# ---- pilha_parametrizada ----
==> pilha_parametrizada/wire_density.png <==
31 x 31 tiles, from dark blue (low) to red (high), scaled to the fullest tile. Values are wire area over tile area, all layers added.
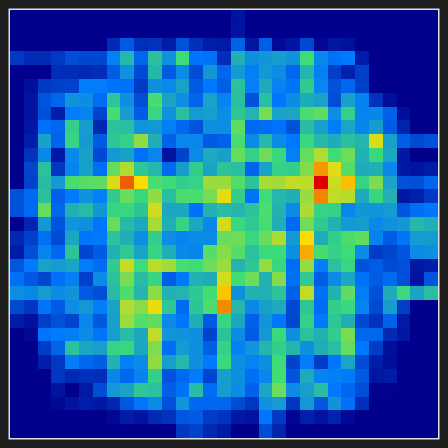

===== src/rtl/pilha_pkg.sv =====
// Shared types and defaults for the parametrised LIFO stack.
// Source-select codes, default geometry and the push/pop operation encoding.
package pilha_pkg;

  localparam logic SRC_UC  = 1'b0;
  localparam logic SRC_ULA = 1'b1;

  localparam int PILHA_WIDTH_DEF     = 16;
  localparam int PILHA_DEPTH_DEF     = 16;
  localparam int PILHA_ULA_WIDTH_DEF = 32;

  // Encoding is exactly {push, pop}, so decoding is a plain cast.
  typedef enum logic [1:0] {
    NOP  = 2'b00,
    POP  = 2'b01,
    PUSH = 2'b10,
    SWAP = 2'b11
  } pilha_op_t;

  function automatic pilha_op_t op_decode(input logic i_push, input logic i_pop);
    return pilha_op_t'({i_push, i_pop});
  endfunction

endpackage


===== src/rtl/pilha_mem.sv =====
// Storage array for the stack: one write port, one combinational read port.
// Contents are deliberately not reset.
module pilha_mem #(
  parameter int WIDTH = 16,
  parameter int DEPTH = 16,
  parameter int AW    = $clog2(DEPTH)
) (
  input  logic             clk,
  input  logic             i_we,
  input  logic [AW-1:0]    i_waddr,
  input  logic [WIDTH-1:0] i_wdata,
  input  logic [AW-1:0]    i_raddr,
  output logic [WIDTH-1:0] o_rdata
);

  logic [WIDTH-1:0] r_mem [DEPTH];

  always_ff @(posedge clk) begin
    if (i_we) begin
      r_mem[i_waddr] <= i_wdata;
    end
  end

  assign o_rdata = r_mem[i_raddr];

endmodule


===== src/rtl/pilha_parametrizada.sv =====
// Parametrised LIFO stack between the control unit and the ALU, with status and error flags.
// Optional PILHA_ERR_STICKY_EN: overflow/underflow become sticky and gain an err_clr input.
module pilha_parametrizada
  import pilha_pkg::*;
#(
  parameter int WIDTH     = PILHA_WIDTH_DEF,
  parameter int DEPTH     = PILHA_DEPTH_DEF,
  parameter int ULA_WIDTH = PILHA_ULA_WIDTH_DEF
) (
  input  logic                       clk,
  input  logic                       rst,
`ifdef PILHA_ERR_STICKY_EN
  input  logic                       err_clr,
`endif
  input  logic                       push,
  input  logic                       pop,
  input  logic                       controle_pilha,
  input  logic [WIDTH-1:0]           din_UC,
  input  logic [ULA_WIDTH-1:0]       din_ULA,
  output logic [WIDTH-1:0]           dout,
  output logic                       dout_valid,
  output logic                       full,
  output logic                       empty,
  output logic [$clog2(DEPTH+1)-1:0] count,
  output logic                       overflow,
  output logic                       underflow
);

  localparam int CW = $clog2(DEPTH+1);
  localparam int AW = $clog2(DEPTH);

  // push/pop are single-cycle requests with no ready: each sampled edge is
  // either accepted, or rejected and reported on overflow/underflow a cycle later.
  logic [CW-1:0]    r_count;
  logic [WIDTH-1:0] r_dout;
  logic             r_valid;
  logic             r_ovf;
  logic             r_unf;

  pilha_op_t        w_op;
  logic [WIDTH-1:0] w_sel_data;
  logic             w_full;
  logic             w_empty;
  logic [AW-1:0]    w_top;
  logic [AW-1:0]    w_next_slot;
  logic [WIDTH-1:0] w_rdata;
  logic             w_we;
  logic [AW-1:0]    w_waddr;
  logic [CW-1:0]    w_count_nxt;
  logic [WIDTH-1:0] w_dout_nxt;
  logic             w_valid_nxt;
  logic             w_ovf_evt;
  logic             w_unf_evt;
  logic             w_unused_ula;

  assign w_op         = op_decode(push, pop);
  assign w_sel_data   = (controle_pilha == SRC_ULA) ? din_ULA[WIDTH-1:0] : din_UC;
  assign w_unused_ula = ^din_ULA;
  assign w_full       = (r_count == CW'(DEPTH));
  assign w_empty      = (r_count == '0);
  assign w_top        = AW'(r_count - CW'(1));
  assign w_next_slot  = AW'(r_count);

  always_comb begin
    w_we        = 1'b0;
    w_waddr     = w_next_slot;
    w_count_nxt = r_count;
    w_dout_nxt  = r_dout;
    w_valid_nxt = 1'b0;
    w_ovf_evt   = 1'b0;
    w_unf_evt   = 1'b0;
    case (w_op)
      PUSH: begin
        if (w_full) begin
          w_ovf_evt = 1'b1;
        end else begin
          w_we        = 1'b1;
          w_count_nxt = r_count + CW'(1);
        end
      end
      POP: begin
        if (w_empty) begin
          w_unf_evt = 1'b1;
        end else begin
          w_dout_nxt  = w_rdata;
          w_valid_nxt = 1'b1;
          w_count_nxt = r_count - CW'(1);
        end
      end
      SWAP: begin
        w_valid_nxt = 1'b1;
        // On an empty stack the new word passes straight through to dout.
        if (w_empty) begin
          w_dout_nxt = w_sel_data;
        end else begin
          w_dout_nxt = w_rdata;
          w_we       = 1'b1;
          w_waddr    = w_top;
        end
      end
      default: ;
    endcase
  end

  // Gating with rst keeps a request in the reset cycle from landing in the array.
  pilha_mem #(
    .WIDTH (WIDTH),
    .DEPTH (DEPTH),
    .AW    (AW)
  ) u_mem (
    .clk     (clk),
    .i_we    (w_we & rst),
    .i_waddr (w_waddr),
    .i_wdata (w_sel_data),
    .i_raddr (w_top),
    .o_rdata (w_rdata)
  );

  always_ff @(posedge clk or negedge rst) begin
    if (!rst) begin
      r_count <= '0;
      r_dout  <= '0;
      r_valid <= 1'b0;
      r_ovf   <= 1'b0;
      r_unf   <= 1'b0;
    end else begin
      r_count <= w_count_nxt;
      r_dout  <= w_dout_nxt;
      r_valid <= w_valid_nxt;
`ifdef PILHA_ERR_STICKY_EN
      r_ovf   <= w_ovf_evt | (r_ovf & ~err_clr);
      r_unf   <= w_unf_evt | (r_unf & ~err_clr);
`else
      r_ovf   <= w_ovf_evt;
      r_unf   <= w_unf_evt;
`endif
    end
  end

  assign dout       = r_dout;
  assign dout_valid = r_valid;
  assign count      = r_count;
  assign full       = w_full;
  assign empty      = w_empty;
  assign overflow   = r_ovf;
  assign underflow  = r_unf;

endmodule


===== config.mk =====
export PLATFORM = sky130hd
export DESIGN_NAME = pilha_parametrizada
export DESIGN_NICKNAME = d
export VERILOG_FILES = /design/src/rtl/pilha_pkg.sv /design/src/rtl/pilha_mem.sv /design/src/rtl/pilha_parametrizada.sv
export SDC_FILE = /design/constraint.sdc
export NUM_CORES = 1
export LEC_CHECK = 0
export CAP_MARGIN = 20
export CORE_MARGIN = 8
export CORE_UTILIZATION = 59
export CTS_BUF_LIST = sky130_fd_sc_hd__clkbuf_4 sky130_fd_sc_hd__clkbuf_8 sky130_fd_sc_hd__clkbuf_16
export DETAILED_ROUTE_END_ITERATION = 10
export PLACE_DENSITY_LB_ADDON = 0.25
export SETUP_SLACK_MARGIN = 0.1
export SYNTH_ARGS = -nofsm -noshare
export SYNTH_HDL_FRONTEND = slang
export SYNTH_SLANG_ARGS = --single-unit

===== constraint.sdc =====
create_clock -name clk -period 4.9 [get_ports clk]
set_input_delay 0.98 -clock clk [delete_from_list [all_inputs] [get_ports clk]]
set_output_delay 0.98 -clock clk [all_outputs]
set_load 0.01 [all_outputs]

# ---- mult_div_ctrl ----
## config.mk

```make
export PLATFORM = sky130hd
export DESIGN_NAME = mult_div_ctrl
export DESIGN_NICKNAME = d
export VERILOG_FILES = /design/src/rtl/mult_div_ctrl.sv
export SDC_FILE = /design/constraint.sdc
export NUM_CORES = 1
export LEC_CHECK = 0
export ABC_AREA = 1
export CORE_MARGIN = 10
export CORE_UTILIZATION = 54
export CTS_BUF_LIST = sky130_fd_sc_hd__clkbuf_8
export DETAILED_ROUTE_END_ITERATION = 8
export GPL_TIMING_DRIVEN = 0
export PLACE_DENSITY = 0.86
export SLEW_MARGIN = 0
export SYNTH_ARGS = -nofsm -noshare
export SYNTH_HDL_FRONTEND = slang
export SYNTH_SLANG_ARGS = --single-unit
export TNS_END_PERCENT = 50
```

## constraint.sdc

```tcl
create_clock -name clk -period 2.9 [get_ports clk]
set_input_delay 0.435 -clock clk [delete_from_list [all_inputs] [get_ports clk]]
set_output_delay 0.435 -clock clk [all_outputs]
set_load 0.02 [all_outputs]
```

## src/rtl/mult_div_ctrl.sv

```systemverilog
// Sequencer for MULT/DIV/DIVM: selects operands, starts the unit, waits for done under a watchdog, commits Hi/Lo.
// Accept-to-done is 3+k cycles; requests outside IDLE are dropped, and reset cancels any pending pulse.
module mult_div_ctrl #(
  parameter int TIMEOUT_CYCLES = 40
) (
  input  logic       clk,
  input  logic       reset,
  input  logic       op_valid,
  input  logic [1:0] op_code,
  output logic       op_ready,
  input  logic       divisor_is_zero,
  input  logic       unit_done,
  output logic       MDSrcAControl,
  output logic       MDSrcBControl,
  output logic       mult_start,
  output logic       div_start,
  output logic       hilo_write,
  output logic       busy,
  output logic       done,
  output logic       div_zero_exc,
  output logic       illegal_op,
  output logic       timeout_err
);

  typedef enum logic [2:0] {
    S_IDLE,
    S_SELECT,
    S_RUN,
    S_COMMIT,
    S_EXC
  } state_t;

  typedef enum logic [1:0] {
    C_NONE,
    C_DZERO,
    C_ILLEGAL,
    C_TIMEOUT
  } cause_t;

  localparam logic [1:0] OP_MULT    = 2'b00;
  localparam logic [1:0] OP_DIVM    = 2'b10;
  localparam logic [1:0] OP_ILLEGAL = 2'b11;

  localparam int CW = 6;
  localparam logic [CW-1:0] LAST_COUNT = CW'(TIMEOUT_CYCLES - 1);

  state_t        state, state_nxt;
  cause_t        cause, cause_nxt;
  logic [1:0]    op_q;
  logic [CW-1:0] count;
  logic          mux_a, mux_b;
  logic          live;
  logic          first_run;

  assign first_run = (state == S_RUN) && (count == '0);

  always_comb begin
    state_nxt = state;
    cause_nxt = cause;
    unique case (state)
      S_IDLE: begin
        if (op_valid) begin
          if (op_code == OP_ILLEGAL) begin
            state_nxt = S_EXC;
            cause_nxt = C_ILLEGAL;
          end else begin
            state_nxt = S_SELECT;
          end
        end
      end
      S_SELECT: begin
        // The zero-divisor flag is only meaningful for the divide ops.
        if ((op_q != OP_MULT) && divisor_is_zero) begin
          state_nxt = S_EXC;
          cause_nxt = C_DZERO;
        end else begin
          state_nxt = S_RUN;
        end
      end
      S_RUN: begin
        // unit_done takes priority over the watchdog on the last count.
        if (!first_run && unit_done) begin
          state_nxt = S_COMMIT;
        end else if (count == LAST_COUNT) begin
          state_nxt = S_EXC;
          cause_nxt = C_TIMEOUT;
        end
      end
      S_COMMIT: state_nxt = S_IDLE;
      S_EXC:    state_nxt = S_IDLE;
      default:  state_nxt = S_IDLE;
    endcase
  end

  always_ff @(posedge clk) begin
    if (reset) begin
      state <= S_IDLE;
      cause <= C_NONE;
      op_q  <= OP_MULT;
      count <= '0;
      mux_a <= 1'b0;
      mux_b <= 1'b0;
    end else begin
      state <= state_nxt;
      cause <= cause_nxt;
      if ((state == S_IDLE) && op_valid) begin
        op_q <= op_code;
      end
      if (state == S_SELECT) begin
        count <= '0;
      end else if (state == S_RUN) begin
        count <= count + 1'b1;
      end
      if (state_nxt == S_SELECT) begin
        mux_a <= (op_code == OP_DIVM);
        mux_b <= (op_code == OP_DIVM);
      end else if ((state_nxt == S_IDLE) || (state_nxt == S_EXC)) begin
        mux_a <= 1'b0;
        mux_b <= 1'b0;
      end
    end
  end

  assign live          = !reset;
  assign op_ready      = (state == S_IDLE) && live;
  assign busy          = (state != S_IDLE);
  assign MDSrcAControl = mux_a;
  assign MDSrcBControl = mux_b;
  assign mult_start    = live && first_run && (op_q == OP_MULT);
  assign div_start     = live && first_run && (op_q != OP_MULT);
  assign hilo_write    = live && (state == S_COMMIT);
  assign done          = live && (state == S_COMMIT);
  assign div_zero_exc  = live && (state == S_EXC) && (cause == C_DZERO);
  assign illegal_op    = live && (state == S_EXC) && (cause == C_ILLEGAL);
  assign timeout_err   = live && (state == S_EXC) && (cause == C_TIMEOUT);

  always_ff @(posedge clk) begin
    if (!reset) begin
      assert (!(mult_start && div_start));
      assert (!hilo_write || done);
    end
  end

endmodule

```

# ---- result_serializer ----
<file path="config.mk">
export PLATFORM = sky130hd
export DESIGN_NAME = result_serializer
export DESIGN_NICKNAME = d
export VERILOG_FILES = /design/src/rtl/result_serializer.sv
export SDC_FILE = /design/constraint.sdc
export NUM_CORES = 2
export LEC_CHECK = 0
export CORE_MARGIN = 2
export CORE_UTILIZATION = 55
export CTS_BUF_LIST = sky130_fd_sc_hd__clkbuf_4 sky130_fd_sc_hd__clkbuf_8
export CTS_CLUSTER_SIZE = 24
export DETAILED_ROUTE_END_ITERATION = 8
export PLACE_DENSITY_LB_ADDON = 0.08
export SLEW_MARGIN = 20
export SYNTH_ARGS = -nofsm -noshare
export SYNTH_HDL_FRONTEND = slang
export SYNTH_SLANG_ARGS = --single-unit
</file>
<file path="constraint.sdc">
create_clock -name clk -period 29.5 [get_ports clk]
set_input_delay 5.9 -clock clk [delete_from_list [all_inputs] [get_ports clk]]
set_output_delay 5.9 -clock clk [all_outputs]
set_load 0.005 [all_outputs]
</file>
<file path="src/rtl/result_serializer.sv">
// result_serializer: buffers stored core result vectors in a small FIFO and streams them out as OUT_W-bit words.
// Define RESULT_SERIALIZER_MSB_FIRST_EN to transmit the most significant word of each vector first.
module result_serializer #(
   parameter int unsigned DIM   = 1023,
   parameter int unsigned OUT_W = 32,
   parameter int unsigned DEPTH = 4
) (
   input  logic             clk,
   input  logic             rst,
   input  logic             run,
   input  logic             store,
   input  logic [DIM:0]     core_result,
   input  logic             last,
   output logic             out_valid,
   output logic [OUT_W-1:0] out_data,
   output logic             out_last,
   input  logic             out_ready,
   output logic             full,
   output logic             overflow,
   output logic             done
);

   localparam int unsigned VEC_W = DIM + 1;
   localparam int unsigned WORDS = VEC_W / OUT_W;
   localparam int unsigned IDX_W = (WORDS > 1) ? $clog2(WORDS) : 1;
   localparam int unsigned PTR_W = $clog2(DEPTH);
   localparam int unsigned CNT_W = PTR_W + 1;
   localparam logic [IDX_W-1:0] LAST_IDX  = IDX_W'(WORDS - 1);
   localparam logic [CNT_W-1:0] DEPTH_CNT = CNT_W'(DEPTH);

   typedef enum logic [1:0] {
      S_IDLE,
      S_SEND,
      S_DONE
   } state_t;

   state_t             state_q, state_d;
   logic [VEC_W-1:0]   mem_q [DEPTH];
   logic [VEC_W-1:0]   mem_d [DEPTH];
   logic [DEPTH-1:0]   tag_q, tag_d;
   logic [PTR_W-1:0]   wr_ptr_q, wr_ptr_d;
   logic [PTR_W-1:0]   rd_ptr_q, rd_ptr_d;
   logic [PTR_W-1:0]   rd_nxt;
   logic [CNT_W-1:0]   count_q, count_d;
   logic [IDX_W-1:0]   idx_q, idx_d;
   logic [IDX_W-1:0]   idx_inc;
   logic               out_valid_q, out_valid_d;
   logic [OUT_W-1:0]   out_data_q, out_data_d;
   logic               out_last_q, out_last_d;
   logic               overflow_q, overflow_d;
   logic               done_q, done_d;
   logic               done_seen_q, done_seen_d;
   logic               push_req, accept, pop;

   // Selects transmitted word k of a vector in the configured word order.
   function automatic logic [OUT_W-1:0] word_sel(input logic [VEC_W-1:0] vec,
                                                 input logic [IDX_W-1:0] k);
      logic [OUT_W-1:0] w;
      w = '0;
      for (int unsigned i = 0; i < WORDS; i++) begin
         if (k == IDX_W'(i)) begin
`ifdef RESULT_SERIALIZER_MSB_FIRST_EN
            w = vec[(WORDS-1-i)*OUT_W +: OUT_W];
`else
            w = vec[i*OUT_W +: OUT_W];
`endif
         end
      end
      return w;
   endfunction

   assign rd_nxt  = rd_ptr_q + PTR_W'(1);
   assign idx_inc = idx_q + IDX_W'(1);

   always_comb begin
      state_d     = state_q;
      mem_d       = mem_q;
      tag_d       = tag_q;
      wr_ptr_d    = wr_ptr_q;
      rd_ptr_d    = rd_ptr_q;
      count_d     = count_q;
      idx_d       = idx_q;
      out_valid_d = out_valid_q;
      out_data_d  = out_data_q;
      out_last_d  = out_last_q;
      overflow_d  = overflow_q;
      done_d      = done_q;
      done_seen_d = done_seen_q;
      pop         = 1'b0;
      push_req    = store & ~done_seen_q;
      accept      = 1'b0;

      case (state_q)
         S_IDLE: begin
            out_valid_d = 1'b0;
            out_last_d  = 1'b0;
            out_data_d  = '0;
            if (count_q != '0) begin
               state_d     = S_SEND;
               idx_d       = '0;
               out_valid_d = 1'b1;
               out_data_d  = word_sel(mem_q[rd_ptr_q], '0);
               out_last_d  = (LAST_IDX == '0) & tag_q[rd_ptr_q];
            end
         end
         S_SEND: begin
            if (out_ready) begin
               if (idx_q != LAST_IDX) begin
                  idx_d      = idx_inc;
                  out_data_d = word_sel(mem_q[rd_ptr_q], idx_inc);
                  out_last_d = (idx_inc == LAST_IDX) & tag_q[rd_ptr_q];
               end else begin
                  pop   = 1'b1;
                  idx_d = '0;
                  if (tag_q[rd_ptr_q]) begin
                     state_d     = S_DONE;
                     out_valid_d = 1'b0;
                     out_last_d  = 1'b0;
                     out_data_d  = '0;
                     done_d      = 1'b1;
                  end else if (count_q > CNT_W'(1)) begin
                     // Next entry already resident: continue without a bubble.
                     out_data_d = word_sel(mem_q[rd_nxt], '0);
                     out_last_d = (LAST_IDX == '0) & tag_q[rd_nxt];
                  end else begin
                     state_d     = S_IDLE;
                     out_valid_d = 1'b0;
                     out_last_d  = 1'b0;
                     out_data_d  = '0;
                  end
               end
            end
         end
         S_DONE: begin
            out_valid_d = 1'b0;
            out_last_d  = 1'b0;
            done_d      = 1'b1;
         end
         default: state_d = S_IDLE;
      endcase

      // A full FIFO still takes a strobe when the head retires in the same cycle.
      accept     = push_req & ((count_q != DEPTH_CNT) | pop);
      overflow_d = overflow_q | (push_req & ~accept);
      if (accept) begin
         mem_d[wr_ptr_q] = core_result;
         tag_d[wr_ptr_q] = last;
         wr_ptr_d        = wr_ptr_q + PTR_W'(1);
         if (last) begin
            done_seen_d = 1'b1;
         end
      end
      if (pop) begin
         rd_ptr_d = rd_nxt;
      end
      count_d = count_q + CNT_W'(accept) - CNT_W'(pop);

      if (!run) begin
         state_d     = S_IDLE;
         wr_ptr_d    = '0;
         rd_ptr_d    = '0;
         count_d     = '0;
         idx_d       = '0;
         out_valid_d = 1'b0;
         out_data_d  = '0;
         out_last_d  = 1'b0;
         overflow_d  = 1'b0;
         done_d      = 1'b0;
         done_seen_d = 1'b0;
      end
   end

   always_ff @(posedge clk or posedge rst) begin
      if (rst) begin
         state_q     <= S_IDLE;
         tag_q       <= '0;
         wr_ptr_q    <= '0;
         rd_ptr_q    <= '0;
         count_q     <= '0;
         idx_q       <= '0;
         out_valid_q <= 1'b0;
         out_data_q  <= '0;
         out_last_q  <= 1'b0;
         overflow_q  <= 1'b0;
         done_q      <= 1'b0;
         done_seen_q <= 1'b0;
      end else begin
         state_q     <= state_d;
         tag_q       <= tag_d;
         wr_ptr_q    <= wr_ptr_d;
         rd_ptr_q    <= rd_ptr_d;
         count_q     <= count_d;
         idx_q       <= idx_d;
         out_valid_q <= out_valid_d;
         out_data_q  <= out_data_d;
         out_last_q  <= out_last_d;
         overflow_q  <= overflow_d;
         done_q      <= done_d;
         done_seen_q <= done_seen_d;
      end
   end

   // Vector storage is pure datapath; validity is tracked by the pointers and count.
   always_ff @(posedge clk) begin
      mem_q <= mem_d;
   end

   assign out_valid = out_valid_q;
   assign out_data  = out_data_q;
   assign out_last  = out_last_q;
   assign overflow  = overflow_q;
   assign done      = done_q;
   assign full      = (count_q == DEPTH_CNT);

endmodule

</file>
# ---- scale_offset_pipe_flat ----
**src/rtl/scale_offset_pipe_if.sv**
```systemverilog
// Stream bundle for scale_offset_pipe: producer-side input beat and consumer-side output beat.
// A beat moves on a side when its valid and ready are both high at a rising clock edge; the
// sender keeps the beat's payload stable while valid is high and ready is low.
interface scale_offset_pipe_if #(
    parameter int WIDTH = 8,
    parameter int CHW   = 2,
    parameter int CNTW  = 16
);
    logic             in_valid;
    logic             in_ready;
    logic [WIDTH-1:0] in_data;
    logic [CHW-1:0]   in_chan;
    logic             in_sat;
    logic             out_valid;
    logic             out_ready;
    logic [WIDTH-1:0] out_data;
    logic [CHW-1:0]   out_chan;
    logic             out_clipped;
    logic [CNTW-1:0]  xfer_count;

    modport master (
        output in_valid, in_data, in_chan, in_sat, out_ready,
        input  in_ready, out_valid, out_data, out_chan, out_clipped, xfer_count
    );

    modport slave (
        input  in_valid, in_data, in_chan, in_sat, out_ready,
        output in_ready, out_valid, out_data, out_chan, out_clipped, xfer_count
    );
endinterface

```
**src/rtl/scale_offset_pipe.sv**
```systemverilog
// Two-stage streaming converter out = SCALE*(in - OFFSET) with per-beat wrap/saturate,
// channel-tag passthrough and a completed-transfer counter.
module scale_offset_pipe #(
    parameter int WIDTH  = 8,
    parameter int SCALE  = 5,
    parameter int OFFSET = 32,
    parameter int CHW    = 2,
    parameter int CNTW   = 16
) (
    input logic             clk,
    input logic             rst,
    scale_offset_pipe_if.slave bus
);
    localparam int DW = WIDTH + 1;
    // Wide enough for SCALE * (+/- 2**WIDTH) plus a sign bit, and always >= WIDTH+3.
    localparam int PW = DW + $clog2(SCALE + 1) + 1;
    localparam logic signed [PW-1:0] SCALE_S = PW'(SCALE);

    logic                  s1_valid;
    logic signed [DW-1:0]  s1_diff;
    logic [CHW-1:0]        s1_chan;
    logic                  s1_sat;

    logic                  s2_valid;
    logic [WIDTH-1:0]      s2_data;
    logic [CHW-1:0]        s2_chan;
    logic                  s2_clipped;
    logic [CNTW-1:0]       count;

    logic                  s2_load;
    logic                  in_ready;
    logic                  in_fire;
    logic                  out_fire;
    logic signed [PW-1:0]  prod;
    logic [WIDTH-1:0]      res_data;
    logic                  res_clipped;

    always_comb begin
        s2_load  = s1_valid && (!s2_valid || bus.out_ready);
        in_ready = !s1_valid || s2_load;
        in_fire  = bus.in_valid && in_ready;
        out_fire = s2_valid && bus.out_ready;
    end

    always_comb begin
        prod        = $signed({{(PW-DW){s1_diff[DW-1]}}, s1_diff}) * SCALE_S;
        res_data    = prod[WIDTH-1:0];
        res_clipped = 1'b0;
        if (s1_sat) begin
            if (prod[PW-1]) begin
                res_data    = '0;
                res_clipped = 1'b1;
            end else if (|prod[PW-2:WIDTH]) begin
                res_data    = '1;
                res_clipped = 1'b1;
            end
        end
    end

    always_ff @(posedge clk) begin
        if (rst) begin
            s1_valid   <= 1'b0;
            s1_diff    <= '0;
            s1_chan    <= '0;
            s1_sat     <= 1'b0;
            s2_valid   <= 1'b0;
            s2_data    <= '0;
            s2_chan    <= '0;
            s2_clipped <= 1'b0;
            count      <= '0;
        end else begin
            // S1 is either empty or handing its beat to S2 whenever in_ready is high.
            if (in_ready) begin
                s1_valid <= bus.in_valid;
            end
            if (in_fire) begin
                s1_diff <= {1'b0, bus.in_data} - DW'(OFFSET);
                s1_chan <= bus.in_chan;
                s1_sat  <= bus.in_sat;
            end
            if (s2_load) begin
                s2_valid   <= 1'b1;
                s2_data    <= res_data;
                s2_chan    <= s1_chan;
                s2_clipped <= res_clipped;
            end else if (out_fire) begin
                s2_valid <= 1'b0;
            end
            if (out_fire) begin
                count <= count + CNTW'(1);
            end
        end
    end

    assign bus.in_ready    = in_ready;
    assign bus.out_valid   = s2_valid;
    assign bus.out_data    = s2_data;
    assign bus.out_chan    = s2_chan;
    assign bus.out_clipped = s2_clipped;
    assign bus.xfer_count  = count;
endmodule

```
**src/flat_wrapper.sv**
```systemverilog
// flat-port wrapper written by rule: the top's interface ports become plain ports
module scale_offset_pipe_flat 
#(
    parameter int WIDTH  = 8,
    parameter int SCALE  = 5,
    parameter int OFFSET = 32,
    parameter int CHW    = 2,
    parameter int CNTW   = 16
)
  (clk, rst, bus_in_valid, bus_in_data, bus_in_chan, bus_in_sat, bus_out_ready, bus_in_ready, bus_out_valid, bus_out_data, bus_out_chan, bus_out_clipped, bus_xfer_count);
  scale_offset_pipe_if #(.WIDTH(WIDTH), .CHW(CHW), .CNTW(CNTW)) bus_i ();
  input logic clk;
  input logic rst;
  input wire logic [$bits(bus_i.in_valid)-1:0] bus_in_valid;
  input wire logic [$bits(bus_i.in_data)-1:0] bus_in_data;
  input wire logic [$bits(bus_i.in_chan)-1:0] bus_in_chan;
  input wire logic [$bits(bus_i.in_sat)-1:0] bus_in_sat;
  input wire logic [$bits(bus_i.out_ready)-1:0] bus_out_ready;
  output wire logic [$bits(bus_i.in_ready)-1:0] bus_in_ready;
  output wire logic [$bits(bus_i.out_valid)-1:0] bus_out_valid;
  output wire logic [$bits(bus_i.out_data)-1:0] bus_out_data;
  output wire logic [$bits(bus_i.out_chan)-1:0] bus_out_chan;
  output wire logic [$bits(bus_i.out_clipped)-1:0] bus_out_clipped;
  output wire logic [$bits(bus_i.xfer_count)-1:0] bus_xfer_count;
  assign bus_i.in_valid = bus_in_valid;
  assign bus_i.in_data = bus_in_data;
  assign bus_i.in_chan = bus_in_chan;
  assign bus_i.in_sat = bus_in_sat;
  assign bus_i.out_ready = bus_out_ready;
  assign bus_in_ready = bus_i.in_ready;
  assign bus_out_valid = bus_i.out_valid;
  assign bus_out_data = bus_i.out_data;
  assign bus_out_chan = bus_i.out_chan;
  assign bus_out_clipped = bus_i.out_clipped;
  assign bus_xfer_count = bus_i.xfer_count;
  scale_offset_pipe #(.WIDTH(WIDTH), .SCALE(SCALE), .OFFSET(OFFSET), .CHW(CHW), .CNTW(CNTW)) u_core (.clk(clk), .rst(rst), .bus(bus_i));
endmodule
```
**config.mk**
```make
export PLATFORM = sky130hd
export DESIGN_NAME = scale_offset_pipe_flat
export DESIGN_NICKNAME = d
export VERILOG_FILES = /design/src/rtl/scale_offset_pipe_if.sv /design/src/rtl/scale_offset_pipe.sv /design/src/flat_wrapper.sv
export SDC_FILE = /design/constraint.sdc
export NUM_CORES = 1
export LEC_CHECK = 0
export CORE_MARGIN = 2
export CORE_UTILIZATION = 25
export DETAILED_ROUTE_END_ITERATION = 8
export PLACE_DENSITY_LB_ADDON = 0.12
export SLEW_MARGIN = 15
export SYNTH_ARGS = -nofsm -noshare
export SYNTH_HDL_FRONTEND = slang
export SYNTH_SLANG_ARGS = --single-unit
```
**constraint.sdc**
```tcl
create_clock -name clk -period 3.5 [get_ports clk]
set_clock_uncertainty 0.15 [all_clocks]
set_input_delay 0.7 -clock clk [delete_from_list [all_inputs] [get_ports clk]]
set_output_delay 0.7 -clock clk [all_outputs]
set_load 0.01 [all_outputs]
```
==> result_serializer/clock_map.png <==
The bar under the picture is 200 microns long.
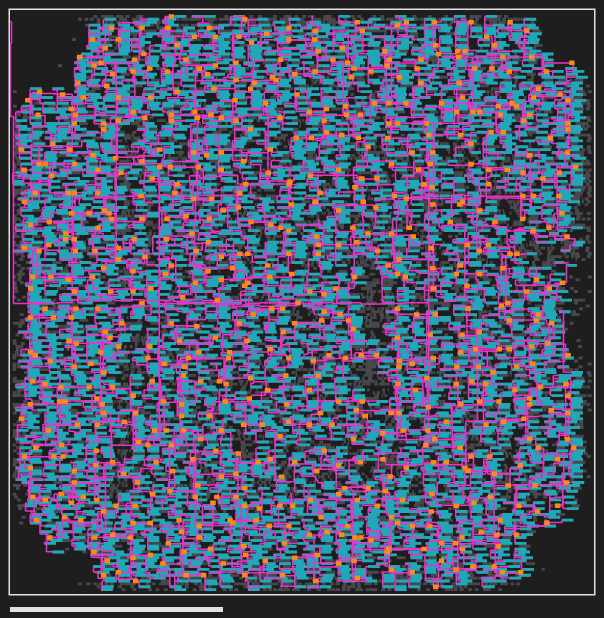
- magenta: clock wires (length 48.1 mm)
- orange: cells driving clock nets (count 661)
- cyan: flip-flops (count 4151)
- flops lie: widely spread
clk latency of the worst-skew pair: 1.23 ns
final worst clock skew: 0.0532 ns
Clock group: 4800 uW
clock share of power: 33.6%

==> result_serializer/final_placement.png <==
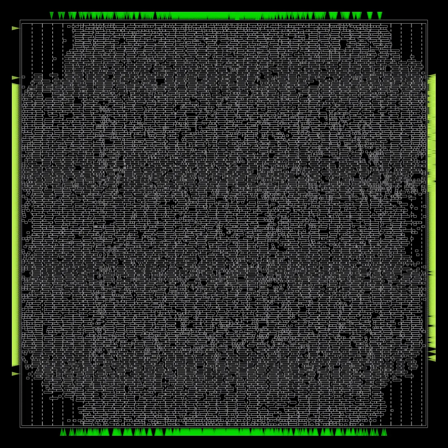
# Taps: 3919
non-filler cells, final: 14.0k
Post-Route Utilization: 65.3%
Rows: 199

==> flow_summary.yaml, result_serializer <==
# yosys + openroad results
timing:
  post-route-min-period_ns: 11.69
  holdWs_ns: 0.508
  post-route-period-util_pct: 39.6
  finalHoldViolations: 0
power:
  ir_drop_mv: 0.0484
  p_int_uw: 10200
  p_leak_uw: 0.0600
clocking:
  cts.sinks: 4151
global_route:
  grt_max_degree: 140
placed_design:
  place_congestion: 0.994
cells_and_area:
  seqAreaFraction_pct: 64.7
  clockBufferCount: 904
  area_share_nonclk_buffers_pct: 6.81
  largestClassByArea: "registers"
run_status:
  outcome: "finished, final reports clean"
worst_setup_path:
  cpMostUsedCell: "buf_4"
  worstPathArrival_ns: 12.51
  cp_num_cells: 9
  path_buffers: 6
  required_ns: 30.32
synth:
  synthArstFlopShare_pct: 1.32
  synthMuxAreaShare_pct: 14.6
  yosys-top-cells-count: "4096 x edfxtp_1, 1022 x mux4_2, 255 x nand2_1"
  synth_area_sq_mm: 0.163
  xor_area_share_pct: 0.0268
  synth_cell_types: 106
  yosys_warnings: 0
min_path:
  min_path_cells: 2
  min_to: "idx_q[4]$_DFFE_PP0P_"
[result_serializer: cell usage in the layout, fill, tap and decap left out, drive strengths merged, types with 89 or more instances in the layout]
cell / count
mux4: 1024
nor2: 231
diode: 213
a21oi: 213
clkinv: 222
clkdlybuf4s50: 1066
edfxtp: 4096
o21ai: 229
a22oi: 91
clkbuf: 904
nand2: 256
nor3: 90
buf: 299
nand3: 89
[result_serializer: state kept, by name, summed over array words and instances (netlist names), 2 cells and up]
name	cells
out_data	32
state_q	2
rd_ptr_q	2
tag_q	4
idx_q	5
wr_ptr_q	2
mem_q	4096
count_q	3
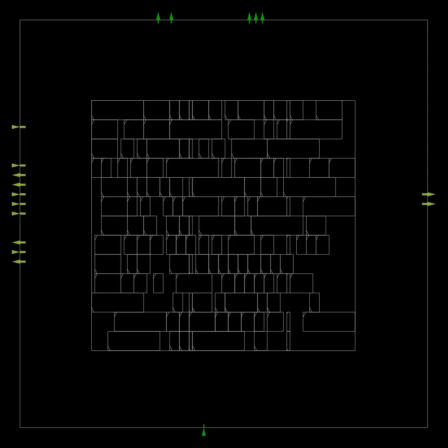
(mult_div_ctrl/final_placement.png)
Rows: 13
fill cell count: 100
non-filler cells, final: 148
Post-Route Utilization: 75.8%
# Taps: 15

==> mult_div_ctrl/clock_map.png <==
The bar under the picture is 20 microns long.
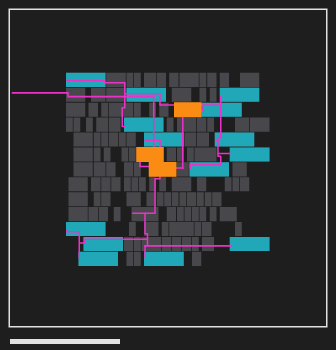
- cyan: flip-flops (count 14)
- orange: cells driving clock nets (count 3)
- magenta: clock wires (length 194 microns)
- routed clock nets: 4
clk latency of the worst-skew pair: 0.24 ns
Clock group: 190 uW
final worst clock skew: 0.00267 ns

==> flow_summary.yaml, mult_div_ctrl <==
# yosys + openroad results
run_status:
  outcome: "finished, final reports clean"
timing:
  finalHoldViolations: 0
clocking:
  cts-root-buf: "clkbuf_8"
  cts_tree: "yes"
  postCtsResizedCells: 0
worst_setup_path:
  path_buffers: 2
  cp_num_cells: 6
  regToRegStartpoint: "count[0]$_SDFFE_PP0P_"
  endpoint: "mult_start"
min_path:
  worstHoldPathType: "reg -> reg"
  worstHoldStart: "MDSrcBControl$_SDFFE_PP0P_"
synth:
  syn_area_per_cell_sq_um: 6.77
  adder_share_pct: 3.27
  xor_area_share_pct: 1.15
  seq_area_frac_synth_pct: 36.7
  yosysCellCount: 113
  yosys_warnings: 0
power:
  p_total_uw: 505
placed_design:
  placed_cell_area_sq_um: 943
  portBuffers: 16
  hpwl_microns: 1440
cells_and_area:
  ff_count: 14
  lay_top_count: "nand2_1"
  lay_top_cells: "20 x nand2_1, 16 x inv_1, 16 x clkdlybuf4s50_1, 14 x dfxtp_1, 11 x nor2_1"
floorplanning:
  die_area_sq_mm: 0.00332
drt:
  drc: 0
[mult_div_ctrl: synthesized netlist by cell type, drive strengths merged]
cell    count  area (sq um)
nand2      21          81.3
inv        19          71.3
nand3      10          55.1
nand4       2          12.5
xor2        1          8.76
a21oi      10          50.1
nor2       16          77.6
clkbuf      1          3.75
nor3        5          25.0
dfxtp      14           280
nor4        1          6.26
o21ai       6          30.0
a211oi      1          7.51
ha          2          25.0
buf         2          15.0
nand3b      2          15.0
[mult_div_ctrl: where the power goes]
part | internal [uW] | switching (uW)
logic | 40.1 | 61.0
clock network | 120 | 69.7
registers | 204 | 10.1
total | 364 | 141
==> scale_offset_pipe_flat/wire_density.png <==
19 x 19 tiles, from dark blue (low) to red (high), scaled to the fullest tile. Values are wire area over tile area, all layers added.
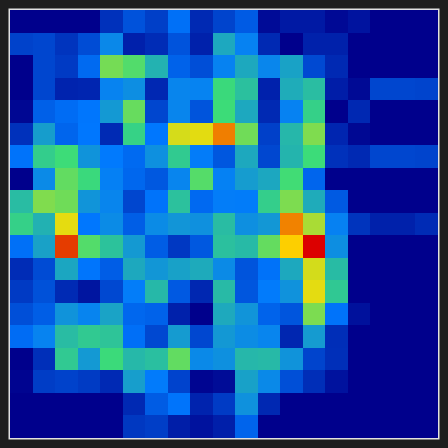
- emptiest ninth of the die: bottom right
- mean over tiles: 0.085
- fullest tile: 0.41
- tiles over half the peak: 7.8%
- nearly empty tiles: 26%
Tot GR Track Use: 11.4%
routed vias: 1750
drt total wl: 4820 microns
WL per Instance: 12.5 microns

==> flow_summary.yaml, scale_offset_pipe_flat <==
# yosys + openroad results
run_status:
  outcome: "finished, final reports clean"
floorplanning:
  core_area_sq_mm: 0.00809
worst_setup_path:
  regToRegStartpoint: "u_core.s1_diff[1]$_SDFFE_PP0P_"
  cp_slowest_cell: "fa_1"
min_path:
  worstHoldStart: "u_core.bus.out_data[6]$_SDFFE_PP0P_"
  worstHoldPathType: "reg -> reg"
clocking:
  cts.sinks: 41
  clk_latency_ns: 0.29
  cts_made_buffers: 5
timing:
  relSlewSlack_pct: 63.3
  drv_slew: 0
  finalHoldViolations: 0
  fmax_mhz: 329
synth:
  most_common_cell: "dfxtp_1"
  ff_type: "dfxtp_1"
  simple_gate_area_share_pct: 18.1
  yosys_area_sq_mm: 0.00205
  yosysTopAreaCell: "dfxtp_1"
placed_design:
  place_congestion: 0.784
  hpwl_microns: 3500
  portBuffers: 43
cells_and_area:
  final_util_pct: 33.2
  final_layout_size_suffix_gt1_share_pct: 5.71
  diodes: 0
drt:
  postRouteAntennaNets: 0
flow_run:
  openroad.warnings: 26
power:
  p_leak_uw: 0.00108
  p_clk_share_pct: 32.0
==> scale_offset_pipe_flat: cell type report <==
class	instances	area (sq um)
Sequential cell	41	821
Tap cell	105	131
Fill cell	870	5400
Timing Repair Buffer	46	453
Clock inverter	2	10.0
Clock buffer	6	72.6
Multi-Input combinational cell	178	1170
Inverter	7	26.3
==> scale_offset_pipe_flat: per-layer routing <==
metal | vias to the layer above | global-route usage (%)
li1 | 899 | -
met1 | 810 | 14.0
met2 | 37 | 18.8
met3 | 4 | 4.07
met4 | 0 | 3.26
met5 | - | 0
==> pilha_parametrizada/clock_map.png <==
The bar under the picture is 50 microns long.
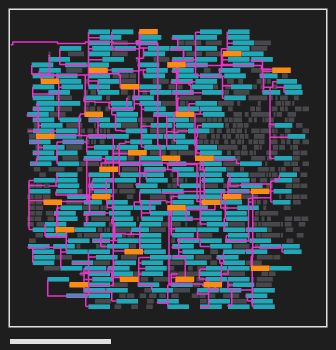
- magenta: clock wires (length 2910 microns)
- cyan: flip-flops (count 280)
- orange: cells driving clock nets (count 27)
- routed clock nets: 28
final worst clock skew: 0.0119 ns
clock share of power: 25.7%

About pilha_parametrizada/wire_density.png:
- fullest tile: 0.67
- densest ninth of the die: middle
- nearly empty tiles: 20%
- mean over tiles: 0.17
- tiles over half the peak: 12%
drt total wl: 25800 microns
Tot GR Track Use: 21.6%
routed vias: 5970

==> flow_summary.yaml, pilha_parametrizada <==
# yosys + openroad results
run_status:
  outcome: "finished, final reports clean"
synth:
  top_cell_area_share_pct: 66.2
  yosys-top-cells-count: "256 x edfxtp_1, 64 x mux4_2, 24 x dfrtp_1"
  seq_area_frac_synth_pct: 71.4
cells_and_area:
  fin_cells: 952
  sh_comb_area_pct: 23.4
  fin_nets: 724
  area_share_nonclk_buffers_pct: 6.16
  largestClassByArea: "registers"
worst_setup_path:
  crit_start: "count[1]$_DFFE_PN0P_"
placed_design:
  pre_cts_ws_ns: 0.995
power:
  switching_share_pct: 31.9
  seq_power_share_pct: 37.3
timing:
  final.setup.tns_ns: 0
  drv_slew: 0
floorplanning:
  fp.dieH_microns: 156
clocking:
  postCtsResizedCells: 0
global_route:
  grt_pass1_vias: 6369
==> pilha_parametrizada: metal layers <==
layer	vias up	track usage, %	wire length, microns
li1	2580	-	-
met1	3089	27.3	9900
met2	252	37.8	13200
met3	49	4.03	2020
met4	0	5.90	623
met5	-	0	0
==> pilha_parametrizada: registers in the layout (all words and copies together) (netlist names) <==
register	flops
overflow	1
count	5
underflow	1
u_mem.r_mem	256
dout	16
dout_valid	1

==> layout pictures side by side <==
Sequential cells coloured by netlist name.
(a)
The bar under the picture is 200 microns long.
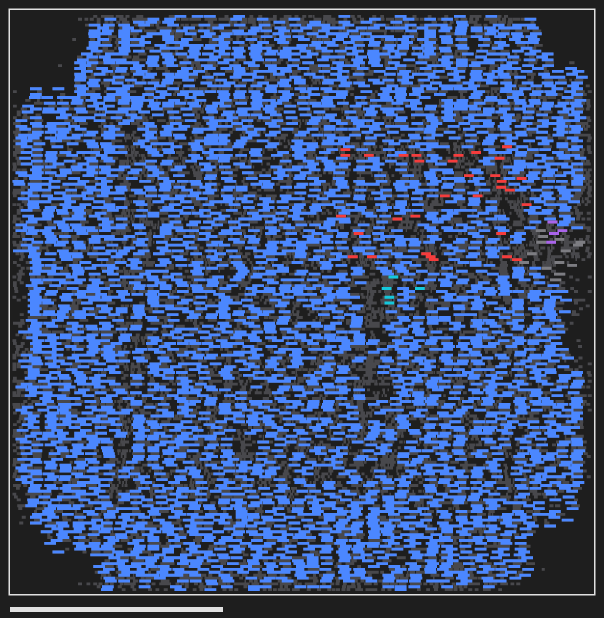
(b)
The bar under the picture is 50 microns long.
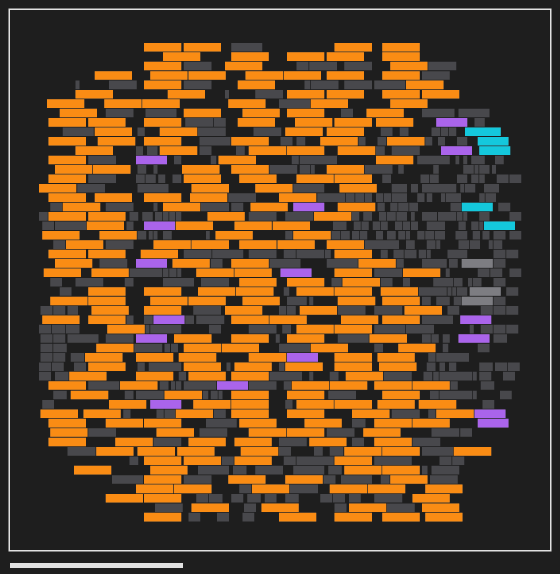
(c)
The bar under the picture is 20 microns long.
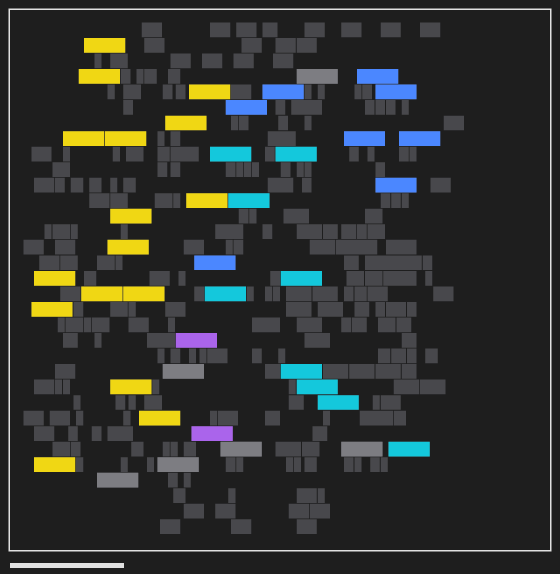
(d)
The bar under the picture is 20 microns long.
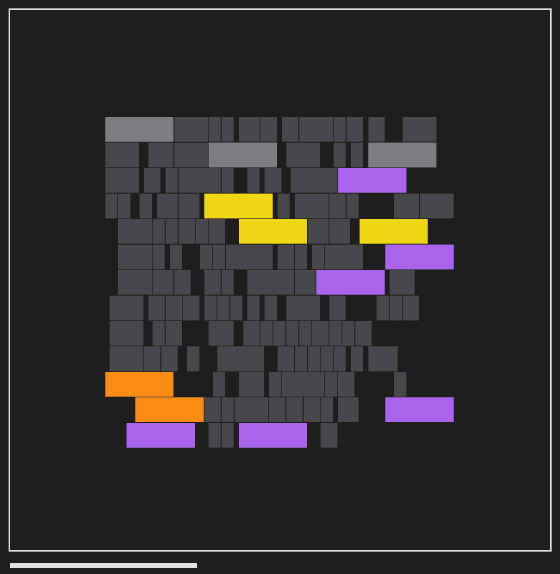
- pilha_parametrizada = (b)
- mult_div_ctrl = (d)
- result_serializer = (a)
- scale_offset_pipe_flat = (c)


# ---- dtc_preimage_search ----
==> dtc_preimage_search/clock_map.png <==
The bar under the picture is 20 microns long.
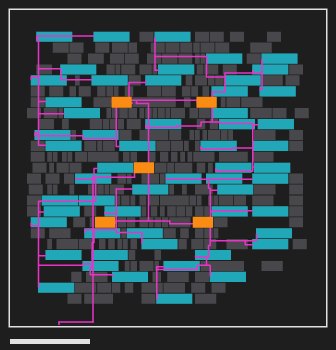

<file path="config.mk">
export PLATFORM = sky130hd
export DESIGN_NAME = dtc_preimage_search
export DESIGN_NICKNAME = d
export VERILOG_FILES = /design/src/rtl/dtc_preimage_search.sv
export SDC_FILE = /design/constraint.sdc
export NUM_CORES = 1
export LEC_CHECK = 0
export CAP_MARGIN = 30
export CORE_MARGIN = 4
export CORE_UTILIZATION = 54
export DETAILED_ROUTE_END_ITERATION = 8
export GPL_TIMING_DRIVEN = 0
export PLACE_DENSITY = 0.86
export SLEW_MARGIN = 30
export SYNTH_ARGS = -nofsm -noshare
export SYNTH_HDL_FRONTEND = slang
export SYNTH_SLANG_ARGS = --single-unit
</file>
<file path="constraint.sdc">
create_clock -name clk -period 2.7 [get_ports clk]
set_input_delay 0.405 -clock clk [delete_from_list [all_inputs] [get_ports clk]]
set_output_delay 0.405 -clock clk [all_outputs]
set_load 0.05 [all_outputs]
</file>
<file path="src/rtl/dtc_preimage_search.sv">
// rtl/dtc_preimage_search.sv - upward preimage search driving a combinational decision-tree classifier.
// Optional abort input enabled by defining DTC_SEARCH_ABORT_EN.
module dtc_preimage_search #(
    parameter int IN_W  = 12,
    parameter int CLS_W = 3
) (
    input  logic             clk,
    input  logic             rst_n,
    input  logic             req_valid,
    output logic             req_ready,
    input  logic [CLS_W-1:0] req_class,
    input  logic [IN_W-1:0]  req_start,
    output logic [IN_W-1:0]  cand,
    input  logic [CLS_W-1:0] cand_class,
    output logic             rsp_valid,
    input  logic             rsp_ready,
    output logic             rsp_found,
    output logic [IN_W-1:0]  rsp_vec,
`ifdef DTC_SEARCH_ABORT_EN
    input  logic             abort,
`endif
    output logic [IN_W:0]    rsp_count
);

    typedef enum logic [1:0] {S_IDLE, S_SCAN, S_RESP} state_t;

    localparam logic [IN_W:0] CNT_MAX = {1'b1, {IN_W{1'b0}}};

    state_t           r_state;
    state_t           w_next;
    logic [IN_W-1:0]  r_cand;
    logic [CLS_W-1:0] r_target;
    logic [IN_W:0]    r_cnt;
    logic             r_found;
    logic [IN_W-1:0]  r_vec;
    logic [IN_W:0]    r_count;
    logic             w_accept;
    logic             w_match;
    logic             w_stop;
    logic             w_abort;

`ifdef DTC_SEARCH_ABORT_EN
    assign w_abort = abort;
`else
    assign w_abort = 1'b0;
`endif

    always_ff @(posedge clk or negedge rst_n) begin
        if (!rst_n) begin
            r_state <= S_IDLE;
        end else begin
            r_state <= w_next;
        end
    end

    always_comb begin
        w_next   = r_state;
        w_accept = 1'b0;
        w_match  = 1'b0;
        w_stop   = 1'b0;
        case (r_state)
            S_IDLE: begin
                w_accept = req_valid;
                if (req_valid) begin
                    w_next = S_SCAN;
                end
            end
            S_SCAN: begin
                // A match this cycle outranks both exhaustion and abort.
                w_match = (cand_class == r_target);
                w_stop  = (r_cnt == CNT_MAX) || w_abort;
                if (w_match || w_stop) begin
                    w_next = S_RESP;
                end
            end
            S_RESP: begin
                if (rsp_ready) begin
                    w_next = S_IDLE;
                end
            end
            default: w_next = S_IDLE;
        endcase
    end

    always_ff @(posedge clk or negedge rst_n) begin
        if (!rst_n) begin
            r_cand   <= '0;
            r_target <= '0;
            r_cnt    <= '0;
            r_found  <= 1'b0;
            r_vec    <= '0;
            r_count  <= '0;
        end else if (w_accept) begin
            r_cand   <= req_start;
            r_target <= req_class;
            r_cnt    <= {{IN_W{1'b0}}, 1'b1};
        end else if (r_state == S_SCAN) begin
            if (w_match || w_stop) begin
                r_found <= w_match;
                r_vec   <= r_cand;
                r_count <= r_cnt;
            end else begin
                r_cand <= r_cand + 1'b1;
                r_cnt  <= r_cnt + 1'b1;
            end
        end
    end

    assign req_ready = (r_state == S_IDLE);
    assign rsp_valid = (r_state == S_RESP);
    assign cand      = r_cand;
    assign rsp_found = r_found;
    assign rsp_vec   = r_vec;
    assign rsp_count = r_count;

endmodule

</file>
# ---- scanline_feeder ----
File: src/rtl/scanline_feeder_pkg.sv
// Shared constants and state encoding for the scanline feeder and its pixel FIFO.
package scanline_feeder_pkg;
  localparam int LINE_WIDTH_DEF = 1024;
  localparam int LINE_COUNT_DEF = 768;
  localparam int COLOR_W        = 12;
  localparam int X_W            = 12;
  localparam int Y_W            = 10;

  typedef logic [COLOR_W-1:0] pixel_t;

  typedef enum logic {
    IDLE = 1'b0,
    FILL = 1'b1
  } state_t;
endpackage

File: src/rtl/scanline_feeder_pixel_fifo.sv
// First-word-fall-through pixel FIFO; head word visible combinationally, push/pop same cycle allowed.
// Push is ignored when full and pop is ignored when empty, so callers may drive raw requests.
module pixel_fifo
  import scanline_feeder_pkg::*;
#(
  parameter int DEPTH = 16
) (
  input  logic   clk,
  input  logic   rst,
  input  logic   push,
  input  pixel_t push_data,
  input  logic   pop,
  output pixel_t pop_data,
  output logic   full,
  output logic   empty
);
  localparam int AW = $clog2(DEPTH);

  pixel_t          mem [DEPTH];
  logic [AW-1:0]   wr_ptr;
  logic [AW-1:0]   rd_ptr;
  logic [AW:0]     count;
  logic            do_push;
  logic            do_pop;

  assign full     = (count == (AW+1)'(DEPTH));
  assign empty    = (count == '0);
  assign do_push  = push && !full;
  assign do_pop   = pop && !empty;
  assign pop_data = mem[rd_ptr];

  always_ff @(posedge clk) begin
    if (rst) begin
      wr_ptr <= '0;
      rd_ptr <= '0;
      count  <= '0;
    end else begin
      if (do_push) wr_ptr <= wr_ptr + 1'b1;
      if (do_pop)  rd_ptr <= rd_ptr + 1'b1;
      unique case ({do_push, do_pop})
        2'b10:   count <= count + 1'b1;
        2'b01:   count <= count - 1'b1;
        default: count <= count;
      endcase
    end
  end

  // Storage needs no reset: pointers and count define what is valid.
  always_ff @(posedge clk) begin
    if (do_push) mem[wr_ptr] <= push_data;
  end
endmodule

File: src/rtl/scanline_feeder.sv
// Drains buffered pixels into a line buffer, one line per lineend rising edge; writes appear one cycle after each pop.
// Upstream stalls only on FIFO full; an empty FIFO simply pauses the fill.
module scanline_feeder
  import scanline_feeder_pkg::*;
#(
  parameter int LINE_WIDTH = LINE_WIDTH_DEF,
  parameter int LINE_COUNT = LINE_COUNT_DEF,
  parameter int FIFO_DEPTH = 16
) (
  input  logic               CLK,
  input  logic               RST,
  input  logic               pix_valid_in,
  input  logic [COLOR_W-1:0] pix_data_in,
  output logic               pix_ready_out,
  input  logic               lineend_in,
  output logic [X_W-1:0]     x_out,
  output logic [COLOR_W-1:0] data_out,
  output logic [Y_W-1:0]     line_y_out,
  output logic               busy_out,
  output logic               overrun_out
);
  localparam logic [X_W-1:0] LAST_X = X_W'(LINE_WIDTH - 1);
  localparam logic [Y_W-1:0] LAST_Y = Y_W'(LINE_COUNT - 1);

  state_t         state;
  state_t         state_next;
  logic           lineend_q;
  logic           lineend_rise;
  logic           fifo_full;
  logic           fifo_empty;
  pixel_t         fifo_data;
  logic           pop;
  logic           last_pix;
  logic [X_W-1:0] x_cnt;

  pixel_fifo #(.DEPTH(FIFO_DEPTH)) u_fifo (
    .clk       (CLK),
    .rst       (RST),
    .push      (pix_valid_in),
    .push_data (pix_data_in),
    .pop       (pop),
    .pop_data  (fifo_data),
    .full      (fifo_full),
    .empty     (fifo_empty)
  );

  assign lineend_rise  = lineend_in && !lineend_q;
  assign pix_ready_out = !fifo_full;
  assign busy_out      = (state == FILL);

  always_ff @(posedge CLK) begin
    if (RST) state <= IDLE;
    else     state <= state_next;
  end

  always_comb begin
    state_next = state;
    pop        = 1'b0;
    last_pix   = 1'b0;
    unique case (state)
      IDLE: if (lineend_rise) state_next = FILL;
      FILL: begin
        if (!fifo_empty) begin
          pop = 1'b1;
          if (x_cnt == LAST_X) begin
            last_pix   = 1'b1;
            state_next = IDLE;
          end
        end
      end
      default: state_next = IDLE;
    endcase
  end

  always_ff @(posedge CLK) begin
    if (RST) begin
      lineend_q   <= 1'b0;
      x_cnt       <= '0;
      x_out       <= '0;
      data_out    <= '0;
      line_y_out  <= '0;
      overrun_out <= 1'b0;
    end else begin
      lineend_q   <= lineend_in;
      // A new line-end while filling is only reported; the current line keeps going.
      overrun_out <= lineend_rise && (state == FILL);
      if (state == IDLE && lineend_rise) begin
        x_cnt <= '0;
      end else if (pop) begin
        x_out    <= x_cnt;
        data_out <= fifo_data;
        x_cnt    <= last_pix ? '0 : x_cnt + 1'b1;
        if (last_pix) line_y_out <= (line_y_out == LAST_Y) ? '0 : line_y_out + 1'b1;
      end
    end
  end
endmodule

File: config.mk
export PLATFORM = sky130hd
export DESIGN_NAME = scanline_feeder
export DESIGN_NICKNAME = d
export VERILOG_FILES = /design/src/rtl/scanline_feeder_pkg.sv /design/src/rtl/scanline_feeder_pixel_fifo.sv /design/src/rtl/scanline_feeder.sv
export SDC_FILE = /design/constraint.sdc
export NUM_CORES = 1
export LEC_CHECK = 0
export CORE_ASPECT_RATIO = 1.4
export CORE_UTILIZATION = 63
export CTS_CLUSTER_DIAMETER = 40
export CTS_CLUSTER_SIZE = 28
export DETAILED_ROUTE_END_ITERATION = 12
export GPL_ROUTABILITY_DRIVEN = 0
export PLACE_DENSITY = 0.94
export SLEW_MARGIN = 25
export SYNTH_ARGS = -nofsm -noshare
export SYNTH_HDL_FRONTEND = slang
export SYNTH_SLANG_ARGS = --single-unit
File: constraint.sdc
create_clock -name CLK -period 8.45 [get_ports CLK]
set_input_delay 1.69 -clock CLK [delete_from_list [all_inputs] [get_ports CLK]]
set_output_delay 1.69 -clock CLK [all_outputs]
set_load 0.03 [all_outputs]
# ---- seq_scan_ctrl ----
**src/rtl/seq_scan_ctrl.sv**
```systemverilog
// -----------------------------------------------------------------------------
// seq_scan_ctrl
//   Sequencing controller for a serial sequence detector. A W-bit word is
//   accepted on a valid/ready input and shifted MSB-first into the detector's
//   serial input, one bit per clock. The detector's match pulses that complete
//   on bits of the word are counted. The count is then returned on a
//   valid/ready output. The block also owns the detector's pattern register,
//   which can only be reloaded while IDLE.
//
// Ports
//   clk        in   1            clock, rising edge
//   reset_n    in   1            asynchronous active-low reset
//   pat_load   in   1            capture pat_in into det_seq (IDLE only)
//   pat_in     in   N            new detection pattern
//   in_valid   in   1            in_data is valid
//   in_ready   out  1            word can be accepted (IDLE only)
//   in_data    in   W            word to scan, bit W-1 goes out first
//   det_a      out  1            serial bit to the detector
//   det_seq    out  N            pattern to the detector
//   det_valid  in   1            detector match pulse (registered in detector)
//   out_valid  out  1            out_count is valid
//   out_ready  in   1            consumer accepts out_count
//   out_count  out  clog2(W+1)   matches completing within the word
//   busy       out  1            high whenever not IDLE
// -----------------------------------------------------------------------------
module seq_scan_ctrl #(
   parameter int N = 6,
   parameter int W = 16
) (
   input  logic                   clk,
   input  logic                   reset_n,
   input  logic                   pat_load,
   input  logic [N-1:0]           pat_in,
   input  logic                   in_valid,
   output logic                   in_ready,
   input  logic [W-1:0]           in_data,
   output logic                   det_a,
   output logic [N-1:0]           det_seq,
   input  logic                   det_valid,
   output logic                   out_valid,
   input  logic                   out_ready,
   output logic [$clog2(W+1)-1:0] out_count,
   output logic                   busy
);

   localparam int CW = $clog2(W + 1);
   localparam int KW = $clog2(W + 1);

   // A det_valid seen in cycle k reports the bit driven in cycle k-1, so the
   // first match that lies entirely inside the word shows up at k = N.
   localparam logic [KW-1:0] K_FIRST_COUNTED = KW'(N);
   localparam logic [KW-1:0] K_LAST          = KW'(W - 1);

   generate
      if (W < N) begin : g_width_check
         $error("seq_scan_ctrl: W must be >= N");
      end
   endgenerate

   typedef enum logic [1:0] {
      ST_IDLE  = 2'd0,
      ST_SHIFT = 2'd1,
      ST_DRAIN = 2'd2,
      ST_DONE  = 2'd3
   } state_t;

   state_t          state;
   logic [W-1:0]    shift_reg;
   logic [KW-1:0]   k;
   logic [CW-1:0]   match_cnt;

   // Controller FSM with all outputs registered alongside the state.
   always_ff @(posedge clk or negedge reset_n) begin
      if (!reset_n) begin
         state     <= ST_IDLE;
         shift_reg <= '0;
         k         <= '0;
         match_cnt <= '0;
         det_a     <= 1'b0;
         det_seq   <= '0;
         out_valid <= 1'b0;
         out_count <= '0;
         in_ready  <= 1'b1;
         busy      <= 1'b0;
      end else begin
         case (state)
            ST_IDLE: begin
               det_a <= 1'b0;
               // A pattern loaded on the acceptance edge is the one the word
               // is scanned against, since det_seq updates on that same edge.
               if (pat_load) begin
                  det_seq <= pat_in;
               end else begin
                  det_seq <= det_seq;
               end
               if (in_valid) begin
                  // Bit W-1 goes out during k=0, so it is put on det_a here and
                  // the remaining bits are pre-shifted up.
                  det_a     <= in_data[W-1];
                  shift_reg <= in_data << 1'b1;
                  k         <= '0;
                  match_cnt <= '0;
                  state     <= ST_SHIFT;
                  in_ready  <= 1'b0;
                  busy      <= 1'b1;
               end else begin
                  state <= ST_IDLE;
               end
            end

            ST_SHIFT: begin
               // Earlier pulses belong to matches ending on pre-word bits.
               if (det_valid && (k >= K_FIRST_COUNTED)) begin
                  match_cnt <= match_cnt + CW'(1);
               end else begin
                  match_cnt <= match_cnt;
               end
               if (k == K_LAST) begin
                  det_a <= 1'b0;
                  state <= ST_DRAIN;
               end else begin
                  det_a     <= shift_reg[W-1];
                  shift_reg <= shift_reg << 1'b1;
                  k         <= k + KW'(1);
               end
            end

            ST_DRAIN: begin
               // The pulse for the last word bit arrives in this cycle.
               det_a     <= 1'b0;
               out_count <= match_cnt + CW'(det_valid);
               out_valid <= 1'b1;
               state     <= ST_DONE;
            end

            ST_DONE: begin
               det_a <= 1'b0;
               if (out_ready) begin
                  out_valid <= 1'b0;
                  in_ready  <= 1'b1;
                  busy      <= 1'b0;
                  state     <= ST_IDLE;
               end else begin
                  state <= ST_DONE;
               end
            end

            default: begin
               det_a     <= 1'b0;
               out_valid <= 1'b0;
               in_ready  <= 1'b1;
               busy      <= 1'b0;
               state     <= ST_IDLE;
            end
         endcase
      end
   end

endmodule

```
**config.mk**
```make
export PLATFORM = sky130hd
export DESIGN_NAME = seq_scan_ctrl
export DESIGN_NICKNAME = d
export VERILOG_FILES = /design/src/rtl/seq_scan_ctrl.sv
export SDC_FILE = /design/constraint.sdc
export NUM_CORES = 1
export LEC_CHECK = 0
export CELL_PAD_IN_SITES_DETAIL_PLACEMENT = 0
export CELL_PAD_IN_SITES_GLOBAL_PLACEMENT = 1
export CORE_MARGIN = 3
export CORE_UTILIZATION = 41
export CTS_BUF_LIST = sky130_fd_sc_hd__clkbuf_4 sky130_fd_sc_hd__clkbuf_8
export DETAILED_ROUTE_END_ITERATION = 12
export PLACE_DENSITY_LB_ADDON = 0.2
export SETUP_SLACK_MARGIN = 0.5
export SYNTH_ARGS = -nofsm -noshare
export SYNTH_HDL_FRONTEND = slang
export SYNTH_SLANG_ARGS = --single-unit
```
**constraint.sdc**
```tcl
create_clock -name clk -period 2.45 [get_ports clk]
set_input_delay 0.6125 -clock clk [delete_from_list [all_inputs] [get_ports clk]]
set_output_delay 0.6125 -clock clk [all_outputs]
set_load 0.01 [all_outputs]
```
# ---- imem_dmem_port_arbiter_flat ----
File: config.mk
export PLATFORM = sky130hd
export DESIGN_NAME = imem_dmem_port_arbiter_flat
export DESIGN_NICKNAME = d
export VERILOG_FILES = /design/src/rtl/imem_dmem_port_arbiter_if.sv /design/src/rtl/imem_dmem_port_arbiter.sv /design/src/flat_wrapper.sv
export SDC_FILE = /design/constraint.sdc
export NUM_CORES = 1
export LEC_CHECK = 0
export CORE_AREA = 2 2 88 90
export DETAILED_ROUTE_END_ITERATION = 12
export DIE_AREA = 0 0 90 92
export PLACE_DENSITY = 0.69
export REMOVE_ABC_BUFFERS = 1
export SYNTH_ARGS = -nofsm -noshare
export SYNTH_HDL_FRONTEND = slang
export SYNTH_SLANG_ARGS = --single-unit
File: constraint.sdc
create_clock -name clk -period 1.85 [get_ports clk]
set_input_delay 0.185 -clock clk [delete_from_list [all_inputs] [get_ports clk]]
set_output_delay 0.185 -clock clk [all_outputs]
set_load 0.005 [all_outputs]
File: src/rtl/imem_dmem_port_arbiter_if.sv
// ----------------------------------------------------------------------------
// imem_dmem_port_arbiter_if
//   Bundles the fetch, load/store and memory-side signals of the shared
//   memory port arbiter.
//   Signal names carry the arbiter's point of view (_i = into the arbiter,
//   _o = out of the arbiter).
//   slave  : the arbiter itself
//   master : IF stage + LSU + memory (the environment around the arbiter)
// ----------------------------------------------------------------------------
interface imem_dmem_port_arbiter_if #(
    parameter int DATA_WIDTH     = 32,
    parameter int MEM_ADDR_WIDTH = 16
);
    // fetch side
    logic                      if_req_i;
    logic [MEM_ADDR_WIDTH-1:0] if_addr_i;
    logic                      if_flush_i;
    logic                      if_gnt_o;
    logic                      if_stall_o;
    logic                      if_valid_o;
    logic [DATA_WIDTH-1:0]     if_rdata_o;
    // load/store side
    logic                      ls_req_i;
    logic                      ls_we_i;
    logic [DATA_WIDTH/8-1:0]   ls_be_i;
    logic [MEM_ADDR_WIDTH-1:0] ls_addr_i;
    logic [DATA_WIDTH-1:0]     ls_wdata_i;
    logic                      ls_gnt_o;
    logic                      ls_valid_o;
    logic [DATA_WIDTH-1:0]     ls_rdata_o;
    // memory side
    logic                      mem_en_o;
    logic                      mem_we_o;
    logic [DATA_WIDTH/8-1:0]   mem_be_o;
    logic [MEM_ADDR_WIDTH-1:0] mem_addr_o;
    logic [DATA_WIDTH-1:0]     mem_wdata_o;
    logic [DATA_WIDTH-1:0]     mem_rdata_i;

    modport slave (
        input  if_req_i, if_addr_i, if_flush_i,
        output if_gnt_o, if_stall_o, if_valid_o, if_rdata_o,
        input  ls_req_i, ls_we_i, ls_be_i, ls_addr_i, ls_wdata_i,
        output ls_gnt_o, ls_valid_o, ls_rdata_o,
        output mem_en_o, mem_we_o, mem_be_o, mem_addr_o, mem_wdata_o,
        input  mem_rdata_i
    );

    modport master (
        output if_req_i, if_addr_i, if_flush_i,
        input  if_gnt_o, if_stall_o, if_valid_o, if_rdata_o,
        output ls_req_i, ls_we_i, ls_be_i, ls_addr_i, ls_wdata_i,
        input  ls_gnt_o, ls_valid_o, ls_rdata_o,
        input  mem_en_o, mem_we_o, mem_be_o, mem_addr_o, mem_wdata_o,
        output mem_rdata_i
    );
endinterface

File: src/rtl/imem_dmem_port_arbiter.sv
// ----------------------------------------------------------------------------
// imem_dmem_port_arbiter
//   Shares one single-port, fixed-latency, pipelined memory between the
//   instruction fetch stage and the load/store unit. One access per cycle;
//   the LSU has priority, but fetch is guaranteed a grant after STARVE_LIMIT
//   consecutive LSU grants. A tag pipeline of MEM_LATENCY stages routes each
//   read response to its owner; a flush kills in-flight fetch responses.
//
//   Ports:
//     clk  - clock, all state on the rising edge
//     rst  - synchronous active-high reset
//     bus  - imem_dmem_port_arbiter_if.slave (fetch, LSU and memory signals)
// ----------------------------------------------------------------------------
module imem_dmem_port_arbiter #(
    parameter int DATA_WIDTH     = 32,
    parameter int MEM_ADDR_WIDTH = 16,
    parameter int MEM_LATENCY    = 1,
    parameter int STARVE_LIMIT   = 3
) (
    input  logic                      clk,
    input  logic                      rst,
    imem_dmem_port_arbiter_if.slave   bus
);

    typedef enum logic {
        OWN_IF = 1'b0,
        OWN_LS = 1'b1
    } owner_e;

    localparam int            CW         = $clog2(STARVE_LIMIT + 1);
    localparam logic [CW-1:0] STARVE_MAX = CW'(STARVE_LIMIT);
    localparam int            TAIL       = MEM_LATENCY - 1;

    logic [CW-1:0]          starve_q, starve_d;
    logic [MEM_LATENCY-1:0] tag_vld_q, tag_vld_d;
    owner_e                 tag_own_q [MEM_LATENCY];
    owner_e                 tag_own_d [MEM_LATENCY];

    logic   if_gnt;
    logic   ls_gnt;
    logic   rd_push;
    owner_e rd_own;

    // Grant: LSU first unless fetch has waited STARVE_LIMIT LSU grants.
    always_comb begin
        if_gnt = 1'b0;
        ls_gnt = 1'b0;
        if (!rst) begin
            if (bus.ls_req_i && !(bus.if_req_i && (starve_q == STARVE_MAX))) begin
                ls_gnt = 1'b1;
            end else if (bus.if_req_i) begin
                if_gnt = 1'b1;
            end
        end
    end

    assign bus.if_gnt_o    = if_gnt;
    assign bus.ls_gnt_o    = ls_gnt;
    assign bus.if_stall_o  = bus.if_req_i & ~if_gnt;
    assign bus.mem_en_o    = if_gnt | ls_gnt;
    assign bus.mem_we_o    = ls_gnt & bus.ls_we_i;
    assign bus.mem_be_o    = ls_gnt ? bus.ls_be_i : (if_gnt ? '1 : '0);
    assign bus.mem_addr_o  = ls_gnt ? bus.ls_addr_i : bus.if_addr_i;
    assign bus.mem_wdata_o = bus.ls_wdata_i;
    assign bus.if_rdata_o  = bus.mem_rdata_i;
    assign bus.ls_rdata_o  = bus.mem_rdata_i;

    // The tail tag is killed by a same-cycle flush, so its fetch valid is
    // gated here rather than waiting for the register update.
    assign bus.ls_valid_o = ~rst & tag_vld_q[TAIL] & (tag_own_q[TAIL] == OWN_LS);
    assign bus.if_valid_o = ~rst & tag_vld_q[TAIL] & (tag_own_q[TAIL] == OWN_IF)
                            & ~bus.if_flush_i;

    always_comb begin
        starve_d  = '0;
        tag_vld_d = '0;
        for (int unsigned i = 0; i < MEM_LATENCY; i++) begin
            tag_own_d[i] = OWN_IF;
        end
        rd_push = if_gnt | (ls_gnt & ~bus.ls_we_i);
        rd_own  = ls_gnt ? OWN_LS : OWN_IF;

        if (ls_gnt && bus.if_req_i) begin
            starve_d = (starve_q == STARVE_MAX) ? starve_q : starve_q + 1'b1;
        end

        // Head takes the new read (a fetch granted during a flush survives);
        // older stages shift toward the tail with IF tags killed on flush.
        tag_vld_d[0] = rd_push;
        tag_own_d[0] = rd_own;
        for (int unsigned i = 1; i < MEM_LATENCY; i++) begin
            tag_vld_d[i] = tag_vld_q[i-1]
                           & ~(bus.if_flush_i & (tag_own_q[i-1] == OWN_IF));
            tag_own_d[i] = tag_own_q[i-1];
        end
    end

    always_ff @(posedge clk) begin
        if (rst) begin
            starve_q  <= '0;
            tag_vld_q <= '0;
        end else begin
            starve_q  <= starve_d;
            tag_vld_q <= tag_vld_d;
        end
    end

    always_ff @(posedge clk) begin
        for (int unsigned i = 0; i < MEM_LATENCY; i++) begin
            tag_own_q[i] <= tag_own_d[i];
        end
    end

endmodule

File: src/flat_wrapper.sv
// flat-port wrapper written by rule: the top's interface ports become plain ports
module imem_dmem_port_arbiter_flat 
#(
    parameter int DATA_WIDTH     = 32,
    parameter int MEM_ADDR_WIDTH = 16,
    parameter int MEM_LATENCY    = 1,
    parameter int STARVE_LIMIT   = 3
)
  (clk, rst, bus_if_req_i, bus_if_addr_i, bus_if_flush_i, bus_if_gnt_o, bus_if_stall_o, bus_if_valid_o, bus_if_rdata_o, bus_ls_req_i, bus_ls_we_i, bus_ls_be_i, bus_ls_addr_i, bus_ls_wdata_i, bus_ls_gnt_o, bus_ls_valid_o, bus_ls_rdata_o, bus_mem_en_o, bus_mem_we_o, bus_mem_be_o, bus_mem_addr_o, bus_mem_wdata_o, bus_mem_rdata_i);
  imem_dmem_port_arbiter_if #(.DATA_WIDTH(DATA_WIDTH), .MEM_ADDR_WIDTH(MEM_ADDR_WIDTH)) bus_i ();
  input  logic clk;
  input  logic rst;
  input wire logic [$bits(bus_i.if_req_i)-1:0] bus_if_req_i;
  input wire logic [$bits(bus_i.if_addr_i)-1:0] bus_if_addr_i;
  input wire logic [$bits(bus_i.if_flush_i)-1:0] bus_if_flush_i;
  output wire logic [$bits(bus_i.if_gnt_o)-1:0] bus_if_gnt_o;
  output wire logic [$bits(bus_i.if_stall_o)-1:0] bus_if_stall_o;
  output wire logic [$bits(bus_i.if_valid_o)-1:0] bus_if_valid_o;
  output wire logic [$bits(bus_i.if_rdata_o)-1:0] bus_if_rdata_o;
  input wire logic [$bits(bus_i.ls_req_i)-1:0] bus_ls_req_i;
  input wire logic [$bits(bus_i.ls_we_i)-1:0] bus_ls_we_i;
  input wire logic [$bits(bus_i.ls_be_i)-1:0] bus_ls_be_i;
  input wire logic [$bits(bus_i.ls_addr_i)-1:0] bus_ls_addr_i;
  input wire logic [$bits(bus_i.ls_wdata_i)-1:0] bus_ls_wdata_i;
  output wire logic [$bits(bus_i.ls_gnt_o)-1:0] bus_ls_gnt_o;
  output wire logic [$bits(bus_i.ls_valid_o)-1:0] bus_ls_valid_o;
  output wire logic [$bits(bus_i.ls_rdata_o)-1:0] bus_ls_rdata_o;
  output wire logic [$bits(bus_i.mem_en_o)-1:0] bus_mem_en_o;
  output wire logic [$bits(bus_i.mem_we_o)-1:0] bus_mem_we_o;
  output wire logic [$bits(bus_i.mem_be_o)-1:0] bus_mem_be_o;
  output wire logic [$bits(bus_i.mem_addr_o)-1:0] bus_mem_addr_o;
  output wire logic [$bits(bus_i.mem_wdata_o)-1:0] bus_mem_wdata_o;
  input wire logic [$bits(bus_i.mem_rdata_i)-1:0] bus_mem_rdata_i;
  assign bus_i.if_req_i = bus_if_req_i;
  assign bus_i.if_addr_i = bus_if_addr_i;
  assign bus_i.if_flush_i = bus_if_flush_i;
  assign bus_if_gnt_o = bus_i.if_gnt_o;
  assign bus_if_stall_o = bus_i.if_stall_o;
  assign bus_if_valid_o = bus_i.if_valid_o;
  assign bus_if_rdata_o = bus_i.if_rdata_o;
  assign bus_i.ls_req_i = bus_ls_req_i;
  assign bus_i.ls_we_i = bus_ls_we_i;
  assign bus_i.ls_be_i = bus_ls_be_i;
  assign bus_i.ls_addr_i = bus_ls_addr_i;
  assign bus_i.ls_wdata_i = bus_ls_wdata_i;
  assign bus_ls_gnt_o = bus_i.ls_gnt_o;
  assign bus_ls_valid_o = bus_i.ls_valid_o;
  assign bus_ls_rdata_o = bus_i.ls_rdata_o;
  assign bus_mem_en_o = bus_i.mem_en_o;
  assign bus_mem_we_o = bus_i.mem_we_o;
  assign bus_mem_be_o = bus_i.mem_be_o;
  assign bus_mem_addr_o = bus_i.mem_addr_o;
  assign bus_mem_wdata_o = bus_i.mem_wdata_o;
  assign bus_i.mem_rdata_i = bus_mem_rdata_i;
  imem_dmem_port_arbiter #(.DATA_WIDTH(DATA_WIDTH), .MEM_ADDR_WIDTH(MEM_ADDR_WIDTH), .MEM_LATENCY(MEM_LATENCY), .STARVE_LIMIT(STARVE_LIMIT)) u_core (.clk(clk), .rst(rst), .bus(bus_i));
endmodule
==> imem_dmem_port_arbiter_flat/wire_density.png <==
18 x 18 tiles, from dark blue (low) to red (high), scaled to the fullest tile. Values are wire area over tile area, all layers added.
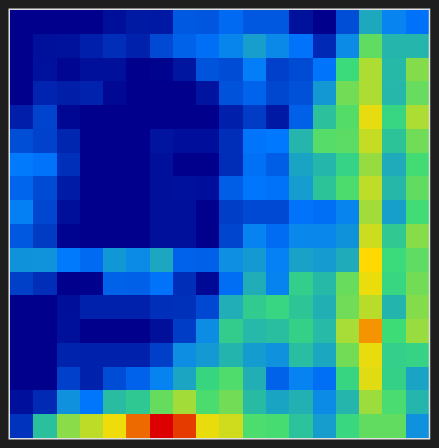
- mean over tiles: 0.23
- nearly empty tiles: 17%
- fullest tile: 0.86
WL per Instance: 39.5 microns
drt total wl: 9290 microns
routed vias: 936
Tot GR Track Use: 21.4%

==> imem_dmem_port_arbiter_flat/drive_strength.png <==
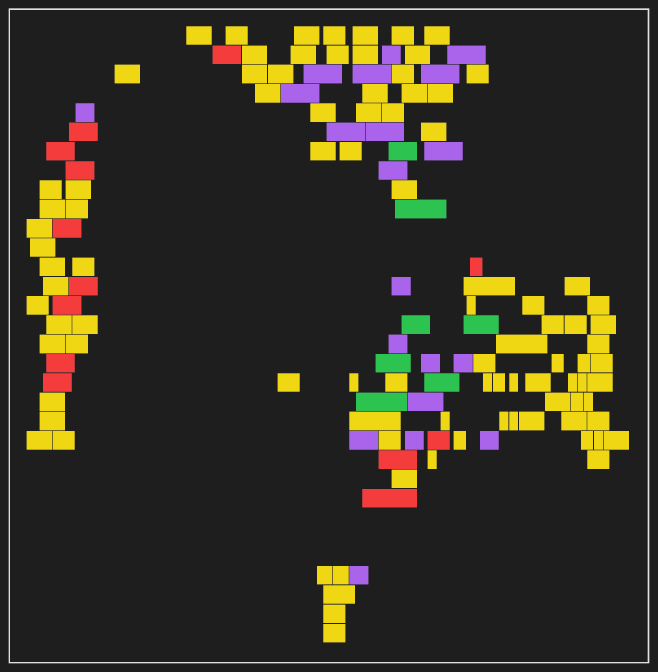
- purple: drive 3 to 4 (cells 20; most used buf_4)
- red: drive 2 (cells 13; most used mux2_2)
- yellow: drive 1 or less (cells 93; most used clkdlybuf4s50_1)
- green: drive 6 and up (cells 7; most used clkbuf_8)
PnR worst setup slack: 0.0662 ns
Final Cell Area: 0.00142 sq mm

==> flow_summary.yaml, imem_dmem_port_arbiter_flat <==
# yosys + openroad results
timing:
  setup_violations: 0
  post-route-period-util_pct: 96.4
  drv_slew: 0
cells_and_area:
  ff_count: 4
  logic_gates: 42
  final_util_pct: 19.1
  final_layout_size_suffix_gt1_share_pct: 30.1
clocking:
  htree_levels: 1
  clockBufferDepth: 2
  postCtsResizedCells: 39
floorplanning:
  fp_util_pct: 16.2
  n_tap_cell: 102
run_status:
  outcome: "finished, final reports clean"
drt:
  vias_per_cell: 3.98
  dr_wl_met3_microns: 2580
flow_run:
  openroad.warnings: 25
min_path:
  min_path_cells: 0
placed_design:
  place_congestion: 1.13
power:
  p_int_uw: 404
  clock_power_uw: 183
global_route:
  use_met3_pct: 29.0
  grt_pass1_wl_microns: 11200
  met1_usage_pct: 9.24
worst_setup_path:
  critPathKind: "reg -> out"
synth:
  top_cell_area_share_pct: 59.6
  ff_type: "dfxtp_1"
imem_dmem_port_arbiter_flat: Yosys cell counts, types with 2 or more instances:
library cell	count
nand2_1	6
mux2_4	8
buf_4	96
buf_6	2
dfxtp_1	4
nor2_1	3
inv_1	4
mux2_2	8
a21oi_1	6
imem_dmem_port_arbiter_flat: worst max-delay path, cell delays in order, from the launching register on:
cell,delay (ns)
dfxtp_2,0.32
ha_2,0.20
nand2_4,0.09
nand2_4,0.10
buf_12,0.12
mux2_4,0.29
dlygate4sd2_1,0.27
==> scanline_feeder/wire_density.png <==
22 x 31 tiles, from dark blue (low) to red (high), scaled to the fullest tile. Values are wire area over tile area, all layers added.
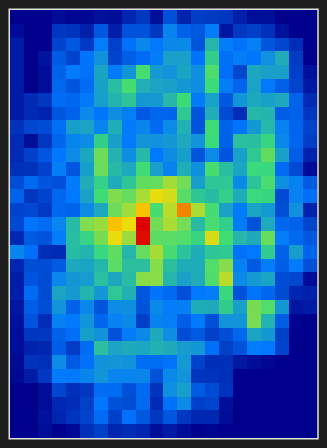
- nearly empty tiles: 11%
- tiles over half the peak: 9.2%
- fullest tile: 1.0
- emptiest ninth of the die: bottom right
- mean over tiles: 0.25
- densest ninth of the die: middle
Tot GR Track Use: 29.8%
drt total wl: 24900 microns

==> scanline_feeder/drive_strength.png <==
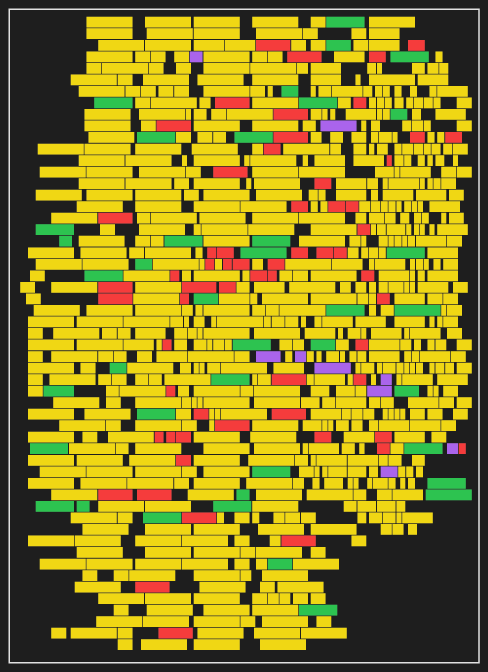
- green: drive 6 and up (cells 39; most used clkbuf_16)
- red: drive 2 (cells 61; most used mux4_2)
- yellow: drive 1 or less (cells 650; most used edfxtp_1)
- purple: drive 3 to 4 (cells 9; most used buf_4)
Area growth syn-to-layout: 14.0%
Buffers, non-clock: 55
Final Cell Area: 0.0118 sq mm

==> flow_summary.yaml, scanline_feeder <==
# yosys + openroad results
run_status:
  outcome: "finished, final reports clean"
floorplanning:
  die_area_sq_mm: 0.0170
clocking:
  postCtsResizedCells: 0
  postCtsSetupBuffers: 0
  cts.sinks: 254
synth:
  yosys_area_sq_mm: 0.0104
  yosysCellCount: 705
  ff_type: "edfxtp_1"
  seq_area_frac_synth_pct: 67.5
drt:
  drt-initial-drc-count: 1052
global_route:
  antenna_found_initial: 0
  grt_pass1_wl_microns: 38000
cells_and_area:
  lay_top_count: "edfxtp_1"
  logic_gates: 400
  final_layout_size_suffix_gt1_share_pct: 14.4
worst_setup_path:
  cp_top_family: "AND-OR/OR-AND gates"
[scanline_feeder: path summary, 6_finish.rpt]
check,cells after the start,slack (ns),endpoint
worst min register to register,2,0.47,x_out[5]$_SDFFE_PP0P_
worst max-delay path,10,4.12,u_fifo.count[4]$_SDFFE_PP0P_
worst min-delay path,2,0.47,x_out[5]$_SDFFE_PP0P_
worst max register to register,11,4.53,u_fifo.count[4]$_SDFFE_PP0P_
[scanline_feeder: power by group]
group          internal (uW)  leakage (uW)  switching (uW)
logic                    146       0.00109             221
registers               1380       0.00224            66.2
clock network            604      0.000410             529
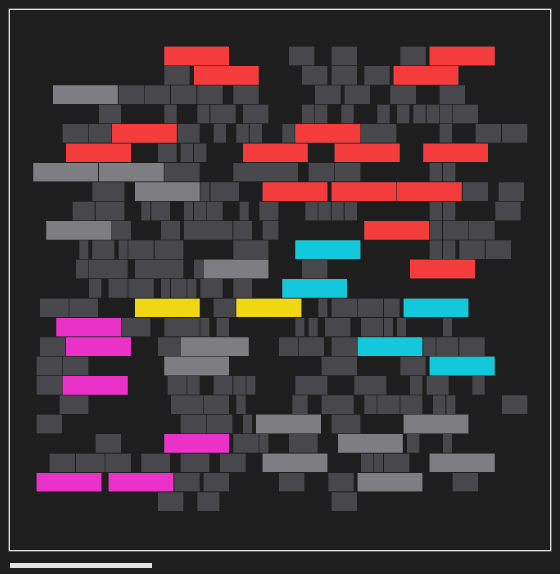
(seq_scan_ctrl/registers.png)
The bar under the picture is 20 microns long.
- cyan: `match_cnt` (placed flops 5)
- magenta: `det_seq` (placed flops 6; where bottom left)
- red: `shift_reg` (placed flops 15)
- yellow: `state` (placed flops 2)
- not coloured: 14
Post-Route Utilization: 58.1%
Seq power: 1230 uW
sequential cell area: 0.00105 sq mm
fraction of area in registers: 39.9%

==> flow_summary.yaml, seq_scan_ctrl <==
# yosys + openroad results
synth:
  ff_type: "dfrtp_1"
  syn_area_per_cell_sq_um: 11.2
  top_cell_area_share_pct: 51.3
  syn_nets: 213
  simple_gate_area_share_pct: 14.0
  synthTopCellsByArea: "dfrtp_1 51%, mux2i_1 9.5%, o21ai_0 5.0%, mux2_2 4.5%, nand3_1 4.3%"
  yosysCellCount: 179
floorplanning:
  core_area_sq_mm: 0.00453
  die_area_sq_mm: 0.00575
run_status:
  outcome: "finished, final reports clean"
drt:
  drc: 0
  wirelength_microns: 4300
timing:
  clock_skew_ns: 0.00393
  fmax_mhz: 527
cells_and_area:
  lay_top_cells: "41 x dfrtp_1, 40 x clkdlybuf4s50_1, 20 x o21ai_0, 19 x mux2i_1, 17 x nand3_1"
  n_fill_cell: 388
worst_setup_path:
  ff2ff_setup_slack_ns: 0.55
power:
  top_power_group: "combinational cells"
==> seq_scan_ctrl: cell type report <==
cell class	instances	area [sq um]	share of cell area, %
clock buffers	7	83.8	3.18
inverters	4	15.0	0.570
multi-input cells	122	926	35.1
flip-flops and latches	42	1050	39.9
well taps	65	81.3	3.08
repair buffers	50	478	18.1
==> seq_scan_ctrl: metal layers <==
layer	vias to the layer above	GRT usage [%]
met5	-	0
met4	0	6.80
met3	7	4.22
met2	31	25.1
met1	724	21.9
li1	724	-
==> dtc_preimage_search/wire_density.png <==
16 x 16 tiles, from dark blue (low) to red (high), scaled to the fullest tile. Values are wire area over tile area, all layers added.
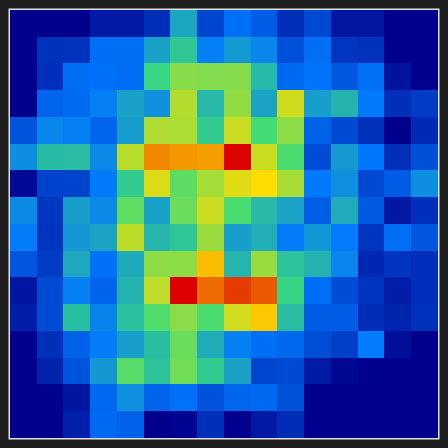
- emptiest ninth of the die: bottom right
- densest ninth of the die: middle
- tiles over half the peak: 18%
- nearly empty tiles: 14%
WL per Instance: 17.0 microns
routed vias: 2074
Tot GR Track Use: 21.9%
drt total wl: 6320 microns

Notes on dtc_preimage_search/clock_map.png above:
- orange: cells driving clock nets (count 5)
- magenta: clock wires (length 618 microns)
- cyan: flip-flops (count 56)
- flops lie: widely spread
clock share of power: 14.4%
clk latency of the worst-skew pair: 0.31 ns
final worst clock skew: 0.0111 ns

==> flow_summary.yaml, dtc_preimage_search <==
# yosys + openroad results
worst_setup_path:
  cp_num_cells: 2
  cp_slowest_cell: "clkdlybuf4s50_1"
  worstPathArrival_ns: 1.90
  path_buffers: 1
  crit_start: "r_state[0]$_DFFE_PN0P_"
cells_and_area:
  ff_count: 56
  logic_gates: 164
  lay_top_count: "clkdlybuf4s50_1"
  lay_top_cells: "60 x clkdlybuf4s50_1, 56 x dfrtp_1, 32 x nand2_1, 19 x mux2_4, 13 x o21ai_0"
  n_fill_cell: 337
floorplanning:
  row_count: 25
  fp_util_pct: 56.5
synth:
  synthTopCellsByArea: "dfrtp_1 52%, mux2_4 11%, nand2_1 4.4%, xor2_1 2.9%, nand4_1 2.5%"
  seq_area_frac_synth_pct: 51.9
  edf_count: 0
  syn_inst: 236
  yosysTopAreaCell: "dfrtp_1"
  yosysCellCount: 236
placed_design:
  pre_cts_ws_ns: 0.277
clocking:
  postCtsResizedCells: 0
  cts_tree: "yes"
  htree_levels: 2
global_route:
  grt_pass1_vias: 2129
  met1_usage_pct: 29.3
  antenna_found_initial: 0
  use_met3_pct: 3.85
timing:
  holdWs_ns: 0.00911
drt:
  first_pass_iters: 4
  wl_met2_microns: 3090
run_status:
  outcome: "finished, final reports clean"
dtc_preimage_search: power breakdown:
| group | internal (uW) | switching (uW) | leakage (uW) |
|---|---|---|---|
| logic | 879 | 1460 | 0.000749 |
| clock network | 365 | 264 | 0.0000642 |
| registers | 1110 | 274 | 0.000710 |
dtc_preimage_search: worst register-to-register path, cell delays in order (launching register included):
cell and delay (ns):
dfrtp_1 0.45, inv_1 0.08, ha_1 0.20, nor4b_2 0.15
nand3_1 0.17, clkbuf_1 0.41, nand4_1 0.20, xor2_1 0.19
o21ai_0 0.22

==> gallery <==
Cell outlines without signal wires.
Plate I
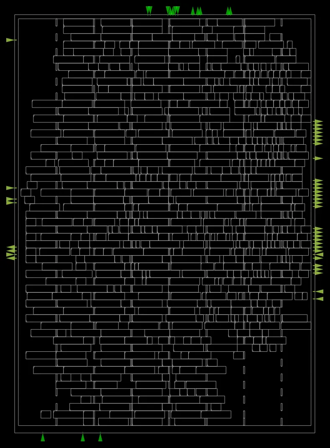
Plate II
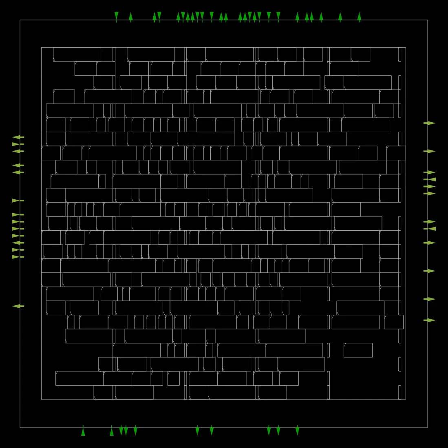
Plate III
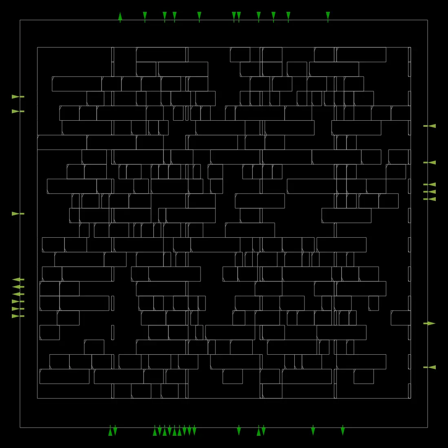
Plate IV
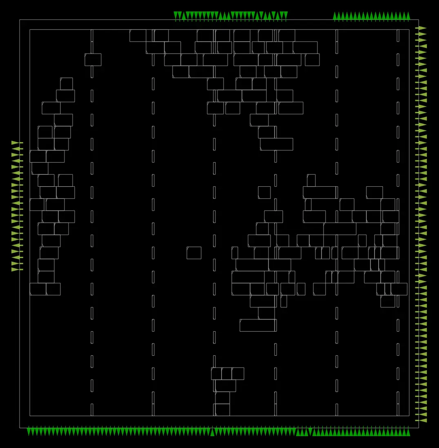
- Plate II = dtc_preimage_search
- Plate III = seq_scan_ctrl
- Plate IV = imem_dmem_port_arbiter_flat
- Plate I = scanline_feeder



==> notes/layouts.md <==
Pictures saved along the way, in no particular order.

Clock distribution.
The bar under the picture is 20 microns long.
panel A
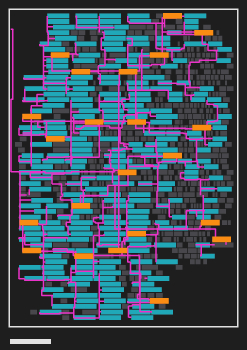
panel B
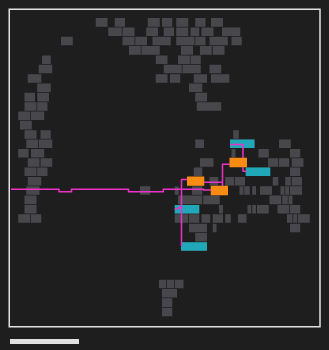
panel C
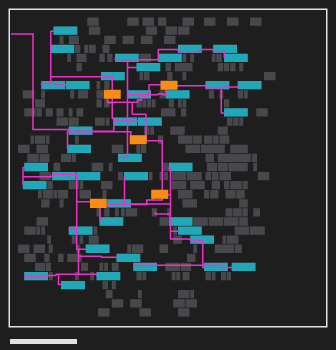
panel D
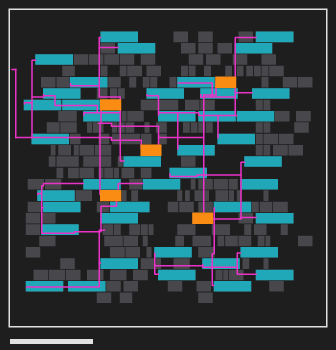
| from | picture |
|---|---|
| scale_offset_pipe_flat | panel C |
| imem_dmem_port_arbiter_flat | panel B |
| scanline_feeder | panel A |
| seq_scan_ctrl | panel D |
The one with the smallest die is panel D.
The one with the largest die is panel A.

Key to panel D:
- magenta: clock wires (length 526 microns)
- orange: cells driving clock nets (count 5)
- cyan: flip-flops (count 42)
- routed clock nets: 6


## Gallery

Cells by drive strength.
image #1
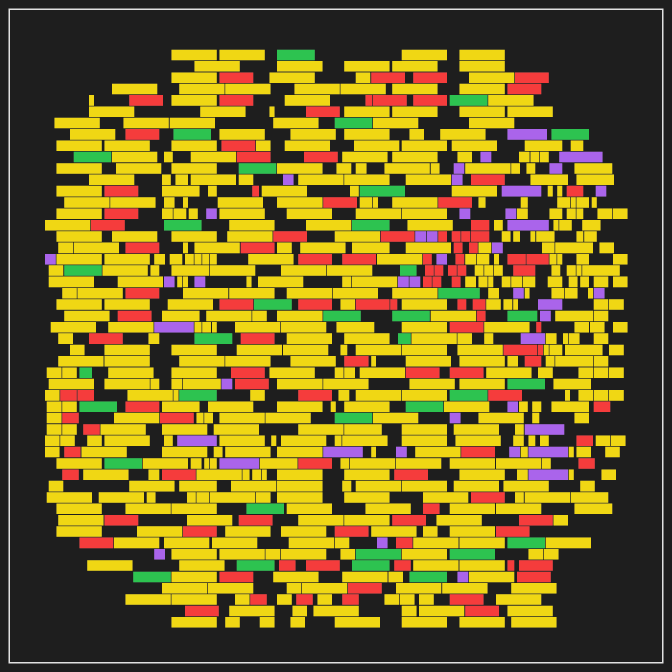
image #2
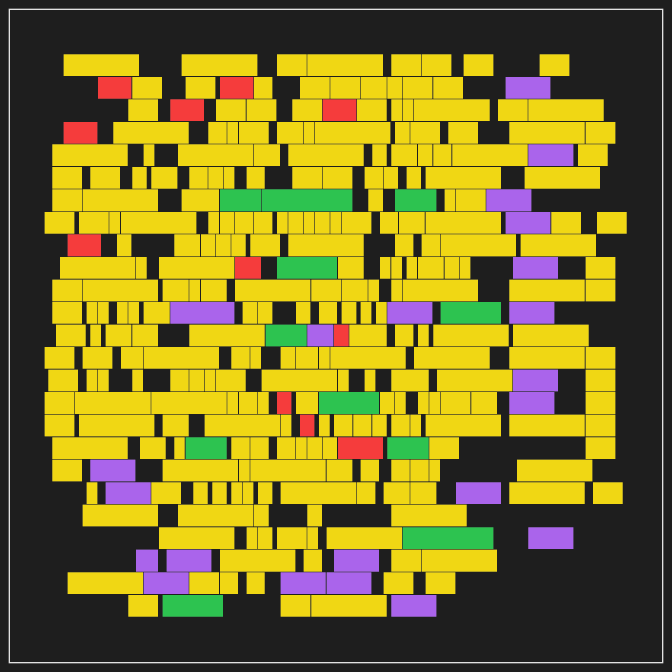
image #3
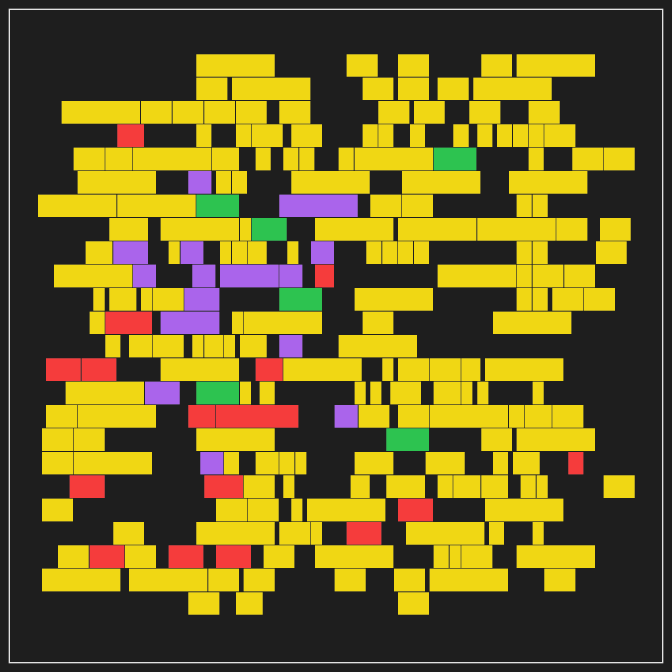
image #4
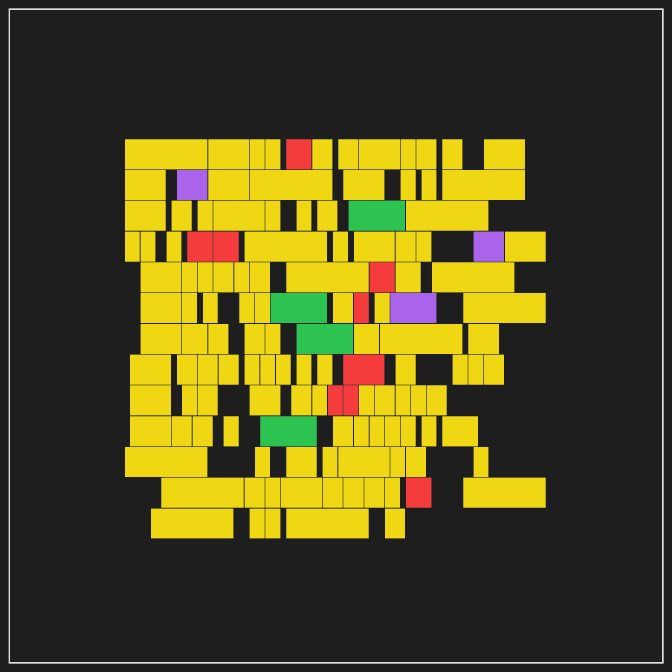
image #5
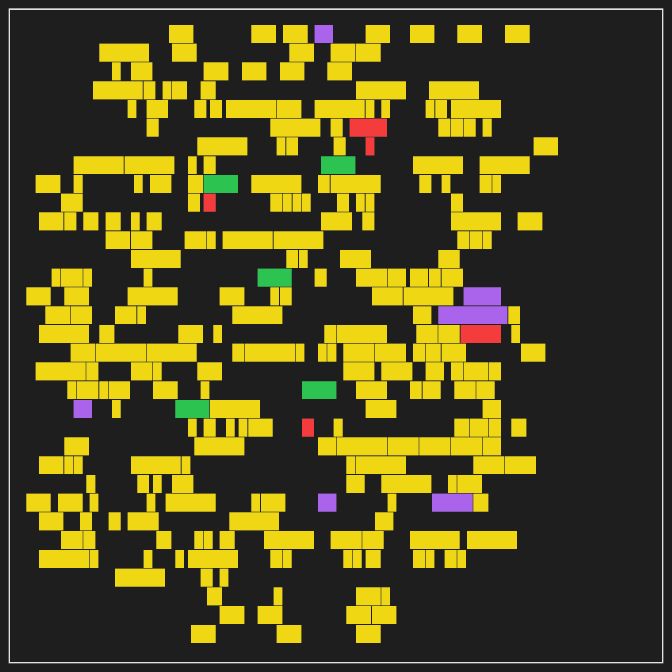
image #1: pilha_parametrizada
image #4: mult_div_ctrl
image #3: seq_scan_ctrl
image #2: dtc_preimage_search
image #5: scale_offset_pipe_flat
Of these, fewest cells: image #4

Power is estimated from default activity; no workload was simulated.
